######## u_seqdiv_rst ########
Figure 1. I/O pins on the die edge (u_seqdiv_rst).
Pins as bars across the die edge, other pins in gray.
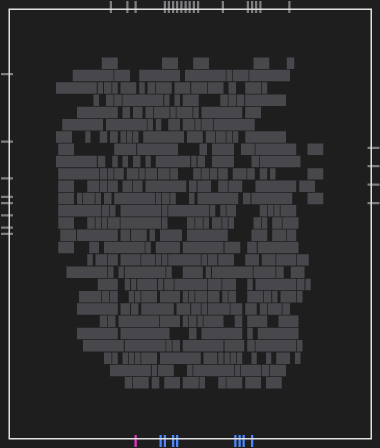
Figure 2. The clock network (u_seqdiv_rst).
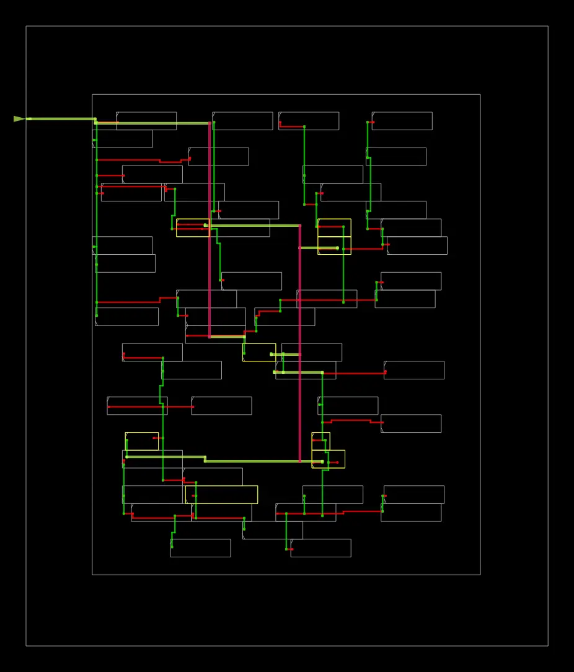
--- src/rtl/u_seqdiv_rst.sv ---
// rtl/u_seqdiv_rst.sv - iterative unsigned restoring divider, one quotient bit per clock (optional TRUNC_QUOTIENT_EN)
module u_seqdiv_rst #(
  parameter int N     = 8,
  parameter int TRUNC = 2
) (
  input  logic         clk,
  input  logic         rst_n,
  input  logic         in_valid,
  output logic         in_ready,
  input  logic [N-1:0] dividend,
  input  logic [N-1:0] divisor,
  output logic         out_valid,
  input  logic         out_ready,
  output logic [N-1:0] quotient,
  output logic [N-1:0] remainder,
  output logic         div_by_zero
);

`ifdef TRUNC_QUOTIENT_EN
  // Low quotient iterations are skipped; the missing bits read back as zero.
  localparam int SKIP = TRUNC;
`else
  // Exact build: every quotient bit is computed, TRUNC has no effect.
  localparam int SKIP = 0 * TRUNC;
`endif

  localparam int ITER = N - SKIP;
  localparam int CW   = $clog2(N + 1);

  typedef enum logic [1:0] {
    IDLE = 2'd0,
    CALC = 2'd1,
    DONE = 2'd2
  } state_t;

  state_t         state;
  logic [N-1:0]   q_reg;
  logic [N-1:0]   d_reg;
  logic [N-1:0]   r_reg;
  logic [CW-1:0]  cnt;

  logic [N:0]     t_val;
  logic [N:0]     s_val;
  logic [N-1:0]   r_next;
  logic [N-1:0]   q_next;

  // One restoring step: shift in the next dividend bit, trial-subtract the divisor.
  always_comb begin
    t_val  = {r_reg, q_reg[N-1]};
    s_val  = t_val - {1'b0, d_reg};
    r_next = t_val[N-1:0];
    q_next = {q_reg[N-2:0], 1'b0};
    if (!s_val[N]) begin
      r_next = s_val[N-1:0];
      q_next = {q_reg[N-2:0], 1'b1};
    end
  end

  // Control FSM with registered handshake and result outputs.
  always_ff @(posedge clk or negedge rst_n) begin
    if (!rst_n) begin
      state       <= IDLE;
      q_reg       <= '0;
      d_reg       <= '0;
      r_reg       <= '0;
      cnt         <= '0;
      in_ready    <= 1'b1;
      out_valid   <= 1'b0;
      quotient    <= '0;
      remainder   <= '0;
      div_by_zero <= 1'b0;
    end else begin
      case (state)
        IDLE: begin
          if (in_valid) begin
            q_reg       <= dividend;
            d_reg       <= divisor;
            r_reg       <= '0;
            cnt         <= CW'(ITER);
            in_ready    <= 1'b0;
            div_by_zero <= 1'b0;
            if (divisor == '0) begin
              // Zero divisor bypasses the iterations entirely.
              state       <= DONE;
              out_valid   <= 1'b1;
              quotient    <= '1;
              remainder   <= dividend;
              div_by_zero <= 1'b1;
            end else begin
              state <= CALC;
            end
          end
        end
        CALC: begin
          q_reg <= q_next;
          r_reg <= r_next;
          cnt   <= cnt - CW'(1);
          if (cnt == CW'(1)) begin
            state     <= DONE;
            out_valid <= 1'b1;
            quotient  <= q_next << SKIP;
            remainder <= r_next;
          end
        end
        DONE: begin
          if (out_ready) begin
            state     <= IDLE;
            out_valid <= 1'b0;
            in_ready  <= 1'b1;
          end
        end
        default: begin
          state     <= IDLE;
          out_valid <= 1'b0;
          in_ready  <= 1'b1;
        end
      endcase
    end
  end

endmodule

--- config.mk ---
export PLATFORM = sky130hd
export DESIGN_NAME = u_seqdiv_rst
export DESIGN_NICKNAME = d
export VERILOG_FILES = /design/src/rtl/u_seqdiv_rst.sv
export SDC_FILE = /design/constraint.sdc
export NUM_CORES = 1
export LEC_CHECK = 0
export ABC_CLOCK_PERIOD_IN_PS = 6300
export CORE_ASPECT_RATIO = 1.25
export CORE_MARGIN = 10
export CORE_UTILIZATION = 58
export CTS_BUF_LIST = sky130_fd_sc_hd__clkbuf_8 sky130_fd_sc_hd__clkbuf_16
export CTS_CLUSTER_SIZE = 25
export DETAILED_ROUTE_END_ITERATION = 8
export PLACE_DENSITY = 0.94
export SYNTH_ARGS = -nofsm -noshare
export SYNTH_HDL_FRONTEND = slang
export SYNTH_SLANG_ARGS = --single-unit
--- constraint.sdc ---
create_clock -name clk -period 6.3 [get_ports clk]
set_clock_uncertainty 0.2 [all_clocks]
set_input_delay 1.26 -clock clk [delete_from_list [all_inputs] [get_ports clk]]
set_output_delay 1.26 -clock clk [all_outputs]
set_load 0.01 [all_outputs]
==> results.tsv <==
metric	value	unit
hold_violations	0	
fp-utilization	59.5	%
critPathRequiredTime	6360	ps
dpl.cell_count	365	
synthTopCellsByArea	dfrtp_1, o21ai_0, nand2_1	
core-area	0.00436	sq mm
crit_fanout	26	
rsz0062_at_grt	no	
cts_tree	yes	
ys_cells	278	
htreeDepth	2	
layout.area.comb	0.00125	sq mm
taps	58	
vias	2185	
ys_seq_share	47.3	%
firstDrtPassIters	5	
cp-end-kind	flop	
max_stage_delay	800	ps
fin_cells	373	
wl	6120	um
drt_iter0_drc	212	
ys_sh_aoi	21.2	%
mux_share	2.65	%
ys_ff	49	
largest_area_cell	dfrtp_1	
logic_gates	200	
wl_per_cell	16.4	um
maxCapViolations	0	
p_sw	0.862	mW
status	finished clean	
startpoint_type	input pin	
syn_nets	309	
peakVddDrop	405	uV
min_period	3480	ps
clockPowerShare	12.2	%
cp_top_family	AND-OR/OR-AND gates	
place.gp.congestion	0.806	
crit_slowest_cell	a211oi_4	
tool_warnings	27	
die_area	0.00756	sq mm
critical_path_class	input pin to flop	
drive_above_1_share	7.30	%
inverters	19	
drv_slew	0	
num_io_pins	39	
seqPwrFrac	30.4	%
lay_top_count	dfrtp_1	
grt_pass1_vias	2175	
internal_power	1.08	mW
xor_area_share	1.69	%
Notes on Figure 1 above:
legend:
  blue:
    port: `divisor`
    pins: 8
    direction: input
    edge: bottom
  magenta:
    port: `div_by_zero`
    pins: 1
    direction: output
    edge: bottom
all pins by edge: 18 top, 9 bottom, 8 left, 4 right

Notes on Figure 2 above:
count of clock buffers in the final design: 6
seq_cells: 49
clock-net power: 0.237 mW
clk latency of the worst-skew pair: 310 ps
CTS Buf Count: 5

-- worst paths after layout --
| check | end | slack [ps] | depth (start not counted) |
|---|---|---|---|
| min in group asynchronous | quotient[3] | 930 | 1 |
| max in group asynchronous | state[1] | 4310 | 1 |
| max | remainder[0] | 2820 | 6 |
| min | cnt[3] | 290 | 1 |
| min reg2reg | cnt[3] | 290 | 1 |
| max reg2reg | remainder[1] | 3300 | 10 |
-- synthesized netlist by cell type (3+ instances only) --
master	count
nand2_1	46
a31oi_1	8
o21ai_1	4
buf_2	3
inv_1	18
a22oi_1	7
and2_1	3
a21o_1	4
nand3_1	7
o2bb2ai_1	3
dfrtp_1	48
a21oi_1	8
nor2_1	22
nand2b_1	4
ha_1	10
xnor2_1	3
clkbuf_1	6
mux2i_1	4
o21ai_0	35
-- power by group through the flow --
| stage | Combinational (mW) | Clock [mW] | Sequential, mW |
|---|---|---|---|
| final | 1.12 | 0.237 | 0.591 |
| after global routing | 1.25 | 0.250 | 0.608 |
| after CTS | 1.12 | 0.236 | 0.589 |
| after detailed placement | 1.10 | 0 | 0.593 |
| after global placement | 1.06 | 0 | 0.586 |
| after floorplan | 0.799 | 0 | 0.585 |

######## ram_burst_reader ########
**config.mk**
```make
export PLATFORM = sky130hd
export DESIGN_NAME = ram_burst_reader
export DESIGN_NICKNAME = d
export VERILOG_FILES = /design/src/rtl/ram_burst_reader.sv
export SDC_FILE = /design/constraint.sdc
export NUM_CORES = 1
export LEC_CHECK = 0
export CORE_MARGIN = 1.5
export CORE_UTILIZATION = 30
export DETAILED_ROUTE_END_ITERATION = 12
export GPL_TIMING_DRIVEN = 0
export HOLD_SLACK_MARGIN = 0.06
export PLACE_DENSITY = 0.52
export SLEW_MARGIN = 15
export SYNTH_ARGS = -nofsm -noshare
export SYNTH_HDL_FRONTEND = slang
export SYNTH_SLANG_ARGS = --single-unit
```
**constraint.sdc**
```tcl
create_clock -name clk -period 2.6 [get_ports clk]
set_clock_uncertainty 0.05 [all_clocks]
set_input_delay 0.52 -clock clk [delete_from_list [all_inputs] [get_ports clk]]
set_output_delay 0.52 -clock clk [all_outputs]
set_load 0.01 [all_outputs]
```
**src/rtl/ram_burst_reader.sv**
```systemverilog
// rtl/ram_burst_reader.sv - burst read initiator for one dual-port RAM port.
// Issues credit-limited reads and streams returned words with a last marker.
module ram_burst_reader #(
  parameter int DATA_WIDTH = 36,
  parameter int ADDR_WIDTH = 14,
  parameter int RAM_DEPTH  = 4096,
  parameter int RD_LATENCY = 2,
  parameter int FIFO_DEPTH = 4,
  parameter int LEN_WIDTH  = 16
) (
  input  logic                  clk,
  input  logic                  rst_n,
  input  logic                  cmd_valid,
  output logic                  cmd_ready,
  input  logic [ADDR_WIDTH-1:0] cmd_addr,
  input  logic [LEN_WIDTH-1:0]  cmd_len,
  output logic                  ram_en,
  output logic                  ram_we,
  output logic [ADDR_WIDTH-1:0] ram_addr,
  input  logic [DATA_WIDTH-1:0] ram_dout,
  input  logic                  ram_dout_valid,
  output logic                  m_valid,
  input  logic                  m_ready,
  output logic [DATA_WIDTH-1:0] m_data,
  output logic                  m_last,
  output logic                  busy
);

  localparam int CW = LEN_WIDTH + 1;
  localparam int OW = $clog2(FIFO_DEPTH + 1);
  localparam int PW = (FIFO_DEPTH > 1) ? $clog2(FIFO_DEPTH) : 1;

  if (RD_LATENCY < 1 || FIFO_DEPTH < 2) begin : g_bad_params
    $error("ram_burst_reader: RD_LATENCY must be >= 1 and FIFO_DEPTH >= 2");
  end

  typedef enum logic [1:0] {IDLE, ISSUE, DRAIN} state_t;

  state_t                state, state_nxt;
  logic [ADDR_WIDTH-1:0] addr_q;
  logic [LEN_WIDTH-1:0]  len_q;
  logic [CW-1:0]         issue_cnt;
  logic [CW-1:0]         ret_cnt;
  logic [OW-1:0]         outstanding;
  logic [OW-1:0]         fifo_count;
  logic [PW-1:0]         wr_ptr;
  logic [PW-1:0]         rd_ptr;
  logic [DATA_WIDTH-1:0] fifo_data [FIFO_DEPTH];
  logic                  fifo_last [FIFO_DEPTH];

  logic          cmd_fire;
  logic          ret_ok;
  logic          pop;
  logic          credit_ok;
  logic [OW:0]   credit_sum;

  // Credit counts both in-flight reads and buffered words so a return always has a slot.
  assign credit_sum = {1'b0, outstanding} + {1'b0, fifo_count};
  assign credit_ok  = credit_sum < (OW+1)'(FIFO_DEPTH);
  assign cmd_fire   = cmd_valid && cmd_ready;
  assign ret_ok     = ram_dout_valid && (outstanding != '0);
  assign m_valid    = (fifo_count != '0);
  assign pop        = m_valid && m_ready;
  assign m_data     = m_valid ? fifo_data[rd_ptr] : '0;
  assign m_last     = m_valid && fifo_last[rd_ptr];
  assign ram_we     = 1'b0;
  assign ram_addr   = addr_q;
  assign busy       = (state != IDLE);

  function automatic logic [PW-1:0] ptr_inc(input logic [PW-1:0] p);
    return (p == PW'(FIFO_DEPTH - 1)) ? '0 : p + PW'(1);
  endfunction

  always_comb begin
    state_nxt = state;
    cmd_ready = 1'b0;
    ram_en    = 1'b0;
    case (state)
      IDLE: begin
        cmd_ready = 1'b1;
        if (cmd_valid) state_nxt = ISSUE;
      end
      ISSUE: begin
        if (credit_ok) begin
          ram_en = 1'b1;
          if (issue_cnt == {1'b0, len_q}) state_nxt = DRAIN;
        end
      end
      DRAIN: begin
        if (pop && m_last) state_nxt = IDLE;
      end
      default: state_nxt = IDLE;
    endcase
  end

  always_ff @(posedge clk or negedge rst_n) begin
    if (!rst_n) begin
      state       <= IDLE;
      addr_q      <= '0;
      len_q       <= '0;
      issue_cnt   <= '0;
      ret_cnt     <= '0;
      outstanding <= '0;
      fifo_count  <= '0;
      wr_ptr      <= '0;
      rd_ptr      <= '0;
    end else begin
      state <= state_nxt;
      if (cmd_fire) begin
        addr_q    <= cmd_addr;
        len_q     <= cmd_len;
        issue_cnt <= '0;
        ret_cnt   <= '0;
      end else begin
        if (ram_en) begin
          addr_q    <= (addr_q == ADDR_WIDTH'(RAM_DEPTH - 1)) ? '0 : addr_q + ADDR_WIDTH'(1);
          issue_cnt <= issue_cnt + CW'(1);
        end
        if (ret_ok) ret_cnt <= ret_cnt + CW'(1);
      end
      case ({ram_en, ret_ok})
        2'b10:   outstanding <= outstanding + OW'(1);
        2'b01:   outstanding <= outstanding - OW'(1);
        default: outstanding <= outstanding;
      endcase
      case ({ret_ok, pop})
        2'b10:   fifo_count <= fifo_count + OW'(1);
        2'b01:   fifo_count <= fifo_count - OW'(1);
        default: fifo_count <= fifo_count;
      endcase
      if (ret_ok) wr_ptr <= ptr_inc(wr_ptr);
      if (pop)    rd_ptr <= ptr_inc(rd_ptr);
    end
  end

  always_ff @(posedge clk) begin
    if (ret_ok) begin
      fifo_data[wr_ptr] <= ram_dout;
      fifo_last[wr_ptr] <= (ret_cnt == {1'b0, len_q});
    end
  end

  a_no_overflow: assert property (@(posedge clk) disable iff (!rst_n)
    !(ret_ok && !pop && fifo_count == OW'(FIFO_DEPTH)));

endmodule

```
Figure 3. Cell sizes after repair (ram_burst_reader).
Bar = 50 um.
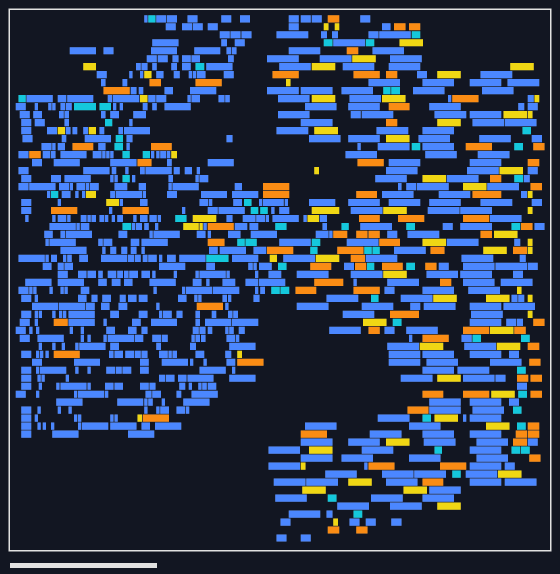
legend:
  orange:
    size: _6 and larger
    cells: 83
    share: 9.3%
  blue:
    size: _0 and _1 cells
    cells: 683
    share: 77%
  yellow:
    size: _2 cells
    cells: 68
    share: 7.6%
  cyan:
    size: _3 and _4 cells
    cells: 57
    share: 6.4%

Figure 4. The clock network (ram_burst_reader).
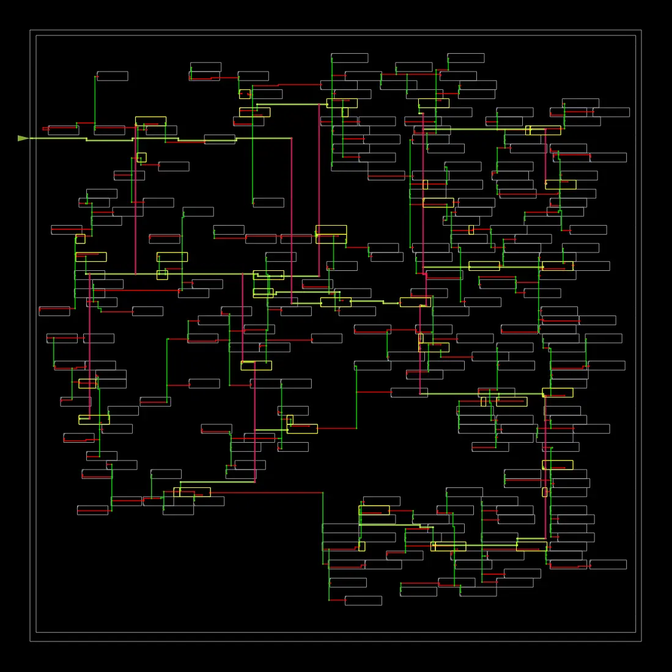
clk latency of the worst-skew pair: 530 ps
count of clock buffers in the final design: 33

==> results.tsv <==
metric	value	unit
status	finished with violations	
violations	negative setup slack	
drv_slew	0	
fin_cells	1333	
most-common-layout-cells	edfxtp_1, clkdlybuf4s50_1, nand2_1	
hold_path.class	input pin to async pin	
buffer_area_share	14.6	%
buffers	185	
core-area	0.0324	sq mm
setup_viol	9	
crit_fanout	3	
regMostFlops	fifo_data	
cp-end-kind	output port	
reg_top3	fifo_data x144, issue_cnt x17, ret_cnt x17	
async_flop_share	33.9	%
inverters	15	
cp_top_family	simple AND/OR/NAND/NOR gates	
power.density	1110	mW/mm^2
yosys_warnings	0	
r2r_slack	-30	ps
setup_slack	-100	ps
fa_ha_area_share	1.94	%
antenna_cells	0	
synth_cell_types	54	
cts.sinks	224	
core.rowCount	66	
die_w	184	um
htreeDepth	1	
firstDrtPassIters	4	
final_area	0.0130	sq mm
layout.area.comb	0.00337	sq mm
grt_pass1_wl	36800	um
crit_arrival	2130	ps
grt_pass1_vias	6451	
dpl_cell_area	0.0117	sq mm
place.gp.congestion	0.784	
final_core_util	40.2	%
r2r_cells	11	
die_area	0.0338	sq mm
comb-cell-share	25.9	%
syn_to_final_growth	32.6	%
largest_reg_flops	144	
setup_tns	-444	ps
internal_power	9.82	mW
## power by group through the flow
stage	Sequential, mW	Clock [mW]	Combinational (mW)
global route	5.14	3.58	6.54
floorplan	5.00	0	2.99
finish	5.05	3.36	6.00
detailed placement	5.13	0	5.08
global placement	5.15	0	4.91
CTS	5.06	3.45	5.58
## cells in the mapped netlist (all sizes together) (2+ instances only)
library cell,n,area [sq um]
and4,2,17.5
a21oi,9,45.0
nor3b,3,27.5
or3,6,37.5
nand2,78,293
a221o,4,40.0
a22o,2,17.5
and3,13,86.3
o21ai,16,80.1
clkbuf,20,85.1
edfxtp,148,4440
mux2i,3,30.0
a32oi,2,17.5
nor2,41,154
and2,43,269
or4,3,26.3
mux4,37,833
o221ai,3,26.3
a21o,2,15.0
nor2b,4,25.0
dfrtp,76,1900
o311ai,2,17.5
inv,14,52.6
nand4,12,75.1
o211ai,3,22.5
nor3,10,55.1
ha,12,150
xor2,58,508
fa,2,40.0
nand3,22,110
buf,10,55.1
o31ai,2,28.8
xnor2,10,87.6
nor4,11,75.1
## metal layers
metal | share of wire, % | wire [um]
met1 | 47 | 10800
met5 | 0 | 0
met4 | 1.8 | 423
met2 | 47 | 10900
met3 | 4.6 | 1060

######## decode_sched ########
Figure 5. Cell sizes after repair (decode_sched).
Bar = 20 um.
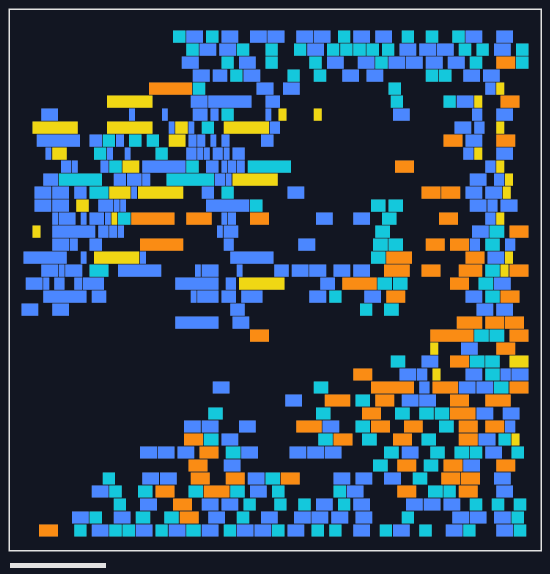
Figure 6. Clock wires, drivers and flops (decode_sched).
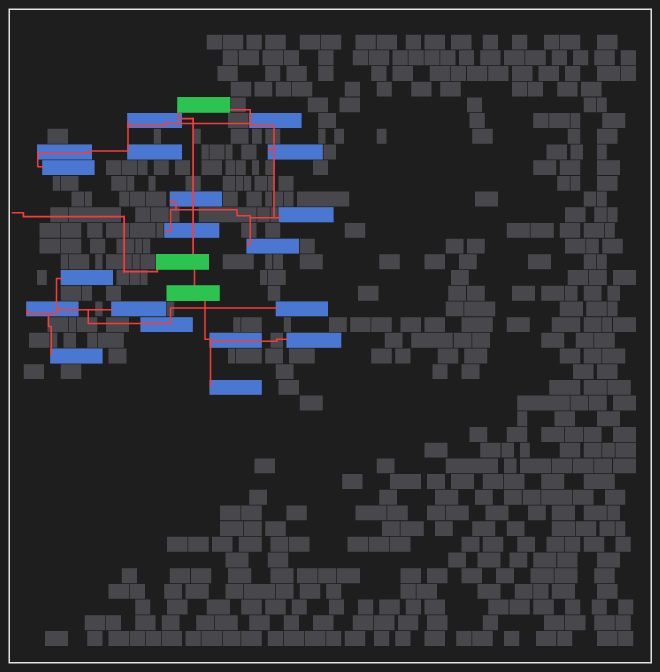
==> src/rtl/decode_pkg.sv <==
// Shared types and constants for the polynomial decode scheduler.
// Holds the FSM encoding, level codes and per-level output sizing.
package decode_pkg;

  typedef enum logic [2:0] {
    S_IDLE,
    S_FEED,
    S_DRAIN,
    S_WAIT_RDY,
    S_FIN
  } state_t;

  localparam logic [1:0] LVL_640  = 2'd0;
  localparam logic [1:0] LVL_976  = 2'd1;
  localparam logic [1:0] LVL_1344 = 2'd2;
  localparam logic [1:0] LVL_BAD  = 2'd3;

  localparam int BATCHES         = 4;
  localparam int WORDS_PER_BATCH = 16;

  // Packed output words produced per batch at a given level.
  function automatic logic [2:0] out_words(input logic [1:0] lvl);
    case (lvl)
      LVL_640: return 3'd2;
      LVL_976: return 3'd3;
      default: return 3'd4;
    endcase
  endfunction

endpackage

==> src/rtl/decode_sched.sv <==
// Decode scheduler: streams 4x16 coefficient words into the decode
// datapath and writes its packed batch results to the result RAM.
module decode_sched
  import decode_pkg::*;
(
  input  logic        clk,
  input  logic        rstn,
  input  logic        start,
  input  logic [1:0]  sec_lvl,
  output logic        busy,
  output logic        done,
  output logic        err,
  output logic        rd_en,
  output logic [5:0]  rd_addr,
  input  logic [63:0] rd_data,
  output logic [1:0]  dec_sec_lvl,
  output logic [63:0] dec_msg,
  output logic        dec_msg_val,
  input  logic        dec_ready,
  input  logic [63:0] dec_out,
  input  logic        dec_out_val,
  output logic        wr_en,
  output logic [3:0]  wr_addr,
  output logic [63:0] wr_data
);

  state_t     state;
  state_t     state_nxt;
  logic [1:0] batch;
  logic [3:0] word_cnt;
  logic [1:0] out_cnt;
  logic [1:0] lvl_q;
  logic [2:0] n_words;
  logic       accept;
  logic       last_word;
  logic       last_out;
  logic       last_batch;
  logic       err_nxt;

  assign n_words    = out_words(lvl_q);
  assign last_word  = word_cnt == 4'(WORDS_PER_BATCH - 1);
  assign last_out   = {1'b0, out_cnt} == n_words - 3'd1;
  assign last_batch = batch == 2'(BATCHES - 1);

  assign rd_addr     = {batch, word_cnt};
  assign dec_sec_lvl = lvl_q;
  assign dec_msg     = dec_msg_val ? rd_data : '0;
  assign wr_data     = dec_out;

  // Bad level on an idle start, or a result word arriving when no
  // batch is draining, are both reported as a single-cycle error.
  assign err_nxt = (state == S_IDLE && start && sec_lvl == LVL_BAD)
                 || (dec_out_val && state != S_DRAIN);

  // State register.
  always_ff @(posedge clk or negedge rstn) begin
    if (!rstn) state <= S_IDLE;
    else       state <= state_nxt;
  end

  // Next state and per-state strobes.
  always_comb begin
    state_nxt = state;
    busy      = 1'b1;
    done      = 1'b0;
    rd_en     = 1'b0;
    wr_en     = 1'b0;
    accept    = 1'b0;
    unique case (state)
      S_IDLE: begin
        busy = 1'b0;
        if (start && sec_lvl != LVL_BAD) begin
          accept    = 1'b1;
          state_nxt = S_FEED;
        end
      end
      S_FEED: begin
        rd_en = dec_ready;
        if (dec_ready && last_word) state_nxt = S_DRAIN;
      end
      S_DRAIN: begin
        wr_en = dec_out_val;
        if (dec_out_val && last_out)
          state_nxt = last_batch ? S_FIN : S_WAIT_RDY;
      end
      S_WAIT_RDY: begin
        if (dec_ready) state_nxt = S_FEED;
      end
      S_FIN: begin
        done      = 1'b1;
        state_nxt = S_IDLE;
      end
      default: state_nxt = S_IDLE;
    endcase
  end

  // Batch, word, output and write-address counters; the last write of
  // the last batch leaves wr_addr on its final address.
  always_ff @(posedge clk or negedge rstn) begin
    if (!rstn) begin
      batch    <= '0;
      word_cnt <= '0;
      out_cnt  <= '0;
      wr_addr  <= '0;
      lvl_q    <= '0;
    end else if (accept) begin
      batch    <= '0;
      word_cnt <= '0;
      out_cnt  <= '0;
      wr_addr  <= '0;
      lvl_q    <= sec_lvl;
    end else begin
      if (rd_en) word_cnt <= word_cnt + 4'd1;
      if (wr_en) begin
        if (last_out) begin
          out_cnt <= '0;
          if (!last_batch) batch <= batch + 2'd1;
        end else begin
          out_cnt <= out_cnt + 2'd1;
        end
        if (!(last_out && last_batch)) wr_addr <= wr_addr + 4'd1;
      end
    end
  end

  // RAM data lands one cycle after the read; valid and error follow.
  always_ff @(posedge clk or negedge rstn) begin
    if (!rstn) begin
      dec_msg_val <= 1'b0;
      err         <= 1'b0;
    end else begin
      dec_msg_val <= rd_en;
      err         <= err_nxt;
    end
  end

endmodule

==> config.mk <==
export PLATFORM = sky130hd
export DESIGN_NAME = decode_sched
export DESIGN_NICKNAME = d
export VERILOG_FILES = /design/src/rtl/decode_pkg.sv /design/src/rtl/decode_sched.sv
export SDC_FILE = /design/constraint.sdc
export NUM_CORES = 1
export LEC_CHECK = 0
export CORE_AREA = 2 2 109 111
export DETAILED_ROUTE_END_ITERATION = 10
export DIE_AREA = 0 0 111 113
export GPL_TIMING_DRIVEN = 0
export SLEW_MARGIN = 0
export SYNTH_ARGS = -nofsm -noshare
export SYNTH_HDL_FRONTEND = slang
export SYNTH_SLANG_ARGS = --single-unit
==> constraint.sdc <==
create_clock -name clk -period 1.6 [get_ports clk]
set_input_delay 0.32 -clock clk [delete_from_list [all_inputs] [get_ports clk]]
set_output_delay 0.32 -clock clk [all_outputs]
set_load 0.01 [all_outputs]
==> results.tsv <==
metric	value	unit
yosys_warnings	0	
crit_path_cell_trace	buf_8 -> nor4bb_4 -> buf_4 -> buf_6	
post-cts-setup-buffers	17	
top_cells_by_count	and2_1, buf_4, dfrtp_1, nand2_1, nor2_1	
violations	negative setup slack	
setup_slack	-13.3	ps
clock_skew	3.61	ps
die_area	0.0125	sq mm
largest_area_cell	buf_4	
rsz0062_at_grt	yes	
crit_arrival	1290	ps
grt_pass1_vias	2542	
ys_cells	244	
powerClk	0.520	mW
max_slew_margin	39.1	%
avgSynthCellArea	7.92	sq um
dpl.cell_count	603	
r2r_end	wr_addr[1]	
grt.overflow.total	0	
internal_power	3.04	mW
status	finished with violations	
p_sw	1.65	mW
netlist_instances	244	
synthesis.area	0.00193	sq mm
place_ws	-691	ps
crit_fanout	5	
htreeDepth	1	
syn_to_final_growth	152	%
clkLatencyLatePin	250	ps
setup_viol	6	
place.gp.congestion	0.852	
async_flop_share	100	%
ctsHoldBuffers	0	
ys_seq_share	24.6	%
drt_iter0_drc	61	
tightest_slew	910	ps
final_area	0.00486	sq mm
num_io_pins	281	
## Picture notes: Figure 5
legend:
  cyan:
    size: _3 and _4 cells
    cells: 134
    share: 28%
  orange:
    size: _6 and larger
    cells: 70
    share: 14%
  yellow:
    size: _2 cells
    cells: 32
    share: 6.6%
  blue:
    size: _0 and _1 cells
    cells: 248
    share: 51%

## Picture notes: Figure 6
legend:
  green:
    item: clock drivers
    count: 3
  blue:
    item: flip-flops
    count: 19
  red:
    item: clock wires
    length: 281 um
routed clock nets: 4

==> metal layers <==
metal	track usage (%)	part of all wire, %	vias up
li1	-	-	1209
met1	20.1	42	1159
met2	25.3	47	117
met3	8.03	11	18
met4	1.75	0.60	12
met5	0	0.80	-
==> final cells by class <==
class,instances,area (sq um)
inverter,4,15.0
antenna,4,10.0
timing repair buffer,239,2390
multi-input combinational,146,1110
sequential,19,485
fill,1105,6410
tap,143,179
buffer,72,592
clock buffer,4,78.8
==> cell families (layout without fill, tap and decap cells) <==
logic type,Yosys count,after routing,share of synthesized area (%)
AND/OR/NAND/NOR,116,116,34.8
buffers and inverters,79,319,27.9
adder cells (fa/ha/maj),3,3,1.94
AND-OR/OR-AND,18,18,6.28
multiplexers,5,5,2.59
flip-flops,19,19,24.6
XOR/XNOR,4,4,1.81
other,0,4,0
==> worst max-delay path by stage <==
stage	startpoint	slack [ps]	cells after the start	end
2_1_floorplan	dec_sec_lvl[0]	5	4	wr_addr[1]
3_3_place_gp	dec_ready	-660	4	rd_en
3_5_place_dp	dec_ready	-690	4	rd_en
4_1_cts	dec_msg_val	-70	5	dec_msg[26]
5_1_grt	state[1]	-60	4	rd_en
6_report	state[1]	-10	4	rd_en

######## instruction_fetch ########
Figure 7. Clock wires, drivers and flops (instruction_fetch).
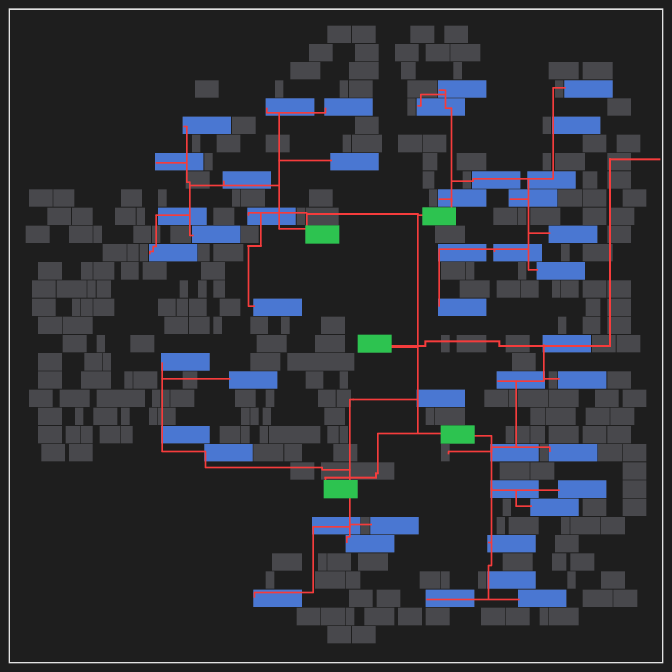
Figure 8. Cell sizes after repair (instruction_fetch).
Bar = 20 um.
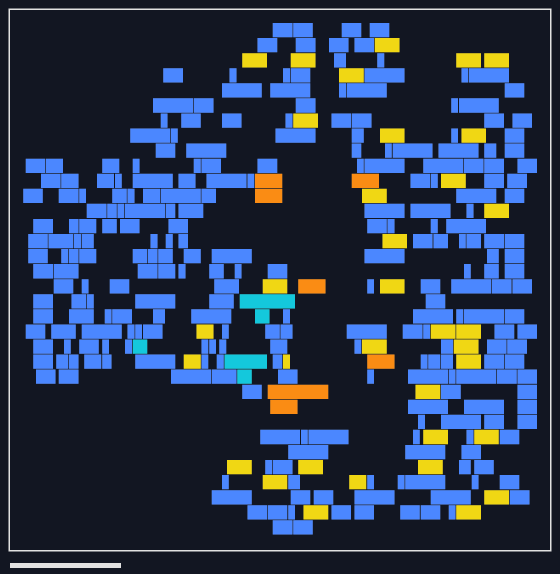
### config.mk
export PLATFORM = sky130hd
export DESIGN_NAME = instruction_fetch
export DESIGN_NICKNAME = d
export VERILOG_FILES = /design/src/rtl/instruction_fetch.sv
export SDC_FILE = /design/constraint.sdc
export NUM_CORES = 1
export LEC_CHECK = 0
export CORE_MARGIN = 2
export CORE_UTILIZATION = 25
export DETAILED_ROUTE_END_ITERATION = 12
export PLACE_DENSITY = 0.62
export REMOVE_ABC_BUFFERS = 1
export SLEW_MARGIN = 30
export SYNTH_ARGS = -nofsm -noshare
export SYNTH_HDL_FRONTEND = slang
export SYNTH_SLANG_ARGS = --single-unit
### constraint.sdc
create_clock -name clk -period 5.45 [get_ports clk]
set_input_delay 1.09 -clock clk [delete_from_list [all_inputs] [get_ports clk]]
set_output_delay 1.09 -clock clk [all_outputs]
set_load 0.03 [all_outputs]
### src/rtl/instruction_fetch.sv
`default_nettype none
// ============================================================================
// Module   : instruction_fetch
// Purpose  : Word-addressed PC plus IF/ID register with stall/branch/jump
//            redirect and halt-on-HALT_WORD.
// Revision : 1.0
// ============================================================================
module instruction_fetch #(
  parameter int          ADDR_W    = 5,
  parameter logic [ADDR_W-1:0] RESET_PC = '0,
  parameter logic [31:0] HALT_WORD = 32'hFFFF_FFFF
) (
  input  logic              clk,
  input  logic              rst_n,
  input  logic              stall,
  input  logic              branch_taken,
  input  logic [ADDR_W-1:0] branch_base,
  input  logic [15:0]       branch_imm,
  input  logic              jump,
  input  logic [25:0]       jump_index,
  output logic [ADDR_W-1:0] instr_addr,
  input  logic [31:0]       instr_in,
  output logic [31:0]       if_id_instr,
  output logic [ADDR_W-1:0] if_id_pc1,
  output logic              if_id_valid,
  output logic              halted
);

  localparam logic [1:0] S_START = 2'd0;
  localparam logic [1:0] S_RUN   = 2'd1;
  localparam logic [1:0] S_HALT  = 2'd2;

  logic [1:0]        state_q, state_d;
  logic [ADDR_W-1:0] pc_q, pc_d;
  logic [31:0]       instr_q, instr_d;
  logic [ADDR_W-1:0] pc1_q, pc1_d;
  logic              valid_q, valid_d;

  logic [ADDR_W-1:0] pc_inc;
  logic [ADDR_W-1:0] branch_target;
  logic [ADDR_W-1:0] jump_target;
  logic              is_halt;

  assign pc_inc        = pc_q + ADDR_W'(1);
  // Signed offset is sign-extended then wrapped modulo the address space.
  assign branch_target = branch_base + ADDR_W'($signed(branch_imm));
  assign jump_target   = ADDR_W'(jump_index);
  assign is_halt       = (instr_in == HALT_WORD);

  always_ff @(posedge clk) begin
    if (!rst_n) begin
      state_q <= S_START;
      pc_q    <= RESET_PC;
      instr_q <= '0;
      pc1_q   <= '0;
      valid_q <= 1'b0;
    end else begin
      state_q <= state_d;
      pc_q    <= pc_d;
      instr_q <= instr_d;
      pc1_q   <= pc1_d;
      valid_q <= valid_d;
    end
  end

  always_comb begin
    state_d = state_q;
    case (state_q)
      S_START: state_d = S_RUN;
      S_RUN:   if (!jump && !branch_taken && !stall && is_halt) state_d = S_HALT;
      S_HALT:  state_d = S_HALT;
      default: state_d = S_START;
    endcase
  end

  always_comb begin
    pc_d    = pc_q;
    instr_d = instr_q;
    pc1_d   = pc1_q;
    valid_d = valid_q;
    case (state_q)
      S_RUN: begin
        if (jump) begin
          pc_d    = jump_target;
          instr_d = '0;
          valid_d = 1'b0;
        end else if (branch_taken) begin
          pc_d    = branch_target;
          instr_d = '0;
          valid_d = 1'b0;
        end else if (!stall) begin
          // The halt word itself is delivered; only the PC stops advancing.
          pc_d    = is_halt ? pc_q : pc_inc;
          instr_d = instr_in;
          pc1_d   = pc_inc;
          valid_d = 1'b1;
        end
      end
      S_HALT: begin
        instr_d = '0;
        valid_d = 1'b0;
      end
      default: ;
    endcase
  end

  assign instr_addr  = pc_q;
  assign if_id_instr = instr_q;
  assign if_id_pc1   = pc1_q;
  assign if_id_valid = valid_q;
  assign halted      = (state_q == S_HALT);

endmodule
`default_nettype wire
==> results.tsv <==
metric	value	unit
top_cells_by_count	nor2_1, dfxtp_1, a22oi_2, ha_1, nand4_1	
min_period	3280	ps
ys_ff	45	
cp-endpoint	if_id_instr[24]	
antenna_cells	0	
hold_violations	0	
met2_usage	19.5	%
cts_root_buf	clkbuf_8	
syn_to_final_growth	50.9	%
cp_top_family	buffers and inverters	
tool_warnings	59	
yosysMostFrequentCell	nor2_1	
die_area	0.00950	sq mm
r2r_end	if_id_instr[24]	
yosys_warnings	0	
r2r_cells	9	
ys_cells	218	
peakVddDrop	207	uV
top_layer_used	met4	
min_to	if_id_pc1[2]	
met1Wirelength	2540	um
setup_viol	0	
post-cts-setup-buffers	0	
synth-area-yosys	0.00218	sq mm
grt_pass1_vias	1911	
status	finished clean	
track_usage	11.9	%
wl_met2	2640	um
startpoint_type	input pin	
synth-main-ff-cell	dfxtp_1	
place_ws	1810	ps
hp-start	if_id_pc1[2]	
post_cts_resized	0	
fill_cells	862	
cts.sinks	45	
critical_path_class	input pin to flop	
crit_fanout	34	
grt.overflow.total	0	
met3_usage	4.39	%
lay_top_count	clkdlybuf4s50_1	
top_cell_area_share	41.2	%
critPathRequiredTime	5620	ps
core-area	0.00859	sq mm
max_stage_delay	750	ps
setup_slack	2170	ps
wl	5750	um
antenna_found_initial	0	
netlist_instances	218	
ys_seq_share	41.2	%
hpwl	4230	um
firstDrtPassIters	4	
rsz0062_at_grt	no	
finalClockPeriodUsage	60.2	%
fin_total_pwr	1.20	mW
htreeDepth	2	
r2r-start	state_q[1]	
## Picture notes: Figure 7
legend:
  green:
    item: clock drivers
    count: 5
  red:
    item: clock wires
    length: 592 um
  blue:
    item: flip-flops
    count: 45
routed clock nets: 6

## Picture notes: Figure 8
legend:
  yellow:
    size: _2 cells
    cells: 34
    share: 11%
  blue:
    size: _0 and _1 cells
    cells: 263
    share: 85%
  orange:
    size: _6 and larger
    cells: 7
    share: 2.3%
  cyan:
    size: _3 and _4 cells
    cells: 5
    share: 1.6%

[metrics by stage]
| step | cell area, sq um | hold slack (ps) |
|---|---|---|
| 6_report | 3300 | 497 |
| 5_1_grt | 3300 | 526 |
| 4_1_cts | 3300 | 501 |
| 3_5_place_dp | 3180 | 480 |
| 3_3_place_gp | 3180 | 480 |
| 2_1_floorplan | 2070 | 487 |
[final cells by class]
type	instances	area (sq um)	area share, %
multi-input combinational	150	1140	34.6
sequential	45	901	27.3
clock inverter	1	30.0	0.911
timing repair buffer	98	973	29.5
clock buffer	7	86.3	2.62
inverter	8	30.0	0.911
tap	108	135	4.10
[report_power, final]
group | switching, mW | internal (mW) | total [mW]
registers | 0.0354 | 0.373 | 0.408
clock network | 0.109 | 0.150 | 0.259
logic | 0.323 | 0.207 | 0.530
[worst reg2reg max path, cell delays in order (launching register included)]
cell     delay [ps]
dfxtp_1         330
inv_1            80
ha_1            190
inv_2            80
o41ai_4         330
buf_4           510
nor4_4           50
buf_4           320
a22oi_1         220
nor2_1           50
[logic make-up after synthesis]
logic type	synth area share [%]
fa+ha+maj	5.50
mux	1.37
buf+inv	6.59
simple gates	15.5
compound gates	27.0
xor+xnor	2.81
flops	41.2

######## vga_scan_compositor_flat ########
**config.mk**
```make
export PLATFORM = sky130hd
export DESIGN_NAME = vga_scan_compositor_flat
export DESIGN_NICKNAME = d
export VERILOG_FILES = /design/src/rtl/vga_pkg.sv /design/src/rtl/vga_scan_compositor_if.sv /design/src/rtl/vga_timing_gen.sv /design/src/rtl/vga_scan_compositor.sv /design/src/flat_wrapper.sv
export SDC_FILE = /design/constraint.sdc
export NUM_CORES = 1
export LEC_CHECK = 0
export CAP_MARGIN = 0
export CORE_MARGIN = 1.5
export CORE_UTILIZATION = 40
export DETAILED_ROUTE_END_ITERATION = 16
export SYNTH_ARGS = -nofsm -noshare
export SYNTH_HDL_FRONTEND = slang
export SYNTH_HIERARCHICAL = 1
export SYNTH_SLANG_ARGS = --single-unit
```
**constraint.sdc**
```tcl
create_clock -name clk -period 2.35 [get_ports clk]
set_clock_uncertainty 0.05 [all_clocks]
set_input_delay 0.47 -clock clk [delete_from_list [all_inputs] [get_ports clk]]
set_output_delay 0.47 -clock clk [all_outputs]
set_load 0.02 [all_outputs]
```
**src/rtl/vga_pkg.sv**
```systemverilog
// vga_pkg: shared timing constants, sentinel addresses and colour types for
// the VGA scan compositor and its timing generator.
//   H_*_DEF / V_*_DEF : 640x480@60 defaults (25 MHz pixel clock)
//   H_TOTAL / V_TOTAL : line and frame lengths for the defaults
//   ROW_NONE/COL_NONE : addresses driven during blanking, outside any sprite
//   rgb12_t           : 4:4:4 colour word {r,g,b}
//   pick_layer()      : priority resolve, lowest set layer index wins
package vga_pkg;

  localparam int H_ACTIVE_DEF = 640;
  localparam int H_FP_DEF     = 16;
  localparam int H_SYNC_DEF   = 96;
  localparam int H_BP_DEF     = 48;
  localparam int V_ACTIVE_DEF = 480;
  localparam int V_FP_DEF     = 10;
  localparam int V_SYNC_DEF   = 2;
  localparam int V_BP_DEF     = 33;

  localparam int H_TOTAL = H_ACTIVE_DEF + H_FP_DEF + H_SYNC_DEF + H_BP_DEF;
  localparam int V_TOTAL = V_ACTIVE_DEF + V_FP_DEF + V_SYNC_DEF + V_BP_DEF;

  localparam int N_LAYERS = 4;

  localparam logic [8:0] ROW_NONE = 9'h1FF;
  localparam logic [9:0] COL_NONE = 10'h3FF;

  typedef logic [11:0] rgb12_t;

  // Written as a concatenation, so the rightmost entry is layer 0:
  // layer0=999, layer1=777, layer2=555, layer3=333.
  localparam logic [N_LAYERS*12-1:0] LAYER_COLORS_DEF =
    {12'h333, 12'h555, 12'h777, 12'h999};
  localparam rgb12_t BG_COLOR_DEF = 12'hFFF;
  localparam rgb12_t BORDER_COLOR = 12'hF00;

  // Walk from the highest index down so the lowest set layer is the last
  // (and therefore winning) assignment.
  function automatic rgb12_t pick_layer(input logic [N_LAYERS-1:0] px,
                                        input logic [N_LAYERS*12-1:0] colors,
                                        input rgb12_t bg);
    rgb12_t c;
    c = bg;
    for (int i = N_LAYERS - 1; i >= 0; i--) begin
      if (px[i]) c = colors[i*12 +: 12];
    end
    return c;
  endfunction

endpackage

```
**src/rtl/vga_scan_compositor_if.sv**
```systemverilog
// vga_scan_compositor_if: bundle between the compositor, the sprite
// renderers and the VGA pins.
//   px        : sprite pixel replies, bit i = layer i (one cycle behind addr)
//   row_addr  : current row, ROW_NONE in vertical blanking
//   col_addr  : current column, COL_NONE in horizontal blanking
//   fresh     : high while scanning active rows
//   hs, vs    : active-low syncs, aligned with r/g/b
//   r, g, b   : 4-bit colour channels
//   frame_cnt : completed-frame counter
// master = compositor side, slave = sprites/pins side.
interface vga_scan_compositor_if;
  import vga_pkg::*;

  logic [N_LAYERS-1:0] px;
  logic [8:0]          row_addr;
  logic [9:0]          col_addr;
  logic                fresh;
  logic                hs;
  logic                vs;
  logic [3:0]          r;
  logic [3:0]          g;
  logic [3:0]          b;
  logic [15:0]         frame_cnt;

  modport master (
    input  px,
    output row_addr, col_addr, fresh, hs, vs, r, g, b, frame_cnt
  );

  modport slave (
    output px,
    input  row_addr, col_addr, fresh, hs, vs, r, g, b, frame_cnt
  );

endinterface

```
**src/rtl/vga_timing_gen.sv**
```systemverilog
// vga_timing_gen: raster counters and raw (undelayed) timing flags.
//   clk, RESET_N : pixel clock, async active-low reset
//   h_cnt        : column counter 0..H_ACTIVE+H_FP+H_SYNC+H_BP-1
//   v_row        : low 9 bits of the line counter
//   h_active     : h_cnt in the visible columns
//   v_active     : line counter in the visible rows
//   hsync_n      : low inside the horizontal sync window
//   vsync_n      : low inside the vertical sync window
//   frame_cnt    : increments as the line counter wraps, 16-bit wrap
module vga_timing_gen
  import vga_pkg::*;
#(
  parameter int H_ACTIVE = H_ACTIVE_DEF,
  parameter int H_FP     = H_FP_DEF,
  parameter int H_SYNC   = H_SYNC_DEF,
  parameter int H_BP     = H_BP_DEF,
  parameter int V_ACTIVE = V_ACTIVE_DEF,
  parameter int V_FP     = V_FP_DEF,
  parameter int V_SYNC   = V_SYNC_DEF,
  parameter int V_BP     = V_BP_DEF
) (
  input  logic        clk,
  input  logic        RESET_N,
  output logic [9:0]  h_cnt,
  output logic [8:0]  v_row,
  output logic        h_active,
  output logic        v_active,
  output logic        hsync_n,
  output logic        vsync_n,
  output logic [15:0] frame_cnt
);

  localparam int H_PERIOD = H_ACTIVE + H_FP + H_SYNC + H_BP;
  localparam int V_PERIOD = V_ACTIVE + V_FP + V_SYNC + V_BP;

  localparam logic [9:0] H_LAST   = 10'(H_PERIOD - 1);
  localparam logic [9:0] V_LAST   = 10'(V_PERIOD - 1);
  localparam logic [9:0] H_VIS    = 10'(H_ACTIVE);
  localparam logic [9:0] V_VIS    = 10'(V_ACTIVE);
  localparam logic [9:0] HS_START = 10'(H_ACTIVE + H_FP);
  localparam logic [9:0] HS_END   = 10'(H_ACTIVE + H_FP + H_SYNC);
  localparam logic [9:0] VS_START = 10'(V_ACTIVE + V_FP);
  localparam logic [9:0] VS_END   = 10'(V_ACTIVE + V_FP + V_SYNC);

  logic [9:0] v_cnt;

  // h and v wrap on the same edge at the last pixel of the frame, and the
  // frame counter steps on that same edge.
  always_ff @(posedge clk or negedge RESET_N) begin
    if (!RESET_N) begin
      h_cnt     <= '0;
      v_cnt     <= '0;
      frame_cnt <= '0;
    end else if (h_cnt == H_LAST) begin
      h_cnt <= '0;
      if (v_cnt == V_LAST) begin
        v_cnt     <= '0;
        frame_cnt <= frame_cnt + 16'd1;
      end else begin
        v_cnt <= v_cnt + 10'd1;
      end
    end else begin
      h_cnt <= h_cnt + 10'd1;
    end
  end

  assign v_row    = v_cnt[8:0];
  assign h_active = (h_cnt < H_VIS);
  assign v_active = (v_cnt < V_VIS);
  assign hsync_n  = !((h_cnt >= HS_START) && (h_cnt < HS_END));
  assign vsync_n  = !((v_cnt >= VS_START) && (v_cnt < VS_END));

endmodule

```
**src/rtl/vga_scan_compositor.sv**
```systemverilog
// vga_scan_compositor: 640x480@60 raster scan, sprite addressing and
// priority compositing into 12-bit RGB with aligned syncs.
//   clk     : pixel clock (25 MHz)
//   RESET_N : async active-low reset
//   bus     : vga_scan_compositor_if.master (px in; addresses, fresh,
//             hs/vs, r/g/b, frame_cnt out)
// Pipeline: counters (t) -> addresses/flags (t+1) -> flags aligned with the
// sprites' registered px (t+2) -> pins (t+3).
// Optional build macro VGA_DEBUG_BORDER_EN: paints the outermost active
// rows/columns 12'hF00 over all layers, same latency.
module vga_scan_compositor
  import vga_pkg::*;
#(
  parameter int H_ACTIVE = H_ACTIVE_DEF,
  parameter int H_FP     = H_FP_DEF,
  parameter int H_SYNC   = H_SYNC_DEF,
  parameter int H_BP     = H_BP_DEF,
  parameter int V_ACTIVE = V_ACTIVE_DEF,
  parameter int V_FP     = V_FP_DEF,
  parameter int V_SYNC   = V_SYNC_DEF,
  parameter int V_BP     = V_BP_DEF,
  parameter logic [N_LAYERS*12-1:0] LAYER_COLORS = LAYER_COLORS_DEF,
  parameter rgb12_t BG_COLOR = BG_COLOR_DEF
) (
  input logic                   clk,
  input logic                   RESET_N,
  vga_scan_compositor_if.master bus
);

  logic [9:0]  h_cnt;
  logic [8:0]  v_row;
  logic        h_active;
  logic        v_active;
  logic        hsync_n;
  logic        vsync_n;
  logic [15:0] frame_cnt;

  vga_timing_gen #(
    .H_ACTIVE (H_ACTIVE),
    .H_FP     (H_FP),
    .H_SYNC   (H_SYNC),
    .H_BP     (H_BP),
    .V_ACTIVE (V_ACTIVE),
    .V_FP     (V_FP),
    .V_SYNC   (V_SYNC),
    .V_BP     (V_BP)
  ) u_timing (
    .clk       (clk),
    .RESET_N   (RESET_N),
    .h_cnt     (h_cnt),
    .v_row     (v_row),
    .h_active  (h_active),
    .v_active  (v_active),
    .hsync_n   (hsync_n),
    .vsync_n   (vsync_n),
    .frame_cnt (frame_cnt)
  );

  logic [9:0] col_q;
  logic [8:0] row_q;
  logic       fresh_q;
  logic       act1, act2;
  logic       hs1, hs2, hs_q;
  logic       vs1, vs2, vs_q;
  rgb12_t     rgb_q;

`ifdef VGA_DEBUG_BORDER_EN
  localparam logic [9:0] COL_LAST = 10'(H_ACTIVE - 1);
  localparam logic [8:0] ROW_LAST = 9'(V_ACTIVE - 1);
  logic brd1, brd2;
`endif

  // Syncs reset high so the pins sit idle (not in sync) through reset.
  always_ff @(posedge clk or negedge RESET_N) begin
    if (!RESET_N) begin
      col_q   <= '0;
      row_q   <= '0;
      fresh_q <= 1'b1;
      act1    <= 1'b0;
      hs1     <= 1'b1;
      vs1     <= 1'b1;
      act2    <= 1'b0;
      hs2     <= 1'b1;
      vs2     <= 1'b1;
      rgb_q   <= '0;
      hs_q    <= 1'b1;
      vs_q    <= 1'b1;
`ifdef VGA_DEBUG_BORDER_EN
      brd1    <= 1'b0;
      brd2    <= 1'b0;
`endif
    end else begin
      col_q   <= h_active ? h_cnt : COL_NONE;
      row_q   <= v_active ? v_row : ROW_NONE;
      fresh_q <= v_active;
      act1    <= h_active && v_active;
      hs1     <= hsync_n;
      vs1     <= vsync_n;

      act2    <= act1;
      hs2     <= hs1;
      vs2     <= vs1;

      // px arrives here directly from the sprites, already one cycle behind
      // the addresses, so it lines up with the stage-2 flags.
      hs_q    <= hs2;
      vs_q    <= vs2;
      if (!act2) begin
        rgb_q <= '0;
      end
`ifdef VGA_DEBUG_BORDER_EN
      else if (brd2) begin
        rgb_q <= BORDER_COLOR;
      end
`endif
      else begin
        rgb_q <= pick_layer(bus.px, LAYER_COLORS, BG_COLOR);
      end

`ifdef VGA_DEBUG_BORDER_EN
      // Only meaningful when act1 is set; the row compare relies on that.
      brd1 <= (h_cnt == 10'd0) || (h_cnt == COL_LAST) ||
              (v_row == 9'd0)  || (v_row == ROW_LAST);
      brd2 <= brd1;
`endif
    end
  end

  assign bus.col_addr  = col_q;
  assign bus.row_addr  = row_q;
  assign bus.fresh     = fresh_q;
  assign bus.hs        = hs_q;
  assign bus.vs        = vs_q;
  assign bus.r         = rgb_q[11:8];
  assign bus.g         = rgb_q[7:4];
  assign bus.b         = rgb_q[3:0];
  assign bus.frame_cnt = frame_cnt;

endmodule
```
**src/flat_wrapper.sv**
```systemverilog
// flat-port wrapper written by rule: the top's interface ports become plain ports
module vga_scan_compositor_flat import vga_pkg::*;
#(
  parameter int H_ACTIVE = H_ACTIVE_DEF,
  parameter int H_FP     = H_FP_DEF,
  parameter int H_SYNC   = H_SYNC_DEF,
  parameter int H_BP     = H_BP_DEF,
  parameter int V_ACTIVE = V_ACTIVE_DEF,
  parameter int V_FP     = V_FP_DEF,
  parameter int V_SYNC   = V_SYNC_DEF,
  parameter int V_BP     = V_BP_DEF,
  parameter logic [N_LAYERS*12-1:0] LAYER_COLORS = LAYER_COLORS_DEF,
  parameter rgb12_t BG_COLOR = BG_COLOR_DEF
)
  (clk, RESET_N, bus_px, bus_row_addr, bus_col_addr, bus_fresh, bus_hs, bus_vs, bus_r, bus_g, bus_b, bus_frame_cnt);
  vga_scan_compositor_if bus_i ();
  input logic clk;
  input logic RESET_N;
  input wire logic [$bits(bus_i.px)-1:0] bus_px;
  output wire logic [$bits(bus_i.row_addr)-1:0] bus_row_addr;
  output wire logic [$bits(bus_i.col_addr)-1:0] bus_col_addr;
  output wire logic [$bits(bus_i.fresh)-1:0] bus_fresh;
  output wire logic [$bits(bus_i.hs)-1:0] bus_hs;
  output wire logic [$bits(bus_i.vs)-1:0] bus_vs;
  output wire logic [$bits(bus_i.r)-1:0] bus_r;
  output wire logic [$bits(bus_i.g)-1:0] bus_g;
  output wire logic [$bits(bus_i.b)-1:0] bus_b;
  output wire logic [$bits(bus_i.frame_cnt)-1:0] bus_frame_cnt;
  assign bus_i.px = bus_px;
  assign bus_row_addr = bus_i.row_addr;
  assign bus_col_addr = bus_i.col_addr;
  assign bus_fresh = bus_i.fresh;
  assign bus_hs = bus_i.hs;
  assign bus_vs = bus_i.vs;
  assign bus_r = bus_i.r;
  assign bus_g = bus_i.g;
  assign bus_b = bus_i.b;
  assign bus_frame_cnt = bus_i.frame_cnt;
  vga_scan_compositor #(.H_ACTIVE(H_ACTIVE), .H_FP(H_FP), .H_SYNC(H_SYNC), .H_BP(H_BP), .V_ACTIVE(V_ACTIVE), .V_FP(V_FP), .V_SYNC(V_SYNC), .V_BP(V_BP), .LAYER_COLORS(LAYER_COLORS), .BG_COLOR(BG_COLOR)) u_core (.clk(clk), .RESET_N(RESET_N), .bus(bus_i));
endmodule
```
Figure 9. Clock wires, drivers and flops (vga_scan_compositor_flat).
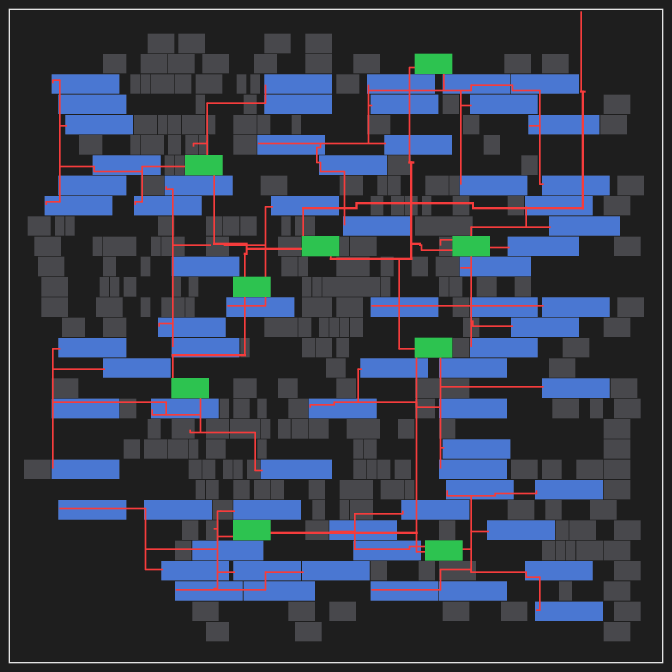
legend:
  green:
    item: clock drivers
    count: 9
  red:
    item: clock wires
    length: 820 um
  blue:
    item: flip-flops
    count: 68
routed clock nets: 10

Figure 10. I/O pins on the die edge (vga_scan_compositor_flat).
Pins as bars across the die edge, other pins in gray.
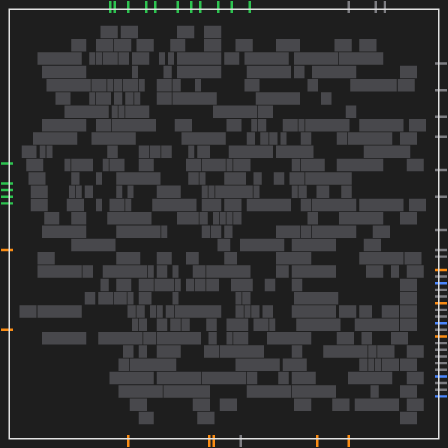
legend:
  blue:
    port: `bus_b`
    pins: 4
    direction: output
    edge: right
  orange:
    port: `bus_col_addr`
    pins: 10
    direction: output
    edge: 5 bottom, 3 right, 2 left
  green:
    port: `bus_frame_cnt`
    pins: 16
    direction: output
    edge: 11 top, 5 left
all pins by edge: 29 right, 14 top, 7 left, 6 bottom

==> results.tsv <==
metric	value	unit
grt_pass1_vias	1772	
synth_cell_types	32	
startpoint_type	flop	
critical_path_class	flop to flop	
cts_buffers	9	
netSwitchingFraction	22.8	%
hold_path.class	input pin to async pin	
num_io_pins	56	
tightest_slew	518	ps
status	finished clean	
synthesis.area	0.00285	sq mm
io_buffer_count	55	
largest_area_cell	dfrtp_1	
vias	1817	
post-cts-setup-buffers	0	
core.rowCount	30	
top_cell_area_share	53.5	%
top_cells_by_count	dfrtp_1, nor2_1, nand2b_1, buf_4, nand2_1	
ys_cells	248	
fin_cells	402	
peakVddDrop	273	uV
fp-utilization	41.8	%
wl	4740	um
powerClk	0.841	mW
most-common-layout-cells	dfrtp_1, clkdlybuf4s50_1, nor2_1	
detail-route-antenna-nets	0	
clockPowerShare	40.3	%
fill_cells	639	
r2r_end	u_core/u_timing/v_cnt[7]	
internal_power	1.61	mW
cp-endpoint	u_core/u_timing/v_cnt[7]	
largestPowerGroup	sequential cells	
hpwl	3310	um
startpoint	u_core/u_timing/h_cnt[0]	
regMostFlops	u_core/u_timing/frame_cnt	
rsz0062_at_grt	no	
setup_viol	0	
synth-area-yosys	0.00285	sq mm
synthTopCellsByArea	dfrtp_1, dfstp_2, nand2b_1	
post_cts_resized	0	
htreeDepth	3	
syn_to_final_growth	26.6	%
wl_per_cell	11.8	um
firstDrtPassIters	4	
comb_cell_power	0.0718	mW
seqPwrFrac	56.3	%
crit_arrival	2290	ps
p_sw	0.476	mW
drv_slew	0	
combPwrFrac	3.4	%
antenna_found_initial	0	
crit_fanout	7	
max_slew_margin	65.5	%
min_period	2110	ps
cts_root_buf	clkbuf_8	
r2r_cells	6	
cts_tree	yes	
ff_latch_area	0.00171	sq mm
grt.overflow.total	0	
die_w	87.5	um
route.detailed.drc	0	
edf_count	0	
vias_per_cell	4.52	
layout.area.comb	948	sq um
syn_nets	259	
track_usage	14.1	%
finalNetCount	312	
yosysMostFrequentCell	dfrtp_1	
[critical path, stage by stage (launching register included)]
cell and delay (ps):
dfrtp_1 410, ha_1 230, nand4_1 190, or3_1 540, nor4_4 320, nand3_1 130, xnor2_1 140
[layer usage]
metal	share of wire [%]	vias up	GRT usage (%)
met5	0	-	0
li1	-	896	-
met2	44	58	19.7
met1	49	858	19.4
met4	0.59	0	6.49
met3	6.2	5	5.12
[cells by family after synthesis]
family          Yosys count  synth area share (%)
fa+ha+maj                 5                  2.19
compound gates           11                  2.28
simple gates            103                  19.7
mux                       2                 0.746
xor+xnor                 27                  8.29
flops                    68                  60.0
buf+inv                  32                  6.80
[layout make-up]
cell class	instances	area share [%]
Multi-Input combinational cell	148	26.3
Inverter	12	1.25
Clock buffer	10	3.81
Tap cell	96	3.33
Sequential cell	68	47.4
Timing Repair Buffer	62	16.9
Clock inverter	6	1.11
[metrics by stage]
stage	util, %	setup slack, ps	cell area [sq um]	hold slack (ps)	power, mW
floorplan	-	402	2850	124	1.22
global placement	50.3	292	3430	282	1.27
detailed placement	50.3	232	3430	298	1.27
CTS	52.9	222	3610	51.6	2.13
global route	52.9	14.3	3610	79.4	2.20
finish	52.9	236	3610	47.8	2.09

######## pwm_multi_channel ########
Figure 11. The clock network (pwm_multi_channel).
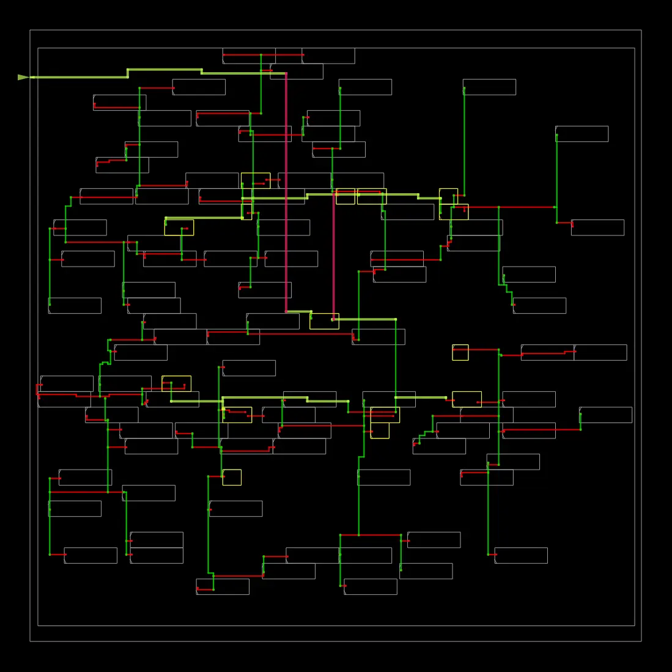
Figure 12. Cells colored by class (pwm_multi_channel).
Bar = 20 um.
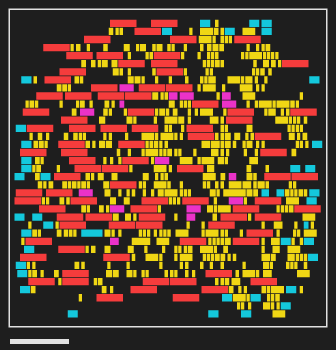
===== src/rtl/pwm_pkg.sv =====
// Shared defaults and helpers for the multi-channel PWM generator.
package pwm_pkg;

  localparam int DEF_N_CH    = 4;
  localparam int DEF_RES     = 8;
  localparam int DEF_PRESC_W = 8;

  // Width of the channel-select field; a single channel still needs one bit.
  function automatic int ch_width(input int n_ch);
    return (n_ch > 1) ? $clog2(n_ch) : 1;
  endfunction

  localparam int CH_W = ch_width(DEF_N_CH);

  typedef logic [DEF_RES-1:0] duty_t;

endpackage


===== src/rtl/pwm_channel.sv =====
// One PWM channel: shadow/active duty pair, pending flag, compare and output flop.
module pwm_channel
  import pwm_pkg::*;
#(
  parameter int RES = DEF_RES
) (
  input  logic           clk,
  input  logic           rst,
  input  logic           ena,
  input  logic [RES-1:0] cnt,
  input  logic           load,
  input  logic           wr,
  input  logic [RES-1:0] duty_val,
  input  logic           ch_en,
  input  logic           polarity,
  output logic           pwm_out,
  output logic           pending
);

  logic [RES-1:0] shadow;
  logic [RES-1:0] active;

  // NOTE: the duty registers are plain flops, not a memory, so they are reset with everything else.
  always_ff @(posedge clk or posedge rst) begin
    if (rst) begin
      shadow  <= '0;
      active  <= '0;
      pending <= 1'b0;
      pwm_out <= 1'b0;
    end else begin
      if (wr) shadow <= duty_val;
      // A write landing on the boundary bypasses the shadow so it is not lost for a period.
      if (load) begin
        active  <= wr ? duty_val : shadow;
        pending <= 1'b0;
      end else if (wr) begin
        pending <= 1'b1;
      end
      pwm_out <= ((cnt < active) & ch_en & ena) ^ polarity;
    end
  end

endmodule


===== src/rtl/pwm_multi_channel.sv =====
// N-channel PWM: prescaler tick enable, shared period counter, write decode, period strobe.
module pwm_multi_channel
  import pwm_pkg::*;
#(
  parameter int N_CH    = DEF_N_CH,
  parameter int RES     = DEF_RES,
  parameter int PRESC_W = DEF_PRESC_W
) (
  input  logic                       clk,
  input  logic                       rst,
  input  logic                       ena,
  input  logic [PRESC_W-1:0]         prescale,
  input  logic                       duty_wr,
  input  logic [ch_width(N_CH)-1:0]  duty_ch,
  input  logic [RES-1:0]             duty_val,
  input  logic [N_CH-1:0]            ch_en,
  input  logic [N_CH-1:0]            polarity,
  output logic [N_CH-1:0]            pwm_out,
  output logic                       period_start,
  output logic [N_CH-1:0]            duty_pending
);

  localparam int CH_BITS = ch_width(N_CH);
  // Last count value before wrap: 2^RES-2, giving a period of 2^RES-1 ticks.
  localparam logic [RES-1:0] CNT_LAST = {{(RES-1){1'b1}}, 1'b0};

  logic [PRESC_W-1:0] presc_cnt;
  logic [RES-1:0]     cnt;
  logic               tick;
  logic               wrap;

  // >= rather than == so lowering prescale below presc_cnt ticks at once instead of wrapping around.
  assign tick = ena && (presc_cnt >= prescale);
  assign wrap = tick && (cnt == CNT_LAST);

  // NOTE: sequential state uses <= so every flop samples the pre-edge values of the others.
  always_ff @(posedge clk or posedge rst) begin
    if (rst) begin
      presc_cnt    <= '0;
      cnt          <= '0;
      period_start <= 1'b0;
    end else begin
      period_start <= wrap;
      if (ena)  presc_cnt <= tick ? '0 : presc_cnt + PRESC_W'(1);
      if (tick) cnt       <= wrap ? '0 : cnt + RES'(1);
    end
  end

  // Out-of-range channel numbers match no instance, so such writes fall away.
  for (genvar i = 0; i < N_CH; i++) begin : g_ch
    pwm_channel #(.RES(RES)) u_ch (
      .clk      (clk),
      .rst      (rst),
      .ena      (ena),
      .cnt      (cnt),
      .load     (wrap),
      .wr       (duty_wr && (duty_ch == CH_BITS'(i))),
      .duty_val (duty_val),
      .ch_en    (ch_en[i]),
      .polarity (polarity[i]),
      .pwm_out  (pwm_out[i]),
      .pending  (duty_pending[i])
    );
  end

endmodule


===== config.mk =====
export PLATFORM = sky130hd
export DESIGN_NAME = pwm_multi_channel
export DESIGN_NICKNAME = d
export VERILOG_FILES = /design/src/rtl/pwm_pkg.sv /design/src/rtl/pwm_channel.sv /design/src/rtl/pwm_multi_channel.sv
export SDC_FILE = /design/constraint.sdc
export NUM_CORES = 1
export LEC_CHECK = 0
export ABC_AREA = 1
export CAP_MARGIN = 20
export CORE_UTILIZATION = 45
export CTS_CLUSTER_SIZE = 14
export DETAILED_ROUTE_END_ITERATION = 8
export PLACE_DENSITY_LB_ADDON = 0.15
export SETUP_SLACK_MARGIN = 0.02
export SYNTH_ARGS = -nofsm -noshare
export SYNTH_HDL_FRONTEND = slang
export SYNTH_SLANG_ARGS = --single-unit

===== constraint.sdc =====
create_clock -name clk -period 3.45 [get_ports clk]
set_clock_uncertainty 0.05 [all_clocks]
set_input_delay 0.345 -clock clk [delete_from_list [all_inputs] [get_ports clk]]
set_output_delay 0.345 -clock clk [all_outputs]
set_load 0.02 [all_outputs]

==> results.tsv <==
metric	value	unit
status	finished clean	
seqPwrFrac	49.9	%
yosys_warnings	0	
clk_pin_slew	90	ps
tightest_slew	929	ps
wl_per_cell	13.8	um
min_period	2280	ps
core.rowCount	37	
core-area	0.0105	sq mm
cts_tree	yes	
xor_area_share	1.60	%
cp_top_family	simple AND/OR/NAND/NOR gates	
p_sw	0.822	mW
wl	10600	um
ys_sh_aoi	6.11	%
netSwitchingFraction	33.4	%
timing.fmax	439	MHz
vias	3897	
power.leakage	2.98	nW
antenna_cells	0	
reg_top3	g_ch.u_ch.active x32, g_ch.u_ch.shadow x32	
critPathRequiredTime	3640	ps
powerClk	0.664	mW
top_cells_by_count	nand2_1, inv_1, dfrtp_1, nand4_1, ha_1	
ys_top_logic_family	simple AND/OR/NAND/NOR gates	
post-cts-setup-buffers	0	
die_w	107	um
combPwrFrac	23.1	%
top_layer_used	met4	
track_usage	20.7	%
num_io_pins	39	
synth_cell_types	26	
netlist_instances	609	
drt_iter0_drc	273	
comb_cell_power	0.569	mW
hold_path.class	input pin to flop	
yosysMostFrequentCell	nand2_1	
post_cts_resized	0	
ys_cells	609	
cp-end-kind	flop	
crit_path_cell_trace	clkdlybuf4s50_1 -> inv_1 -> ha_1 -> nand2_1 -> o21bai_1 -> nand2_1 -> nand2_1 -> nand2_2 -> nand2_1 -> inv_1 -> nor2_1	
crit_arrival	2470	ps
internal_power	1.64	mW
firstDrtPassIters	4	
top_cell_area_share	45.3	%
grt_busiest_layer	met2	
most-common-layout-cells	nand2_1, inv_1, dfrtp_1	
route.detailed.drc	0	
wl_met2	4870	um
hold_violations	0	
crit_fanout	18	
startpoint_type	input pin	
finalClockPeriodUsage	66.1	%
max_stage_delay	450	ps
cpMostUsedCell	nand2_1	
maxCapViolations	0	
hpwl	7580	um
fa_ha_area_share	9.93	%
ys_sh_simple	25.8	%
finalNetCount	701	
cts_root_buf	clkbuf_8	
met2_usage	33.3	%
Notes on Figure 11 above:
CTS Buf Count: 9
clk latency of the worst-skew pair: 360 ps
Sinks on Clock Net: 89

Notes on Figure 12 above:
legend:
  yellow:
    class: combinational and other logic
    cells: 491
    share_of_their_area: 47%
  magenta:
    class: clock drivers and dummy loads
    cells: 15
    share_of_their_area: 3.2%
  red:
    class: flops
    cells: 89
    share_of_their_area: 42%
  cyan:
    class: other buffers and delay cells
    cells: 41
    share_of_their_area: 7.7%

per-stage QoR:
step                      power [mW]  cell area (sq um)  setup WS [ps]  utilization [%]  cells
after detailed placement        1.82               5310            793             50.8    757
after CTS                       2.49               5480           1160             52.4    772
final                           2.46               5480           1170             52.4    772
after global routing            2.63               5480            958             52.4    772
after global placement          1.79               5310            843             50.8    757
after floorplan                 1.64               4910            748                -    609
path summary, 6_finish.rpt:
check                                            start                      to  slack (ps)  cells past startpoint
worst max-delay path                       prescale[3]            presc_cnt[6]        1170                     11
worst min-delay path                               ena  g_ch[1].u_ch.active[0]         400                      3
worst max register to register                  cnt[2]    g_ch[2].u_ch.pending        1220                      7
worst min register to register  g_ch[1].u_ch.active[1]  g_ch[1].u_ch.active[1]         430                      2
max in group asynchronous                          rst  g_ch[3].u_ch.active[7]        2230                      3
min in group asynchronous                          rst  g_ch[1].u_ch.shadow[2]         420                      2
cell type report:
cell class / instances / area, sq um
well taps: 136 / 170
multi-input cells: 394 / 2130
flip-flops and latches: 89 / 2230
repair buffers: 41 / 410
clock buffers: 9 / 124
inverters: 97 / 370
fillers: 1028 / 4980
clock inverters: 6 / 47.5

######## network_sequencer_flat ########
Figure 13. Clock wires, drivers and flops (network_sequencer_flat).
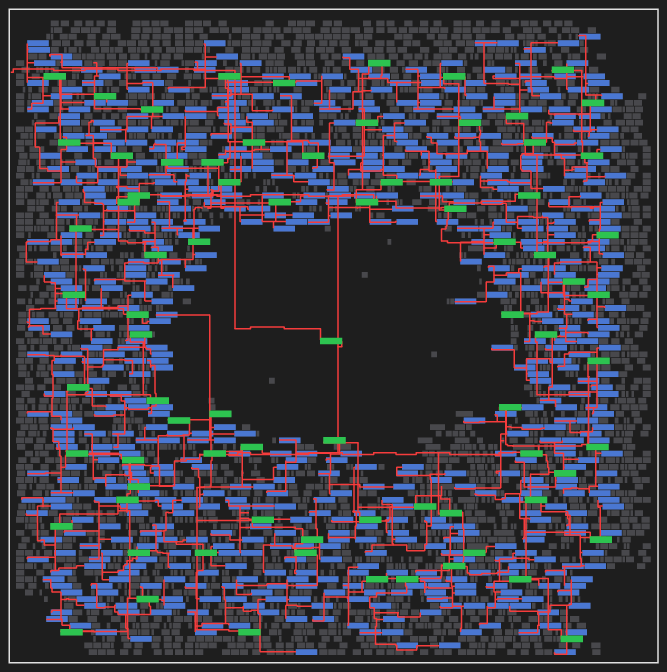
Figure 14. I/O pins on the die edge (network_sequencer_flat).
Pins as bars across the die edge, other pins in gray.
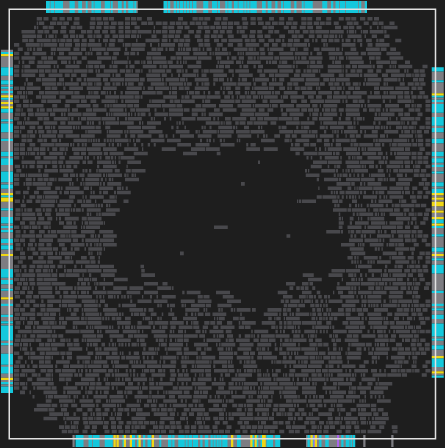
Figure 15. The clock network (network_sequencer_flat).
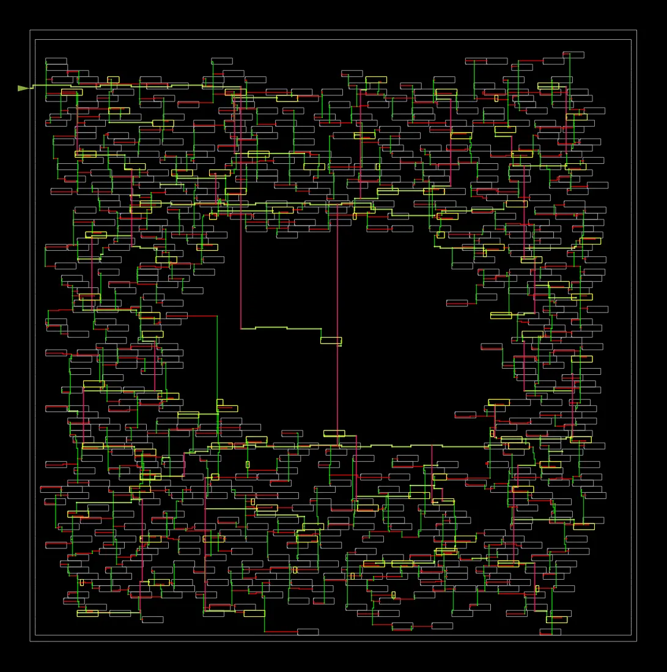
[config.mk]
export PLATFORM = sky130hd
export DESIGN_NAME = network_sequencer_flat
export DESIGN_NICKNAME = d
export VERILOG_FILES = /design/src/rtl/network_sequencer_if.sv /design/src/rtl/network_sequencer.sv /design/src/flat_wrapper.sv
export SDC_FILE = /design/constraint.sdc
export NUM_CORES = 2
export LEC_CHECK = 0
export ABC_CLOCK_PERIOD_IN_PS = 77600
export CAP_MARGIN = 25
export CORE_AREA = 2 2 264 266
export CTS_CLUSTER_SIZE = 10
export DETAILED_ROUTE_END_ITERATION = 10
export DIE_AREA = 0 0 266 268
export MAX_ROUTING_LAYER = met4
export PLACE_DENSITY = 0.77
export SETUP_SLACK_MARGIN = 0.3
export SLEW_MARGIN = 20
export SYNTH_ARGS = -nofsm -noshare
export SYNTH_HDL_FRONTEND = slang
export SYNTH_SLANG_ARGS = --single-unit
[constraint.sdc]
create_clock -name clk -period 77.6 [get_ports clk]
set_clock_uncertainty 0.2 [all_clocks]
set_input_delay 23.28 -clock clk [delete_from_list [all_inputs] [get_ports clk]]
set_output_delay 23.28 -clock clk [all_outputs]
set_load 0.05 [all_outputs]
[src/rtl/network_sequencer_if.sv]
// Handshake bundle between the 9-9-1 network sequencer, its controller and the shared neuron engine.
// master: the sequencer side; slave: the controller/engine side.
interface network_sequencer_if #(
  parameter int W = 33,
  parameter int N = 9
);
  logic             start;
  logic [N*W-1:0]   in_vec;
  logic [N*W-1:0]   neu_in;
  logic             neu_start;
  logic             neu_done;
  logic [W:0]       neu_out;
  logic [1:0]       w_layer;
  logic [3:0]       w_neuron;
  logic             busy;
  logic [W:0]       result;
  logic             done;
  logic             err;

  modport master (
    input  start, in_vec, neu_done, neu_out,
    output neu_in, neu_start, w_layer, w_neuron, busy, result, done, err
  );

  modport slave (
    output start, in_vec, neu_done, neu_out,
    input  neu_in, neu_start, w_layer, w_neuron, busy, result, done, err
  );
endinterface

[src/rtl/network_sequencer.sv]
// Time-multiplexes one 9-input neuron engine over a 9-9-1 network using two
// ping-pong activation buffers; hidden-layer results are saturated to W bits.
module network_sequencer #(
  parameter int W       = 33,
  parameter int N       = 9,
  parameter int TIMEOUT = 255
) (
  input  logic                   clk,
  input  logic                   rst,
  network_sequencer_if.master    bus
);

  localparam int TW = $clog2(TIMEOUT + 1);

  typedef enum logic [2:0] {S_IDLE, S_ISSUE, S_WAIT, S_STORE, S_ERR} state_t;

  state_t         state_reg, state_next;
  logic [W-1:0]   buf_a_reg [N];
  logic [W-1:0]   buf_b_reg [N];
  logic [1:0]     layer_reg;
  logic [3:0]     idx_reg;
  logic [TW-1:0]  timer_reg;
  logic [W:0]     cap_reg;
  logic [W:0]     result_reg;
  logic           done_reg;
  logic           err_reg;
  logic [N*W-1:0] neu_in_vec;
  logic [W-1:0]   sat_val;

  function automatic logic [W-1:0] sat(input logic [W:0] x);
    if (x[W] != x[W-1])
      sat = x[W] ? {1'b1, {(W-1){1'b0}}} : {1'b0, {(W-1){1'b1}}};
    else
      sat = x[W-1:0];
  endfunction

  assign sat_val = sat(cap_reg);

  always_ff @(posedge clk or posedge rst) begin
    if (rst) state_reg <= S_IDLE;
    else     state_reg <= state_next;
  end

  always_comb begin
    state_next = state_reg;
    case (state_reg)
      S_IDLE:  if (bus.start) state_next = S_ISSUE;
      S_ISSUE: state_next = S_WAIT;
      S_WAIT: begin
        if (bus.neu_done)                       state_next = S_STORE;
        else if (timer_reg == TW'(TIMEOUT - 1)) state_next = S_ERR;
      end
      S_STORE: state_next = (layer_reg == 2'd2) ? S_IDLE : S_ISSUE;
      S_ERR:   state_next = S_IDLE;
      default: state_next = S_IDLE;
    endcase
  end

  // err is raised on the edge into ERR so it is already visible during the ERR cycle.
  always_ff @(posedge clk or posedge rst) begin
    if (rst) begin
      layer_reg  <= '0;
      idx_reg    <= '0;
      timer_reg  <= '0;
      cap_reg    <= '0;
      result_reg <= '0;
      done_reg   <= 1'b0;
      err_reg    <= 1'b0;
    end else begin
      done_reg <= (state_reg == S_STORE) && (layer_reg == 2'd2);
      case (state_reg)
        S_IDLE: begin
          if (bus.start) begin
            layer_reg <= '0;
            idx_reg   <= '0;
            err_reg   <= 1'b0;
          end
        end
        S_ISSUE: timer_reg <= '0;
        S_WAIT: begin
          if (bus.neu_done) begin
            cap_reg <= bus.neu_out;
          end else begin
            timer_reg <= timer_reg + TW'(1);
            if (timer_reg == TW'(TIMEOUT - 1)) err_reg <= 1'b1;
          end
        end
        S_STORE: begin
          if (layer_reg == 2'd2) begin
            result_reg <= cap_reg;
          end else if (idx_reg == 4'(N - 1)) begin
            layer_reg <= layer_reg + 2'd1;
            idx_reg   <= '0;
          end else begin
            idx_reg <= idx_reg + 4'd1;
          end
        end
        default: ;
      endcase
    end
  end

  // Layer 0 reads A and fills B; layer 1 reads B and refills A; layer 2 reads A.
  generate
    for (genvar gi = 0; gi < N; gi++) begin : g_buf
      always_ff @(posedge clk or posedge rst) begin
        if (rst)
          buf_a_reg[gi] <= '0;
        else if (state_reg == S_IDLE && bus.start)
          buf_a_reg[gi] <= bus.in_vec[gi*W +: W];
        else if (state_reg == S_STORE && layer_reg == 2'd1 && idx_reg == 4'(gi))
          buf_a_reg[gi] <= sat_val;
      end

      always_ff @(posedge clk or posedge rst) begin
        if (rst)
          buf_b_reg[gi] <= '0;
        else if (state_reg == S_STORE && layer_reg == 2'd0 && idx_reg == 4'(gi))
          buf_b_reg[gi] <= sat_val;
      end

      assign neu_in_vec[gi*W +: W] = (layer_reg == 2'd1) ? buf_b_reg[gi] : buf_a_reg[gi];
    end
  endgenerate

  assign bus.neu_in = neu_in_vec;

  always_comb begin
    bus.neu_start = (state_reg == S_ISSUE);
    bus.busy      = (state_reg == S_ISSUE) || (state_reg == S_WAIT) || (state_reg == S_STORE);
    bus.w_layer   = layer_reg;
    bus.w_neuron  = idx_reg;
    bus.result    = result_reg;
    bus.done      = done_reg;
    bus.err       = err_reg;
  end

endmodule

[src/flat_wrapper.sv]
// flat-port wrapper written by rule: the top's interface ports become plain ports
module network_sequencer_flat 
#(
  parameter int W       = 33,
  parameter int N       = 9,
  parameter int TIMEOUT = 255
)
  (clk, rst, bus_start, bus_in_vec, bus_neu_done, bus_neu_out, bus_neu_in, bus_neu_start, bus_w_layer, bus_w_neuron, bus_busy, bus_result, bus_done, bus_err);
  network_sequencer_if #(.W(W), .N(N)) bus_i ();
  input  logic clk;
  input  logic rst;
  input wire logic [$bits(bus_i.start)-1:0] bus_start;
  input wire logic [$bits(bus_i.in_vec)-1:0] bus_in_vec;
  input wire logic [$bits(bus_i.neu_done)-1:0] bus_neu_done;
  input wire logic [$bits(bus_i.neu_out)-1:0] bus_neu_out;
  output wire logic [$bits(bus_i.neu_in)-1:0] bus_neu_in;
  output wire logic [$bits(bus_i.neu_start)-1:0] bus_neu_start;
  output wire logic [$bits(bus_i.w_layer)-1:0] bus_w_layer;
  output wire logic [$bits(bus_i.w_neuron)-1:0] bus_w_neuron;
  output wire logic [$bits(bus_i.busy)-1:0] bus_busy;
  output wire logic [$bits(bus_i.result)-1:0] bus_result;
  output wire logic [$bits(bus_i.done)-1:0] bus_done;
  output wire logic [$bits(bus_i.err)-1:0] bus_err;
  assign bus_i.start = bus_start;
  assign bus_i.in_vec = bus_in_vec;
  assign bus_i.neu_done = bus_neu_done;
  assign bus_i.neu_out = bus_neu_out;
  assign bus_neu_in = bus_i.neu_in;
  assign bus_neu_start = bus_i.neu_start;
  assign bus_w_layer = bus_i.w_layer;
  assign bus_w_neuron = bus_i.w_neuron;
  assign bus_busy = bus_i.busy;
  assign bus_result = bus_i.result;
  assign bus_done = bus_i.done;
  assign bus_err = bus_i.err;
  network_sequencer #(.W(W), .N(N), .TIMEOUT(TIMEOUT)) u_core (.clk(clk), .rst(rst), .bus(bus_i));
endmodule
==> results.tsv <==
metric	value	unit
status	finished clean	
tightest_slew	1100	ps
synthesis.area	0.0319	sq mm
internal_power	1.06	mW
track_usage	31.8	%
r2r_end	u_core.buf_b_reg[261]	
met3_usage	6.31	%
layout.area.comb	0.0136	sq mm
finalClockPeriodUsage	36.1	%
largestPowerGroup	combinational logic	
crit_fanout	81	
power.density	50.6	mW/mm^2
hold_violations	0	
crit_path_cell_trace	inv_1 -> ha_4 -> buf_4 -> buf_4 -> mux2_2 -> clkdlybuf4s50_1	
maxCapViolations	0	
drv_slew	0	
setup_tns	0	ps
power.leakage	17.3	nW
Notes on Figure 13 above:
legend:
  green:
    item: clock drivers
    count: 79
  blue:
    item: flip-flops
    count: 681
  red:
    item: clock wires
    length: 8,680 um
routed clock nets: 80
flops lie: all over the die

Notes on Figure 14 above:
legend:
  purple:
    port: `bus_w_layer`
    pins: 2
    direction: output
    edge: bottom
  yellow:
    port: `bus_neu_out`
    pins: 34
    direction: input
    edge: 13 bottom, 11 right, 10 left
  cyan:
    port: `bus_in_vec`
    pins: 297
    direction: input
    edge: 100 top, 71 left, 69 bottom, 57 right

Notes on Figure 15 above:
clock-net power: 0.327 mW
CTS Buf Count: 79

## worst min-delay path, delay by kind of cell (launching register included)
kind | cells | cell delay, ps
AND-OR/OR-AND | 1 | 60
flip-flops | 1 | 340
AND/OR/NAND/NOR | 1 | 50
## area by class of cell
type / count / share of cell area [%]
clock inverter: 5 / 0.121
tap: 882 / 2.67
multi-input combinational: 1997 / 32.8
antenna: 14 / 0.0848
sequential: 681 / 41.2
inverter: 43 / 0.409
clock buffer: 93 / 4.99
timing repair buffer: 733 / 17.6
## how the worst max path moves through the flow
stage / start / endpoint / slack (ps)
after floorplan: rst / u_core.buf_a_reg[0] / 35030
after global placement: u_core.bus.w_layer[1] / bus_neu_in[113] / 50320
after detailed placement: u_core.bus.w_layer[1] / bus_neu_in[244] / 50250
after CTS: u_core.bus.w_layer[1] / bus_neu_in[244] / 49600
after global routing: u_core.bus.w_layer[1] / bus_neu_in[113] / 49390
final: u_core.bus.w_layer[1] / bus_neu_in[244] / 49550
## cells in the final DEF, fill, tap and decap left out, drive strengths merged, types with 14 or more instances in the layout
master,n
mux2i,292
inv,46
nor2,25
buf,57
o21ai,596
mux2,396
dfrtp,681
diode,14
clkbuf,94
clkdlybuf4s50,675
a21oi,39
nand2,575

######## inst_issue ########
`src/rtl/definitions.sv`:
```
// Shared controller types: opcodes, register names, the issued instruction
// record and the issue-stage FSM states.
package definitions;

    typedef enum logic [2:0] {
        LD   = 3'd0,
        ST   = 3'd1,
        OUT  = 3'd2,
        SHFL = 3'd3,
        NAND = 3'd4,
        ADD  = 3'd5,
        JMP  = 3'd6,
        HALT = 3'd7
    } t_opcode;

    typedef enum logic [1:0] {
        R0  = 2'd0,
        R1  = 2'd1,
        R2  = 2'd2,
        IMM = 2'd3
    } t_reg_name;

    localparam int IMM_W = 8;

    typedef struct packed {
        t_opcode          opcode;
        t_reg_name        src1;
        t_reg_name        src2;
        logic [IMM_W-1:0] imm;
    } t_inst;

    typedef enum logic [1:0] {
        IDLE  = 2'd0,
        ISSUE = 2'd1,
        HOLD  = 2'd2
    } t_issue_state;

endpackage

```
`src/rtl/inst_fifo.sv`:
```
// Synchronous FIFO of t_inst records with flush; head is visible on rdata_o
// whenever empty_o is low.
module inst_fifo
    import definitions::*;
#(
    parameter int DEPTH = 4
) (
    input  logic                           clock,
    input  logic                           reset,
    input  logic                           push_i,
    input  logic                           pop_i,
    input  logic                           flush_i,
    input  t_inst                          wdata_i,
    output t_inst                          rdata_o,
    output logic [$clog2(DEPTH+1)-1:0]     count_o,
    output logic                           full_o,
    output logic                           empty_o
);

    localparam int PW = $clog2(DEPTH);
    localparam int CW = $clog2(DEPTH + 1);

    t_inst          mem_q [DEPTH];
    logic [PW-1:0]  wr_ptr_q, rd_ptr_q;
    logic [CW-1:0]  count_q;
    logic           do_push, do_pop;

    assign full_o  = (count_q == CW'(DEPTH));
    assign empty_o = (count_q == '0);
    assign count_o = count_q;
    assign rdata_o = mem_q[rd_ptr_q];

    assign do_push = push_i & ~full_o & ~flush_i;
    assign do_pop  = pop_i & ~empty_o & ~flush_i;

    // NOTE: sequential state uses non-blocking assignments so every register
    // samples pre-edge values regardless of block ordering.
    always_ff @(posedge clock or negedge reset) begin
        if (!reset) begin
            wr_ptr_q <= '0;
            rd_ptr_q <= '0;
            count_q  <= '0;
        end else if (flush_i) begin
            wr_ptr_q <= '0;
            rd_ptr_q <= '0;
            count_q  <= '0;
        end else begin
            if (do_push) wr_ptr_q <= wr_ptr_q + PW'(1);
            if (do_pop)  rd_ptr_q <= rd_ptr_q + PW'(1);
            count_q <= count_q + CW'(do_push) - CW'(do_pop);
        end
    end

    // NOTE: storage is deliberately not reset; entries are only read when
    // count_q says they were written, so resetting them buys nothing.
    always_ff @(posedge clock) begin
        if (do_push) mem_q[wr_ptr_q] <= wdata_i;
    end

endmodule

```
`src/rtl/inst_issue.sv`:
```
// Instruction issue buffer: loader handshake into a FIFO, one presented
// instruction in an output slot honouring controller stall and flush.
module inst_issue
    import definitions::*;
#(
    parameter int DEPTH = 4,
    parameter int DATAW = 8
) (
    input  logic                           clock,
    input  logic                           reset,
    input  logic                           in_valid,
    output logic                           in_ready,
    input  t_opcode                        in_opcode,
    input  t_reg_name                      in_src1,
    input  t_reg_name                      in_src2,
    input  logic [DATAW-1:0]               in_imm,
    input  logic                           stalled,
    input  logic                           internal_reset,
    output logic                           instv,
    output t_opcode                        opcode,
    output t_reg_name                      src1,
    output t_reg_name                      src2,
    output logic [DATAW-1:0]               imm,
    output logic [$clog2(DEPTH+1)-1:0]     count,
    output logic [15:0]                    issued_cnt
);

    t_issue_state   state_q, state_d;
    t_inst          slot_q, slot_d;
    logic [15:0]    issued_q, issued_d;
    logic           rdy_en_q;

    t_inst          in_inst, fifo_rdata;
    logic           fifo_full, fifo_empty, fifo_push, fifo_pop;
    logic           handshake, consume, slot_free, bypass;

    assign in_inst = '{opcode: in_opcode, src1: in_src1, src2: in_src2,
                       imm: IMM_W'(in_imm)};

    // rdy_en_q keeps in_ready low while reset is held and for the cycle it releases.
    assign in_ready  = rdy_en_q & ~fifo_full & ~internal_reset;
    assign handshake = in_valid & in_ready;
    assign consume   = instv & ~stalled;
    assign slot_free = ~instv | consume;
    assign bypass    = handshake & fifo_empty & slot_free;
    assign fifo_push = handshake & ~bypass;
    assign fifo_pop  = slot_free & ~fifo_empty & ~internal_reset;

    inst_fifo #(.DEPTH(DEPTH)) u_fifo (
        .clock   (clock),
        .reset   (reset),
        .push_i  (fifo_push),
        .pop_i   (fifo_pop),
        .flush_i (internal_reset),
        .wdata_i (in_inst),
        .rdata_o (fifo_rdata),
        .count_o (count),
        .full_o  (fifo_full),
        .empty_o (fifo_empty)
    );

    // NOTE: every signal written here gets a default first, so no path
    // through the block leaves one unassigned and infers a latch.
    always_comb begin
        state_d  = state_q;
        slot_d   = slot_q;
        issued_d = issued_q;
        if (internal_reset) begin
            state_d = IDLE;
            slot_d  = '0;
        end else begin
            if (consume) issued_d = issued_q + 16'd1;
            if (instv && stalled) begin
                state_d = HOLD;
            end else if (!fifo_empty) begin
                state_d = ISSUE;
                slot_d  = fifo_rdata;
            end else if (bypass) begin
                state_d = ISSUE;
                slot_d  = in_inst;
            end else begin
                state_d = IDLE;
                slot_d  = '0;
            end
        end
    end

    always_ff @(posedge clock or negedge reset) begin
        if (!reset) begin
            state_q  <= IDLE;
            slot_q   <= '0;
            issued_q <= '0;
            rdy_en_q <= 1'b0;
        end else begin
            state_q  <= state_d;
            slot_q   <= slot_d;
            issued_q <= issued_d;
            rdy_en_q <= 1'b1;
        end
    end

    assign instv      = (state_q != IDLE);
    assign opcode     = slot_q.opcode;
    assign src1       = slot_q.src1;
    assign src2       = slot_q.src2;
    assign imm        = DATAW'(slot_q.imm);
    assign issued_cnt = issued_q;

endmodule
```
`config.mk`:
```
export PLATFORM = sky130hd
export DESIGN_NAME = inst_issue
export DESIGN_NICKNAME = d
export VERILOG_FILES = /design/src/rtl/definitions.sv /design/src/rtl/inst_fifo.sv /design/src/rtl/inst_issue.sv
export SDC_FILE = /design/constraint.sdc
export NUM_CORES = 1
export LEC_CHECK = 0
export CAP_MARGIN = 10
export CORE_ASPECT_RATIO = 0.9
export CORE_MARGIN = 2
export CORE_UTILIZATION = 50
export DETAILED_ROUTE_END_ITERATION = 6
export PLACE_DENSITY = 0.74
export SLEW_MARGIN = 10
export SYNTH_ARGS = -nofsm -noshare
export SYNTH_HDL_FRONTEND = slang
export SYNTH_SLANG_ARGS = --single-unit
```
`constraint.sdc`:
```
create_clock -name clock -period 3.1 [get_ports clock]
set_input_delay 0.465 -clock clock [delete_from_list [all_inputs] [get_ports clock]]
set_output_delay 0.465 -clock clock [all_outputs]
set_load 0.05 [all_outputs]
```
Figure 16. Clock wires, drivers and flops (inst_issue).
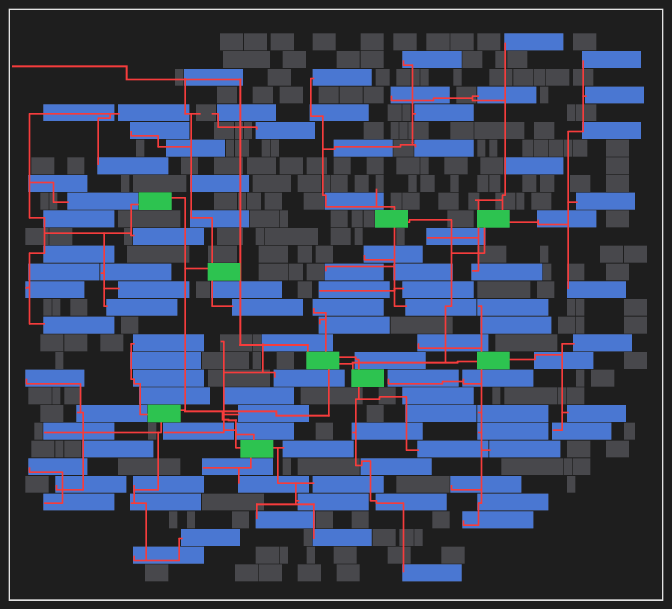
legend:
  blue:
    item: flip-flops
    count: 101
  red:
    item: clock wires
    length: 1,060 um
  green:
    item: clock drivers
    count: 9
routed clock nets: 10
flops lie: all over the die

Figure 17. Cells colored by class (inst_issue).
Bar = 20 um.
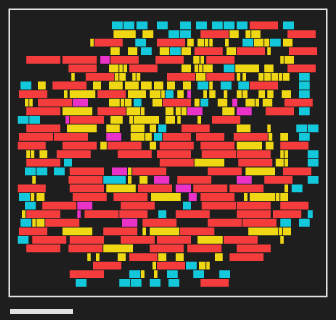
legend:
  red:
    class: flops
    cells: 101
    share_of_their_area: 58%
  cyan:
    class: other buffers and delay cells
    cells: 64
    share_of_their_area: 13%
  magenta:
    class: clock drivers and dummy loads
    cells: 16
    share_of_their_area: 3.5%
  yellow:
    class: combinational and other logic
    cells: 152
    share_of_their_area: 26%

==> results.tsv <==
metric	value	unit
status	finished clean	
crit_path_cell_trace	or3b_1 -> and3b_2 -> clkdlybuf4s50_1	
dpl_cell_area	0.00484	sq mm
io_buffer_count	55	
r2r-start	u_fifo.count_o[1]	
p_sw	1.34	mW
drt_iter0_drc	106	
startpoint_type	flop	
dpl.cell_count	416	
ys_sh_aoi	3.63	%
xor_area_share	3.78	%
critPathBufInv	1	
r2r_cells	9	
ys_sh_simple	9.91	%
final_area	0.00501	sq mm
finalClockPeriodUsage	85.7	%
die_area	0.00908	sq mm
wl	7860	um
synth_cell_types	41	
ys_ff	101	
num_io_pins	56	
largestPowerGroup	sequential cells	
max_slew_margin	35.3	%
ctsHoldBuffers	0	
post-cts-setup-buffers	0	
inverters	7	
timing.fmax	377	MHz
cts_buffers	9	
cts.sinks	101	
power.density	746	mW/mm^2
crit_arrival	2190	ps
crit_cells	3	
syn_nets	290	
vias	2378	
startpoint	u_fifo.count_o[1]	
vias_per_cell	5.50	
post_cts_resized	0	
internal_power	2.40	mW
grt_pass1_wl	12700	um
synth-area-yosys	0.00417	sq mm
fin_cells	432	
buffer_area_share	12.5	%
ff_latch_area	0.00283	sq mm
core-area	0.00807	sq mm
taps	99	
mux_share	9.79	%
fp-utilization	51.6	%
[synthesized netlist by cell type (all sizes together)]
master	instances	share of area [%]
or3b	1	0.21
nand2	36	3.3
nor2b	1	0.15
and3	4	0.60
nor3b	1	0.18
buf	6	1.2
xor2	9	1.9
clkbuf	3	0.51
nor4	1	0.51
mux4	15	9.0
and4	2	0.42
o21ai	2	0.24
fa	1	0.48
nor2	13	1.2
or2	1	0.15
conb	1	0.090
nor3	3	0.75
a21oi	2	0.33
and3b	2	0.48
mux2	2	0.54
nand2b	1	0.15
nand3	4	0.48
mux2i	1	0.24
and2	4	0.60
o21a	1	0.18
xnor2	9	1.9
or3	1	0.15
edfxtp	60	43
inv	7	0.63
a211oi	1	0.18
dfrtp	41	25
ha	7	2.1
nand4	4	0.60
a22oi	15	2.7
[state kept, by name, indices dropped and copies added, names as in the netlist, 2 cells and up]
signal and flops:
u_fifo.wr_ptr_q 2, imm 8, issued_cnt 16, src1 2, state_q 2, src2 2, u_fifo.count_o 3, u_fifo.rd_ptr_q 2
u_fifo.mem_q 60, opcode 3
[layer usage]
layer	routed length (um)	GRT usage, %
met1	3350	26.0
met2	3950	28.9
met3	436	5.42
met4	124	5.59
met5	0	0

######## spi_slave_receiver ########
Figure 18. I/O pins on the die edge (spi_slave_receiver).
Pins as bars across the die edge, other pins in gray.
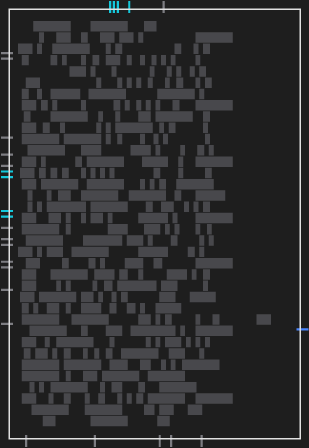
$ cat src/rtl/spi_slave_receiver.sv
// spi_slave_receiver: mode-0 SPI slave that oversamples sclk/mosi/ss and has a one-word reply buffer.
// Define SPI_SLAVE_OVERRUN_EN to add rx_ack/rx_overrun tracking of unacknowledged words.
module spi_slave_receiver #(
  parameter int DATA_W = 8,
  parameter int SYNC_STAGES = 2,
  parameter logic [DATA_W-1:0] DEFAULT_TX = '0
) (
  input  logic              clk,
  input  logic              reset,
  input  logic              sclk,
  input  logic              mosi,
  input  logic              ss,
  output logic              miso,
  output logic [DATA_W-1:0] rx_data,
  output logic              rx_valid,
  input  logic [DATA_W-1:0] tx_data,
  input  logic              tx_load,
  output logic              tx_ready,
  output logic              busy,
  output logic              frame_err
`ifdef SPI_SLAVE_OVERRUN_EN
  ,
  input  logic              rx_ack,
  output logic              rx_overrun
`endif
);
  localparam int CW = $clog2(DATA_W + 1);
  localparam logic [CW-1:0] LAST = CW'(DATA_W);
  typedef enum logic {IDLE, SHIFT} state_t;
  state_t state, state_next;
  logic [SYNC_STAGES-1:0] sclk_s, mosi_s, ss_s;
  logic sclk_d, ss_d;
  logic sclk_rise, sclk_fall, ss_rise, ss_fall;
  logic [CW-1:0] bit_cnt;
  logic [DATA_W-1:0] rx_shift, tx_shift, tx_buf, reload_word;
  logic tx_full, fresh;
  logic start, done, stop, abort, reload, shift_in, shift_out, accept;
  always_ff @(posedge clk or negedge reset)
    if (!reset) begin
      sclk_s <= '0;
      mosi_s <= '0;
      ss_s   <= '1;
      sclk_d <= 1'b0;
      ss_d   <= 1'b1;
    end else begin
      sclk_s <= {sclk_s[SYNC_STAGES-2:0], sclk};
      mosi_s <= {mosi_s[SYNC_STAGES-2:0], mosi};
      ss_s   <= {ss_s[SYNC_STAGES-2:0], ss};
      sclk_d <= sclk_s[SYNC_STAGES-1];
      ss_d   <= ss_s[SYNC_STAGES-1];
    end
  assign sclk_rise = sclk_s[SYNC_STAGES-1] & ~sclk_d;
  assign sclk_fall = ~sclk_s[SYNC_STAGES-1] & sclk_d;
  assign ss_rise   = ss_s[SYNC_STAGES-1] & ~ss_d;
  assign ss_fall   = ~ss_s[SYNC_STAGES-1] & ss_d;
  always_ff @(posedge clk or negedge reset)
    if (!reset) state <= IDLE;
    else state <= state_next;
  // A completed word still counts if ss rises in the same cycle; an ss rise otherwise masks sclk edges.
  always_comb begin
    start      = (state == IDLE) && ss_fall;
    done       = (state == SHIFT) && (bit_cnt == LAST);
    stop       = (state == SHIFT) && ss_rise;
    abort      = stop && (bit_cnt != '0) && !done;
    reload     = start || (done && !stop);
    shift_in   = (state == SHIFT) && !stop && !done && sclk_rise;
    shift_out  = (state == SHIFT) && !stop && sclk_fall;
    state_next = start ? SHIFT : stop ? IDLE : state;
  end
  assign reload_word = tx_full ? tx_buf : DEFAULT_TX;
  assign accept      = tx_load && (!tx_full || reload);
  assign tx_ready    = !tx_full;
  assign busy        = (state == SHIFT);
  always_ff @(posedge clk or negedge reset)
    if (!reset) begin
      bit_cnt   <= '0;
      rx_shift  <= '0;
      tx_shift  <= '0;
      tx_buf    <= '0;
      tx_full   <= 1'b0;
      fresh     <= 1'b0;
      miso      <= 1'b0;
      rx_data   <= '0;
      rx_valid  <= 1'b0;
      frame_err <= 1'b0;
    end else begin
      rx_valid  <= done;
      frame_err <= abort;
      if (done) rx_data <= rx_shift;
      if (start || done || stop) bit_cnt <= '0;
      else if (shift_in) begin
        bit_cnt  <= bit_cnt + 1'b1;
        rx_shift <= {rx_shift[DATA_W-2:0], mosi_s[SYNC_STAGES-1]};
      end
      if (reload) tx_shift <= reload_word;
      else if (shift_out && !fresh) tx_shift <= tx_shift << 1;
      // A mid-frame reload is presented on miso at the next falling edge, not immediately.
      if (start) miso <= reload_word[DATA_W-1];
      else if (shift_out) miso <= fresh ? tx_shift[DATA_W-1] : tx_shift[DATA_W-2];
      fresh   <= (done && !stop) || (fresh && !shift_out && !start);
      tx_full <= accept || (tx_full && !reload);
      if (accept) tx_buf <= tx_data;
    end
`ifdef SPI_SLAVE_OVERRUN_EN
  logic pending;
  always_ff @(posedge clk or negedge reset)
    if (!reset) begin
      pending    <= 1'b0;
      rx_overrun <= 1'b0;
    end else begin
      pending    <= done ? 1'b1 : rx_ack ? 1'b0 : pending;
      rx_overrun <= (done && pending) ? 1'b1 : (rx_ack && !done) ? 1'b0 : rx_overrun;
    end
`endif
endmodule

$ cat config.mk
export PLATFORM = sky130hd
export DESIGN_NAME = spi_slave_receiver
export DESIGN_NICKNAME = d
export VERILOG_FILES = /design/src/rtl/spi_slave_receiver.sv
export SDC_FILE = /design/constraint.sdc
export NUM_CORES = 1
export LEC_CHECK = 0
export ABC_AREA = 1
export CAP_MARGIN = 30
export CELL_PAD_IN_SITES_DETAIL_PLACEMENT = 1
export CELL_PAD_IN_SITES_GLOBAL_PLACEMENT = 2
export CORE_ASPECT_RATIO = 1.5
export CORE_MARGIN = 1.5
export CORE_UTILIZATION = 34
export CTS_CLUSTER_DIAMETER = 150
export CTS_CLUSTER_SIZE = 28
export DETAILED_ROUTE_END_ITERATION = 10
export GPL_TIMING_DRIVEN = 0
export PLACE_DENSITY = 0.9
export SLEW_MARGIN = 0
export SYNTH_ARGS = -nofsm -noshare
export SYNTH_HDL_FRONTEND = slang
export SYNTH_SLANG_ARGS = --single-unit
$ cat constraint.sdc
create_clock -name clk -period 1.9 [get_ports clk]
set_clock_uncertainty 0.15 [all_clocks]
set_input_delay 0.38 -clock clk [delete_from_list [all_inputs] [get_ports clk]]
set_output_delay 0.38 -clock clk [all_outputs]
set_load 0.02 [all_outputs]
==> results.tsv <==
metric	value	unit
critPathBufInv	1	
vias_per_cell	4.70	
grt_pass1_vias	1728	
rsz0062_at_grt	no	
lay_top_count	nand2_1	
post-cts-setup-buffers	0	
maxCapViolations	0	
ff_latch_area	0.00125	sq mm
r2r-start	bit_cnt[0]	
status	finished clean	
startpoint	rx_data[4]	
firstDrtPassIters	4	
synth_cell_types	25	
grt_max_degree	41	
cts_root_buf	clkbuf_8	
ys_seq_share	55.1	%
ys_sh_aoi	5.88	%
wl_per_cell	13.6	um
fp-utilization	35.1	%
crit_cells	1	
power.density	1020	mW/mm^2
ctsHoldBuffers	1	
min_period	1830	ps
netSwitchingFraction	31.2	%
min_to	ss_s[1]	
grt.overflow.total	0	
xor_area_share	0.385	%
drive_above_1_share	16.8	%
cts.sinks	50	
detail-route-antenna-nets	0	
core.rowCount	36	
synth-area-yosys	0.00228	sq mm
max_stage_delay	620	ps
hp-start	ss_s[0]	
finalClockPeriodUsage	96.1	%
met2_usage	26.0	%
grt_use_met1	16.8	%
wl	4850	um
cp-endpoint	rx_data[4]	
crit_arrival	1300	ps
dpl.cell_count	344	
setup_tns	0	ps
p_sw	0.882	mW
die_w	69.8	um
grt_pass1_wl	8200	um
hpwl	3440	um
crit_slowest_cell	clkdlybuf4s50_1	
core-area	0.00649	sq mm
met3_usage	1.94	%
ys_top_logic_family	simple AND/OR/NAND/NOR gates	
die_area	0.00720	sq mm
crit_path_cell_trace	clkdlybuf4s50_1	
track_usage	14.2	%
met1Wirelength	2000	um
## Picture notes: Figure 18
legend:
  blue:
    port: `miso`
    pins: 1
    direction: output
    edge: right
  cyan:
    port: `tx_data`
    pins: 8
    direction: input
    edge: 4 left, 4 top
all pins by edge: 16 left, 5 bottom, 5 top, 1 right

cell usage after synthesis, drive strengths merged:
library cell  number  area share (%)
clkinv             1            0.22
o21ai             20             5.6
inv               28             4.8
nor2               5             1.8
xor2               1            0.38
ha                 2             1.1
nand4              2            0.55
nand3b             1            0.88
nand2             95              19
a211oi             1            0.33
buf                4             1.2
clkbuf             1            0.60
dfrtp             47              52
dfstp              3             3.5
nand3             31             8.5
final cells by class:
cell class	instances	area share, %
plain buffers	5	1.44
clock buffers	5	2.48
clock inverters	3	1.58
inverters	29	4.15
multi-input cells	158	31.2
flip-flops and latches	50	45.3
well taps	76	3.43
repair buffers	29	10.4
registers in the layout, summed over array words and instances, names as in the netlist:
name and count:
mosi_s 2, frame_err 1, ss_d 1, busy 1, bit_cnt 4, tx_shift 8, miso 1, ss_s 2
tx_full 1, rx_data 8, sclk_d 1, rx_shift 8, sclk_s 2, fresh 1, tx_buf 8, rx_valid 1
power by group through the flow:
stage	registers [mW]	clock network (mW)	logic (mW)
2_1_floorplan	1.41	0	0.456
3_3_place_gp	1.42	0	0.633
3_5_place_dp	1.42	0	0.656
4_1_cts	1.40	0.795	0.657
5_1_grt	1.42	0.826	0.761
6_report	1.39	0.765	0.663

######## peak_counter_stream ########
Figure 19. Cell sizes after repair (peak_counter_stream).
Bar = 50 um.
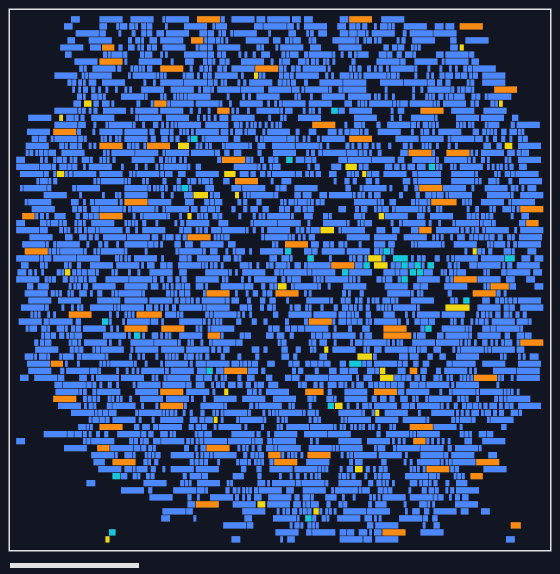
Figure 20. Signal wires on met4 (peak_counter_stream).
Bar = 50 um.
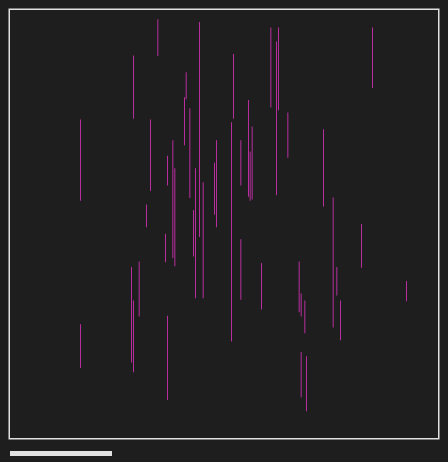
$ cat src/rtl/peak_counter_stream.sv
// Multi-channel edge counters with snapshot shadow bank.
// Frames of count words plus sticky-overflow words leave on a valid/ready stream.
module peak_counter_stream #(
  parameter int NUM_CH     = 24,
  parameter int CNTR_WIDTH = 8,
  parameter int SATURATE   = 0
) (
  input  logic                  clk,
  input  logic                  rst,
  input  logic [NUM_CH-1:0]     sig_in,
  input  logic                  count_en,
  input  logic                  snap,
  output logic [CNTR_WIDTH-1:0] out_data,
  output logic                  out_valid,
  input  logic                  out_ready,
  output logic                  out_last,
  output logic                  busy,
  output logic                  snap_drop
);

  localparam int OVF_WORDS = (NUM_CH + CNTR_WIDTH - 1) / CNTR_WIDTH;
  localparam int FRAME_LEN = NUM_CH + OVF_WORDS;
  localparam int IW        = $clog2(FRAME_LEN);
  localparam logic [IW-1:0] LAST = IW'(FRAME_LEN - 1);
  localparam logic [CNTR_WIDTH-1:0] MAX = '1;

  localparam logic [0:0] IDLE   = 1'b0;
  localparam logic [0:0] STREAM = 1'b1;

  logic [0:0]                       state;
  logic [IW-1:0]                    idx;
  logic [NUM_CH-1:0]                prev;
  logic [NUM_CH-1:0]                hit;
  logic [NUM_CH-1:0]                ovf;
  logic [NUM_CH-1:0]                shadow_ovf;
  logic [NUM_CH-1:0][CNTR_WIDTH-1:0] cnt;
  logic [NUM_CH-1:0][CNTR_WIDTH-1:0] shadow;
  logic [OVF_WORDS*CNTR_WIDTH-1:0]  ovf_pad;
  logic [CNTR_WIDTH-1:0]            frame_w [FRAME_LEN];
  logic [CNTR_WIDTH-1:0]            nxt_word;
  logic                             hs;
  logic                             at_last;
  logic                             snap_ok;

  assign hit       = sig_in & ~prev & {NUM_CH{count_en}};
  assign out_valid = (state == STREAM);
  assign busy      = (state == STREAM);
  assign at_last   = (idx == LAST);
  assign out_last  = out_valid & at_last;
  assign hs        = out_valid & out_ready;
  // A snap on the closing handshake chains straight into the next frame.
  assign snap_ok   = snap & (~out_valid | (hs & at_last));

  always_comb begin
    ovf_pad = '0;
    ovf_pad[NUM_CH-1:0] = shadow_ovf;
    for (int j = 0; j < NUM_CH; j++) begin
      frame_w[j] = shadow[j];
    end
    for (int k = 0; k < OVF_WORDS; k++) begin
      frame_w[NUM_CH+k] = ovf_pad[k*CNTR_WIDTH +: CNTR_WIDTH];
    end
    nxt_word = '0;
    for (int j = 1; j < FRAME_LEN; j++) begin
      if (idx == IW'(j - 1)) nxt_word = frame_w[j];
    end
  end

  always_ff @(posedge clk or posedge rst) begin
    if (rst) begin
      prev       <= '0;
      cnt        <= '0;
      ovf        <= '0;
      shadow     <= '0;
      shadow_ovf <= '0;
    end else begin
      prev <= sig_in;
      if (snap_ok) begin
        shadow     <= cnt;
        shadow_ovf <= ovf;
        ovf        <= '0;
      end
      for (int i = 0; i < NUM_CH; i++) begin
        if (snap_ok) begin
          cnt[i] <= CNTR_WIDTH'(hit[i]);
        end else if (hit[i]) begin
          if (cnt[i] == MAX) begin
            cnt[i] <= (SATURATE != 0) ? MAX : '0;
            ovf[i] <= 1'b1;
          end else begin
            cnt[i] <= cnt[i] + 1'b1;
          end
        end
      end
    end
  end

  always_ff @(posedge clk or posedge rst) begin
    if (rst) begin
      state     <= IDLE;
      idx       <= '0;
      out_data  <= '0;
      snap_drop <= 1'b0;
    end else begin
      snap_drop <= snap & ~snap_ok;
      if (snap_ok) begin
        state    <= STREAM;
        idx      <= '0;
        out_data <= cnt[0];
      end else if (hs) begin
        if (at_last) begin
          state    <= IDLE;
          idx      <= '0;
          out_data <= '0;
        end else begin
          idx      <= idx + 1'b1;
          out_data <= nxt_word;
        end
      end
    end
  end

endmodule
$ cat config.mk
export PLATFORM = sky130hd
export DESIGN_NAME = peak_counter_stream
export DESIGN_NICKNAME = d
export VERILOG_FILES = /design/src/rtl/peak_counter_stream.sv
export SDC_FILE = /design/constraint.sdc
export NUM_CORES = 1
export LEC_CHECK = 0
export CAP_MARGIN = 30
export CORE_MARGIN = 2
export CORE_UTILIZATION = 55
export CTS_CLUSTER_DIAMETER = 100
export DETAILED_ROUTE_END_ITERATION = 8
export PLACE_DENSITY = 0.73
export SETUP_SLACK_MARGIN = 0.5
export SYNTH_ARGS = -nofsm -noshare
export SYNTH_HDL_FRONTEND = slang
export SYNTH_SLANG_ARGS = --single-unit
$ cat constraint.sdc
create_clock -name clk -period 15.5 [get_ports clk]
set_input_delay 1.55 -clock clk [delete_from_list [all_inputs] [get_ports clk]]
set_output_delay 1.55 -clock clk [all_outputs]
set_load 0.05 [all_outputs]
==> results.tsv <==
metric	value	unit
post-cts-setup-buffers	0	
firstDrtPassIters	6	
power.leakage	12.0	nW
status	finished clean	
io_buffer_count	40	
ys_seq_share	50.1	%
route.detailed.drc	0	
cts_root_buf	clkbuf_16	
ys_sh_aoi	14.2	%
timing.fmax	217	MHz
vias_per_cell	6.12	
async_flop_share	100	%
startpoint	idx[3]	
syn_nets	2741	
ys_cells	2683	
detail-route-antenna-nets	0	
vias	19600	
yosys_warnings	0	
ys_sh_simple	27.3	%
die_h	209	um
final_core_util	60.8	%
fin_cells	3203	
dpl.cell_count	3110	
dpl_cell_area	0.0237	sq mm
avgSynthCellArea	8.61	sq um
edf_count	0	
setup_tns	0	ps
cts_buffers	50	
die_area	0.0437	sq mm
syn_to_final_growth	9.52	%
drt_iter0_drc	2174	
clockPowerShare	30.3	%
setup_slack	10890	ps
cp-end-kind	output port	
cts.sinks	463	
netSwitchingFraction	36.5	%
## Picture notes: Figure 19
legend:
  yellow:
    size: _2 cells
    cells: 34
    share: 1.3%
  orange:
    size: _6 and larger
    cells: 71
    share: 2.7%
  cyan:
    size: _3 and _4 cells
    cells: 28
    share: 1.1%
  blue:
    size: _0 and _1 cells
    cells: 2,531
    share: 95%

## Picture notes: Figure 20
main direction: vertical
nets with wire on the layer: 34
share of all routed wire: 2.6%

-- registers in the layout (all words and copies together) (netlist names) --
| name | flops |
|---|---|
| snap_drop | 1 |
| cnt | 192 |
| frame_w | 184 |
| ovf_pad | 24 |
| idx | 5 |
| out_data | 8 |
| ovf | 24 |
| prev | 24 |
| busy | 1 |
-- final cells by class --
type                       count  area (sq um)
sequential                   463         11600
multi-input combinational   2011         10600
timing repair buffer          67           663
tap                          539           674
fill                        3618         16400
inverter                      31           124
clock inverter                16           115
clock buffer                  76          1500
-- per-layer routing --
metal / share of wire (%) / GRT usage, %
met1: 44 / 41.4
met2: 46 / 43.2
met3: 7.6 / 5.18
met4: 2.6 / 8.18
met5: 0 / 0
-- power groups by stage --
stage	Combinational [mW]	Sequential [mW]	Clock [mW]
after floorplan	0.757	1.58	0
after global placement	0.998	1.64	0
after detailed placement	1.03	1.65	0
after CTS	1.03	1.63	1.19
after global routing	1.15	1.67	1.24
final	1.05	1.64	1.17
-- critical path: cells and delay by family, from the launching register on --
kind,cells,cell delay [ps]
buffers and inverters,2,1360
DFF,1,330
and+or+nand+nor,2,750

######## cu_sequencer ########
Figure 21. Cells colored by class (cu_sequencer).
Bar = 20 um.
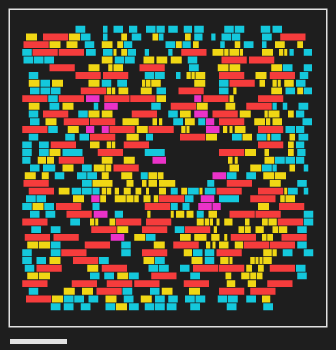
Figure 22. Cell sizes after repair (cu_sequencer).
Bar = 20 um.
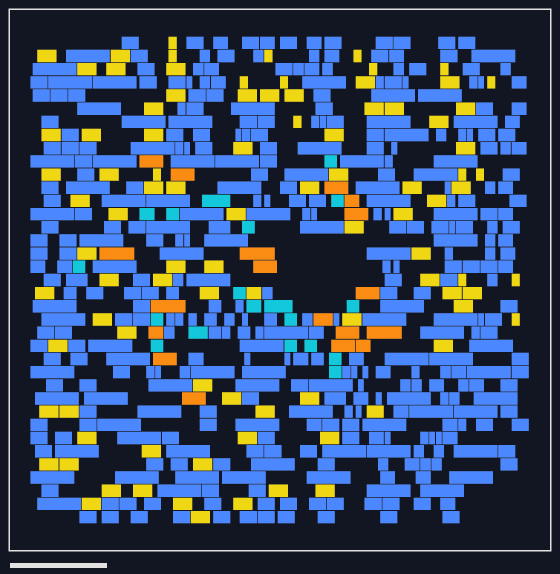
$ cat src/rtl/cu_sequencer.sv
// Multi-cycle control sequencer: takes STORE/LOAD/COMPUTE/RMW commands, drives a
// 1-cycle-latency synchronous memory and a combinational ALU, and returns one response per command.
module cu_sequencer #(
    parameter int DATA_W = 16,
    parameter int ADDR_W = 16,
    parameter int CNT_W  = 16
) (
    input  logic              clk,
    input  logic              rst,
    input  logic              cmd_valid,
    output logic              cmd_ready,
    input  logic [3:0]        cmd_opcode,
    input  logic [2:0]        cmd_alu_op,
    input  logic              cmd_sub,
    input  logic [ADDR_W-1:0] cmd_addr,
    input  logic [DATA_W-1:0] cmd_imm,
    output logic [ADDR_W-1:0] mem_addr,
    output logic              mem_re,
    output logic              mem_we,
    output logic [DATA_W-1:0] mem_wdata,
    input  logic [DATA_W-1:0] mem_rdata,
    output logic [DATA_W-1:0] alu_a,
    output logic [DATA_W-1:0] alu_b,
    output logic [2:0]        alu_op,
    output logic              alu_sub,
    input  logic [DATA_W-1:0] alu_result,
    output logic              rsp_valid,
    input  logic              rsp_ready,
    output logic [DATA_W-1:0] rsp_data,
    output logic              rsp_err,
    output logic              busy,
    output logic [CNT_W-1:0]  cmd_count
);

    localparam logic [3:0] OP_STORE   = 4'b0010;
    localparam logic [3:0] OP_LOAD    = 4'b0011;
    localparam logic [3:0] OP_COMPUTE = 4'b0100;
    localparam logic [3:0] OP_RMW     = 4'b0101;

    typedef enum logic [2:0] {IDLE, READ, CAPT, EXEC, WRITE, DONE} state_t;

    state_t              state_q, state_d;
    logic [3:0]          opcode_q, opcode_d;
    logic [2:0]          alu_op_q, alu_op_d;
    logic                sub_q, sub_d;
    logic [ADDR_W-1:0]   addr_q, addr_d;
    logic [DATA_W-1:0]   imm_q, imm_d;
    logic [DATA_W-1:0]   acc_q, acc_d;
    logic [DATA_W-1:0]   opr_q, opr_d;
    logic                err_q, err_d;
    logic [CNT_W-1:0]    count_q, count_d;

    always_ff @(posedge clk or posedge rst) begin
        if (rst) begin
            state_q  <= IDLE;
            opcode_q <= '0;
            alu_op_q <= '0;
            sub_q    <= 1'b0;
            addr_q   <= '0;
            imm_q    <= '0;
            acc_q    <= '0;
            opr_q    <= '0;
            err_q    <= 1'b0;
            count_q  <= '0;
        end else begin
            state_q  <= state_d;
            opcode_q <= opcode_d;
            alu_op_q <= alu_op_d;
            sub_q    <= sub_d;
            addr_q   <= addr_d;
            imm_q    <= imm_d;
            acc_q    <= acc_d;
            opr_q    <= opr_d;
            err_q    <= err_d;
            count_q  <= count_d;
        end
    end

    always_comb begin
        state_d  = state_q;
        opcode_d = opcode_q;
        alu_op_d = alu_op_q;
        sub_d    = sub_q;
        addr_d   = addr_q;
        imm_d    = imm_q;
        acc_d    = acc_q;
        opr_d    = opr_q;
        err_d    = err_q;
        count_d  = count_q;
        case (state_q)
            IDLE: begin
                if (cmd_valid) begin
                    opcode_d = cmd_opcode;
                    alu_op_d = cmd_alu_op;
                    sub_d    = cmd_sub;
                    addr_d   = cmd_addr;
                    imm_d    = cmd_imm;
                    err_d    = 1'b0;
                    case (cmd_opcode)
                        OP_STORE:         state_d = WRITE;
                        OP_LOAD, OP_RMW:  state_d = READ;
                        OP_COMPUTE:       state_d = EXEC;
                        default: begin
                            err_d   = 1'b1;
                            state_d = DONE;
                        end
                    endcase
                end
            end
            READ: state_d = CAPT;
            CAPT: begin
                // LOAD lands straight in the accumulator; RMW parks the word in opr for EXEC.
                if (opcode_q == OP_LOAD) begin
                    acc_d   = mem_rdata;
                    state_d = DONE;
                end else begin
                    opr_d   = mem_rdata;
                    state_d = EXEC;
                end
            end
            EXEC: begin
                acc_d   = alu_result;
                state_d = (opcode_q == OP_RMW) ? WRITE : DONE;
            end
            WRITE: state_d = DONE;
            DONE: begin
                if (rsp_ready) begin
                    count_d = count_q + CNT_W'(1);
                    state_d = IDLE;
                end
            end
            default: state_d = IDLE;
        endcase
    end

    // The write strobe is also gated by rst so a pending write dies the instant reset rises.
    assign mem_we    = (state_q == WRITE) && !rst;
    assign mem_re    = (state_q == READ);
    assign mem_addr  = addr_q;
    assign mem_wdata = acc_q;
    assign alu_a     = (opcode_q == OP_RMW) ? opr_q : acc_q;
    assign alu_b     = imm_q;
    assign alu_op    = alu_op_q;
    assign alu_sub   = sub_q;
    assign cmd_ready = (state_q == IDLE);
    assign busy      = (state_q != IDLE);
    assign rsp_valid = (state_q == DONE);
    assign rsp_data  = (state_q == DONE) ? acc_q : '0;
    assign rsp_err   = (state_q == DONE) && err_q;
    assign cmd_count = count_q;

endmodule

$ cat config.mk
export PLATFORM = sky130hd
export DESIGN_NAME = cu_sequencer
export DESIGN_NICKNAME = d
export VERILOG_FILES = /design/src/rtl/cu_sequencer.sv
export SDC_FILE = /design/constraint.sdc
export NUM_CORES = 1
export LEC_CHECK = 0
export CORE_MARGIN = 4
export CORE_UTILIZATION = 39
export CTS_BUF_LIST = sky130_fd_sc_hd__clkbuf_4 sky130_fd_sc_hd__clkbuf_8
export CTS_CLUSTER_SIZE = 24
export DETAILED_ROUTE_END_ITERATION = 6
export PLACE_DENSITY_LB_ADDON = 0.08
export SETUP_SLACK_MARGIN = 0.5
export SLEW_MARGIN = 20
export SYNTH_ARGS = -nofsm -noshare
export SYNTH_HDL_FRONTEND = slang
export SYNTH_SLANG_ARGS = --single-unit
$ cat constraint.sdc
create_clock -name clk -period 3.1 [get_ports clk]
set_clock_uncertainty 0.15 [all_clocks]
set_input_delay 0.62 -clock clk [delete_from_list [all_inputs] [get_ports clk]]
set_output_delay 0.62 -clock clk [all_outputs]
set_load 0.02 [all_outputs]
==> results.tsv <==
metric	value	unit
xor_area_share	3.14	%
edf_count	0	
final_core_util	60.7	%
yosys_warnings	0	
final-clk-cell-share	2.98	%
startpoint_type	flop	
grt_max_degree	93	
track_usage	17.2	%
crit_fanout	13	
largest_area_cell	dfrtp_1	
seq_share	36.6	%
pg_seq	2.07	mW
biggestCellCategory	flip-flops and latches	
vias	3179	
cts_root_buf	clkbuf_8	
hp-start	cmd_count[15]	
fill_cells	902	
die_area	0.0124	sq mm
syn_nets	400	
r2r_end	opr_q[6]	
wl_per_cell	16.0	um
synth_cell_types	40	
met1Wirelength	4490	um
top_cell_area_share	55.1	%
crit_arrival	1760	ps
num_io_pins	182	
netlist_instances	323	
cts_tree	yes	
ctsHoldBuffers	0	
core.rowCount	37	
mux_share	23.5	%
dr_wl_met3	723	um
cp-end-kind	output port	
ys_sh_simple	11.7	%
p_sw	2.39	mW
largestPowerGroup	combinational logic	
buffer_area_share	29.5	%
grt_busiest_layer	met2	
detail-route-antenna-nets	0	
seqPwrFrac	33.8	%
hold_violations	0	
clkLatencyLatePin	350	ps
r2r-start	state_q[0]	
route.detailed.drc	0	
status	finished clean	
fp-utilization	40.3	%
flop-count	92	
taps	136	
setup_slack	566	ps
clockPowerShare	12.6	%
synth-area-yosys	0.00418	sq mm
tool_warnings	28	
maxCapViolations	0	
inverters	4	
hold_path.class	flop to flop	
peakVddDrop	501	uV
r2r_slack	930	ps
clk_pin_slew	100	ps
drt_iter0_drc	101	
dpl.cell_count	634	
Notes on Figure 21 above:
legend:
  yellow:
    class: combinational and other logic
    cells: 215
    share_of_their_area: 29%
  cyan:
    class: other buffers and delay cells
    cells: 195
    share_of_their_area: 30%
  magenta:
    class: clock drivers and dummy loads
    cells: 16
    share_of_their_area: 3.1%
  red:
    class: flops
    cells: 92
    share_of_their_area: 38%

Notes on Figure 22 above:
legend:
  blue:
    size: _0 and _1 cells
    cells: 389
    share: 75%
  cyan:
    size: _3 and _4 cells
    cells: 19
    share: 3.7%
  yellow:
    size: _2 cells
    cells: 92
    share: 18%
  orange:
    size: _6 and larger
    cells: 18
    share: 3.5%

==> cell usage in the layout, fill, tap and decap left out, drive strengths merged, types with 2 or more instances in the layout <==
master,count
clkdlybuf4s50,143
dfrtp,92
mux2,73
buf,29
nand2,23
dlygate4sd2,20
o21ai,19
and2,17
mux2i,16
clkbuf,12
xnor2,9
nand3,6
xor2,6
nand4,6
nor2,5
inv,5
and3,4
nor3,4
clkinvlp,3
a21oi,3
nand3b,2
nand2b,2
or4,2
a211oi,2
and4bb,2
==> stage by stage <==
stage	total power, mW	area (sq um)
final	6.13	6290
after detailed placement	5.55	6150
after CTS	6.22	6280
after global placement	5.49	6150
after global routing	6.55	6290
after floorplan	3.99	4180
==> sequential cells by signal, summed over array words and instances (netlist names) <==
| signal | cells |
|---|---|
| alu_b | 16 |
| alu_op | 3 |
| alu_sub | 1 |
| cmd_count | 16 |
| err_q | 1 |
| mem_addr | 16 |
| mem_wdata | 16 |
| opcode_q | 4 |
| opr_q | 16 |
| state_q | 3 |
==> what timing repair did <==
item	4_1_cts	5_1_grt
setup endpoints to repair	37	24
gates resized	86	4
buffers inserted	3	1
pin swaps	1	1


==> gallery <==
Clock wires, drivers and flops.
panel A
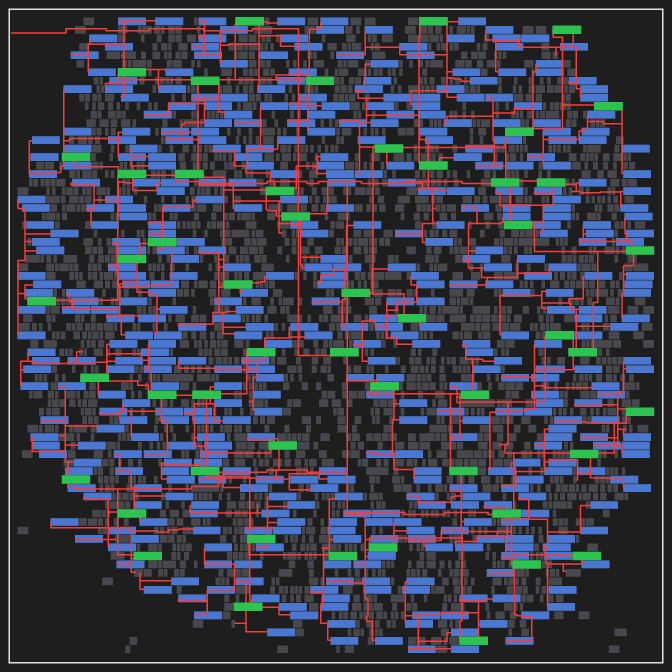
panel B
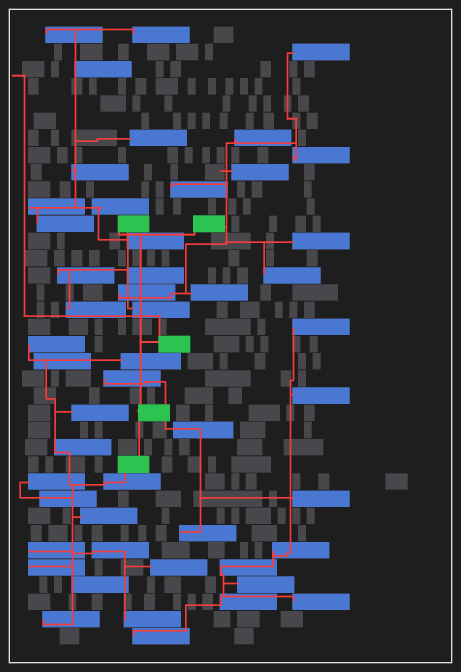
panel C
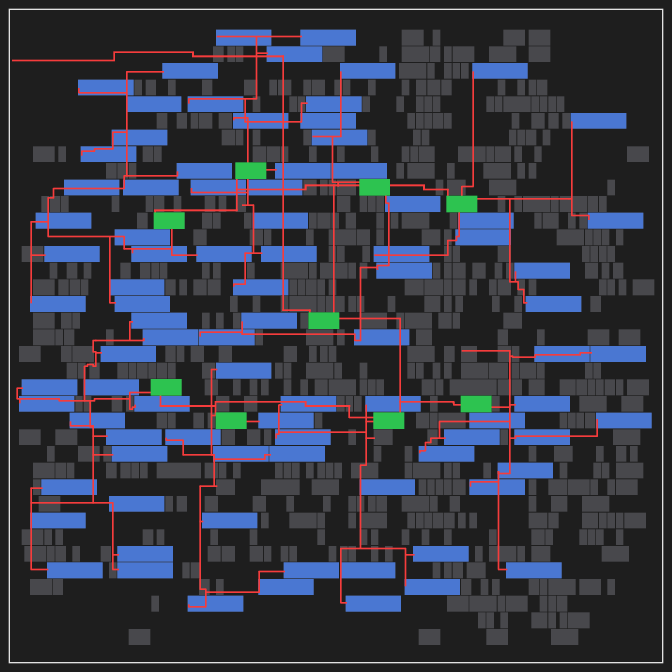
panel D
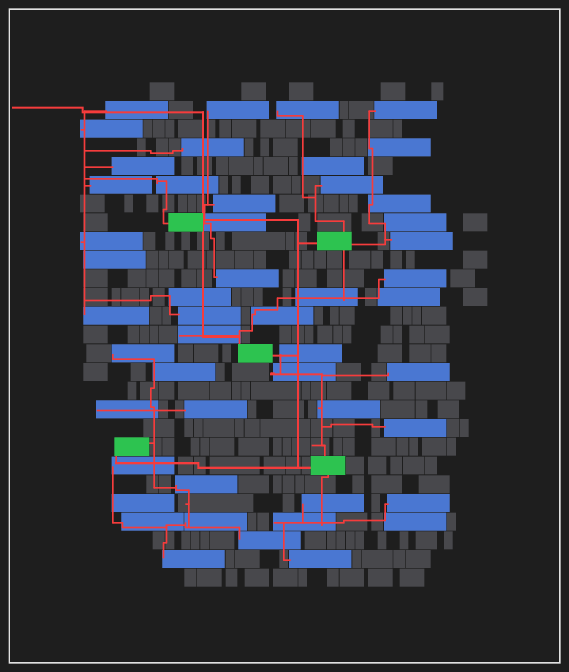
panel E
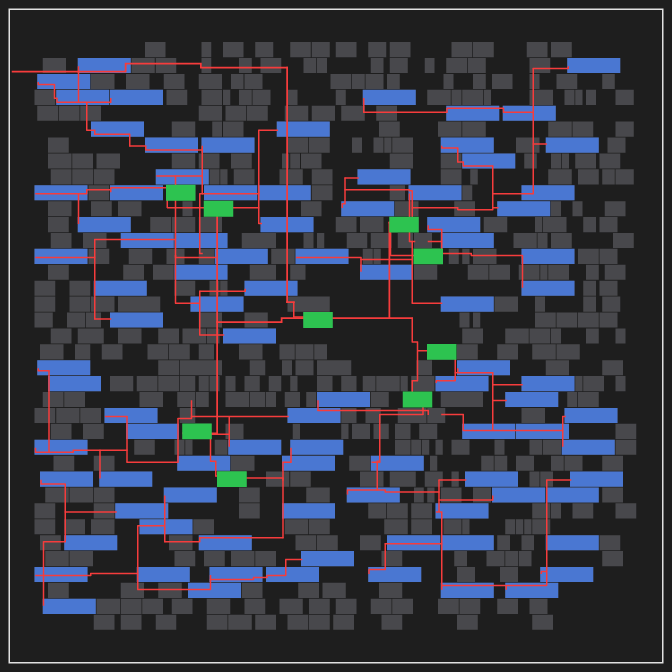
panel F
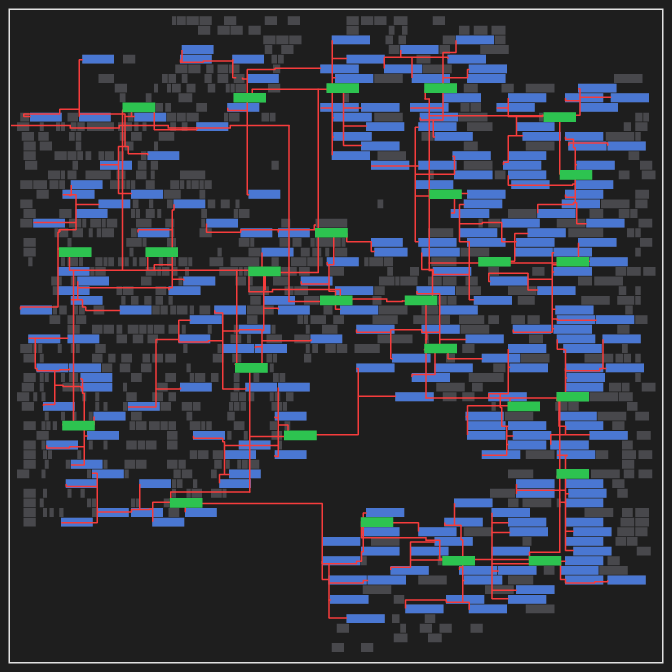
ram_burst_reader: panel F
cu_sequencer: panel E
pwm_multi_channel: panel C
u_seqdiv_rst: panel D
spi_slave_receiver: panel B
peak_counter_stream: panel A
Of these, most sequential cells: panel A


==> layout pictures side by side <==
Cells colored by class.
Bar = 20 um.
(a)
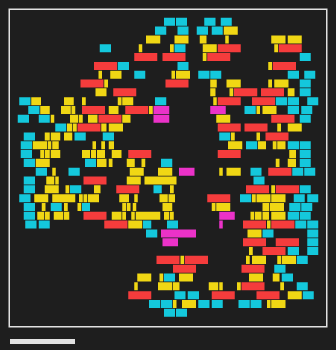
(b)
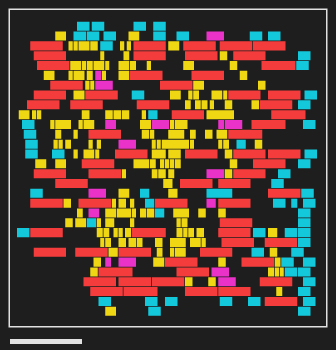
(c)
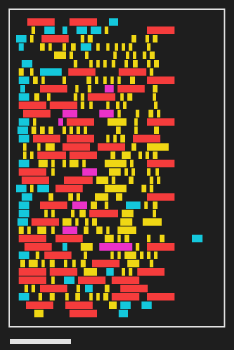
(d)
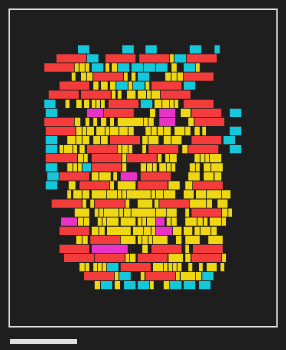
- highest utilization: (d)
- largest die: (a)
| from | picture |
|---|---|
| vga_scan_compositor_flat | (b) |
| spi_slave_receiver | (c) |
| instruction_fetch | (a) |
| u_seqdiv_rst | (d) |

Key to (a):
legend:
  cyan:
    class: other buffers and delay cells
    cells: 98
    share_of_their_area: 31%
  red:
    class: flops
    cells: 45
    share_of_their_area: 29%
  magenta:
    class: clock drivers and dummy loads
    cells: 8
    share_of_their_area: 3.7%
  yellow:
    class: combinational and other logic
    cells: 158
    share_of_their_area: 37%

Power figures rest on the tool's default switching activity, not on a simulated workload.
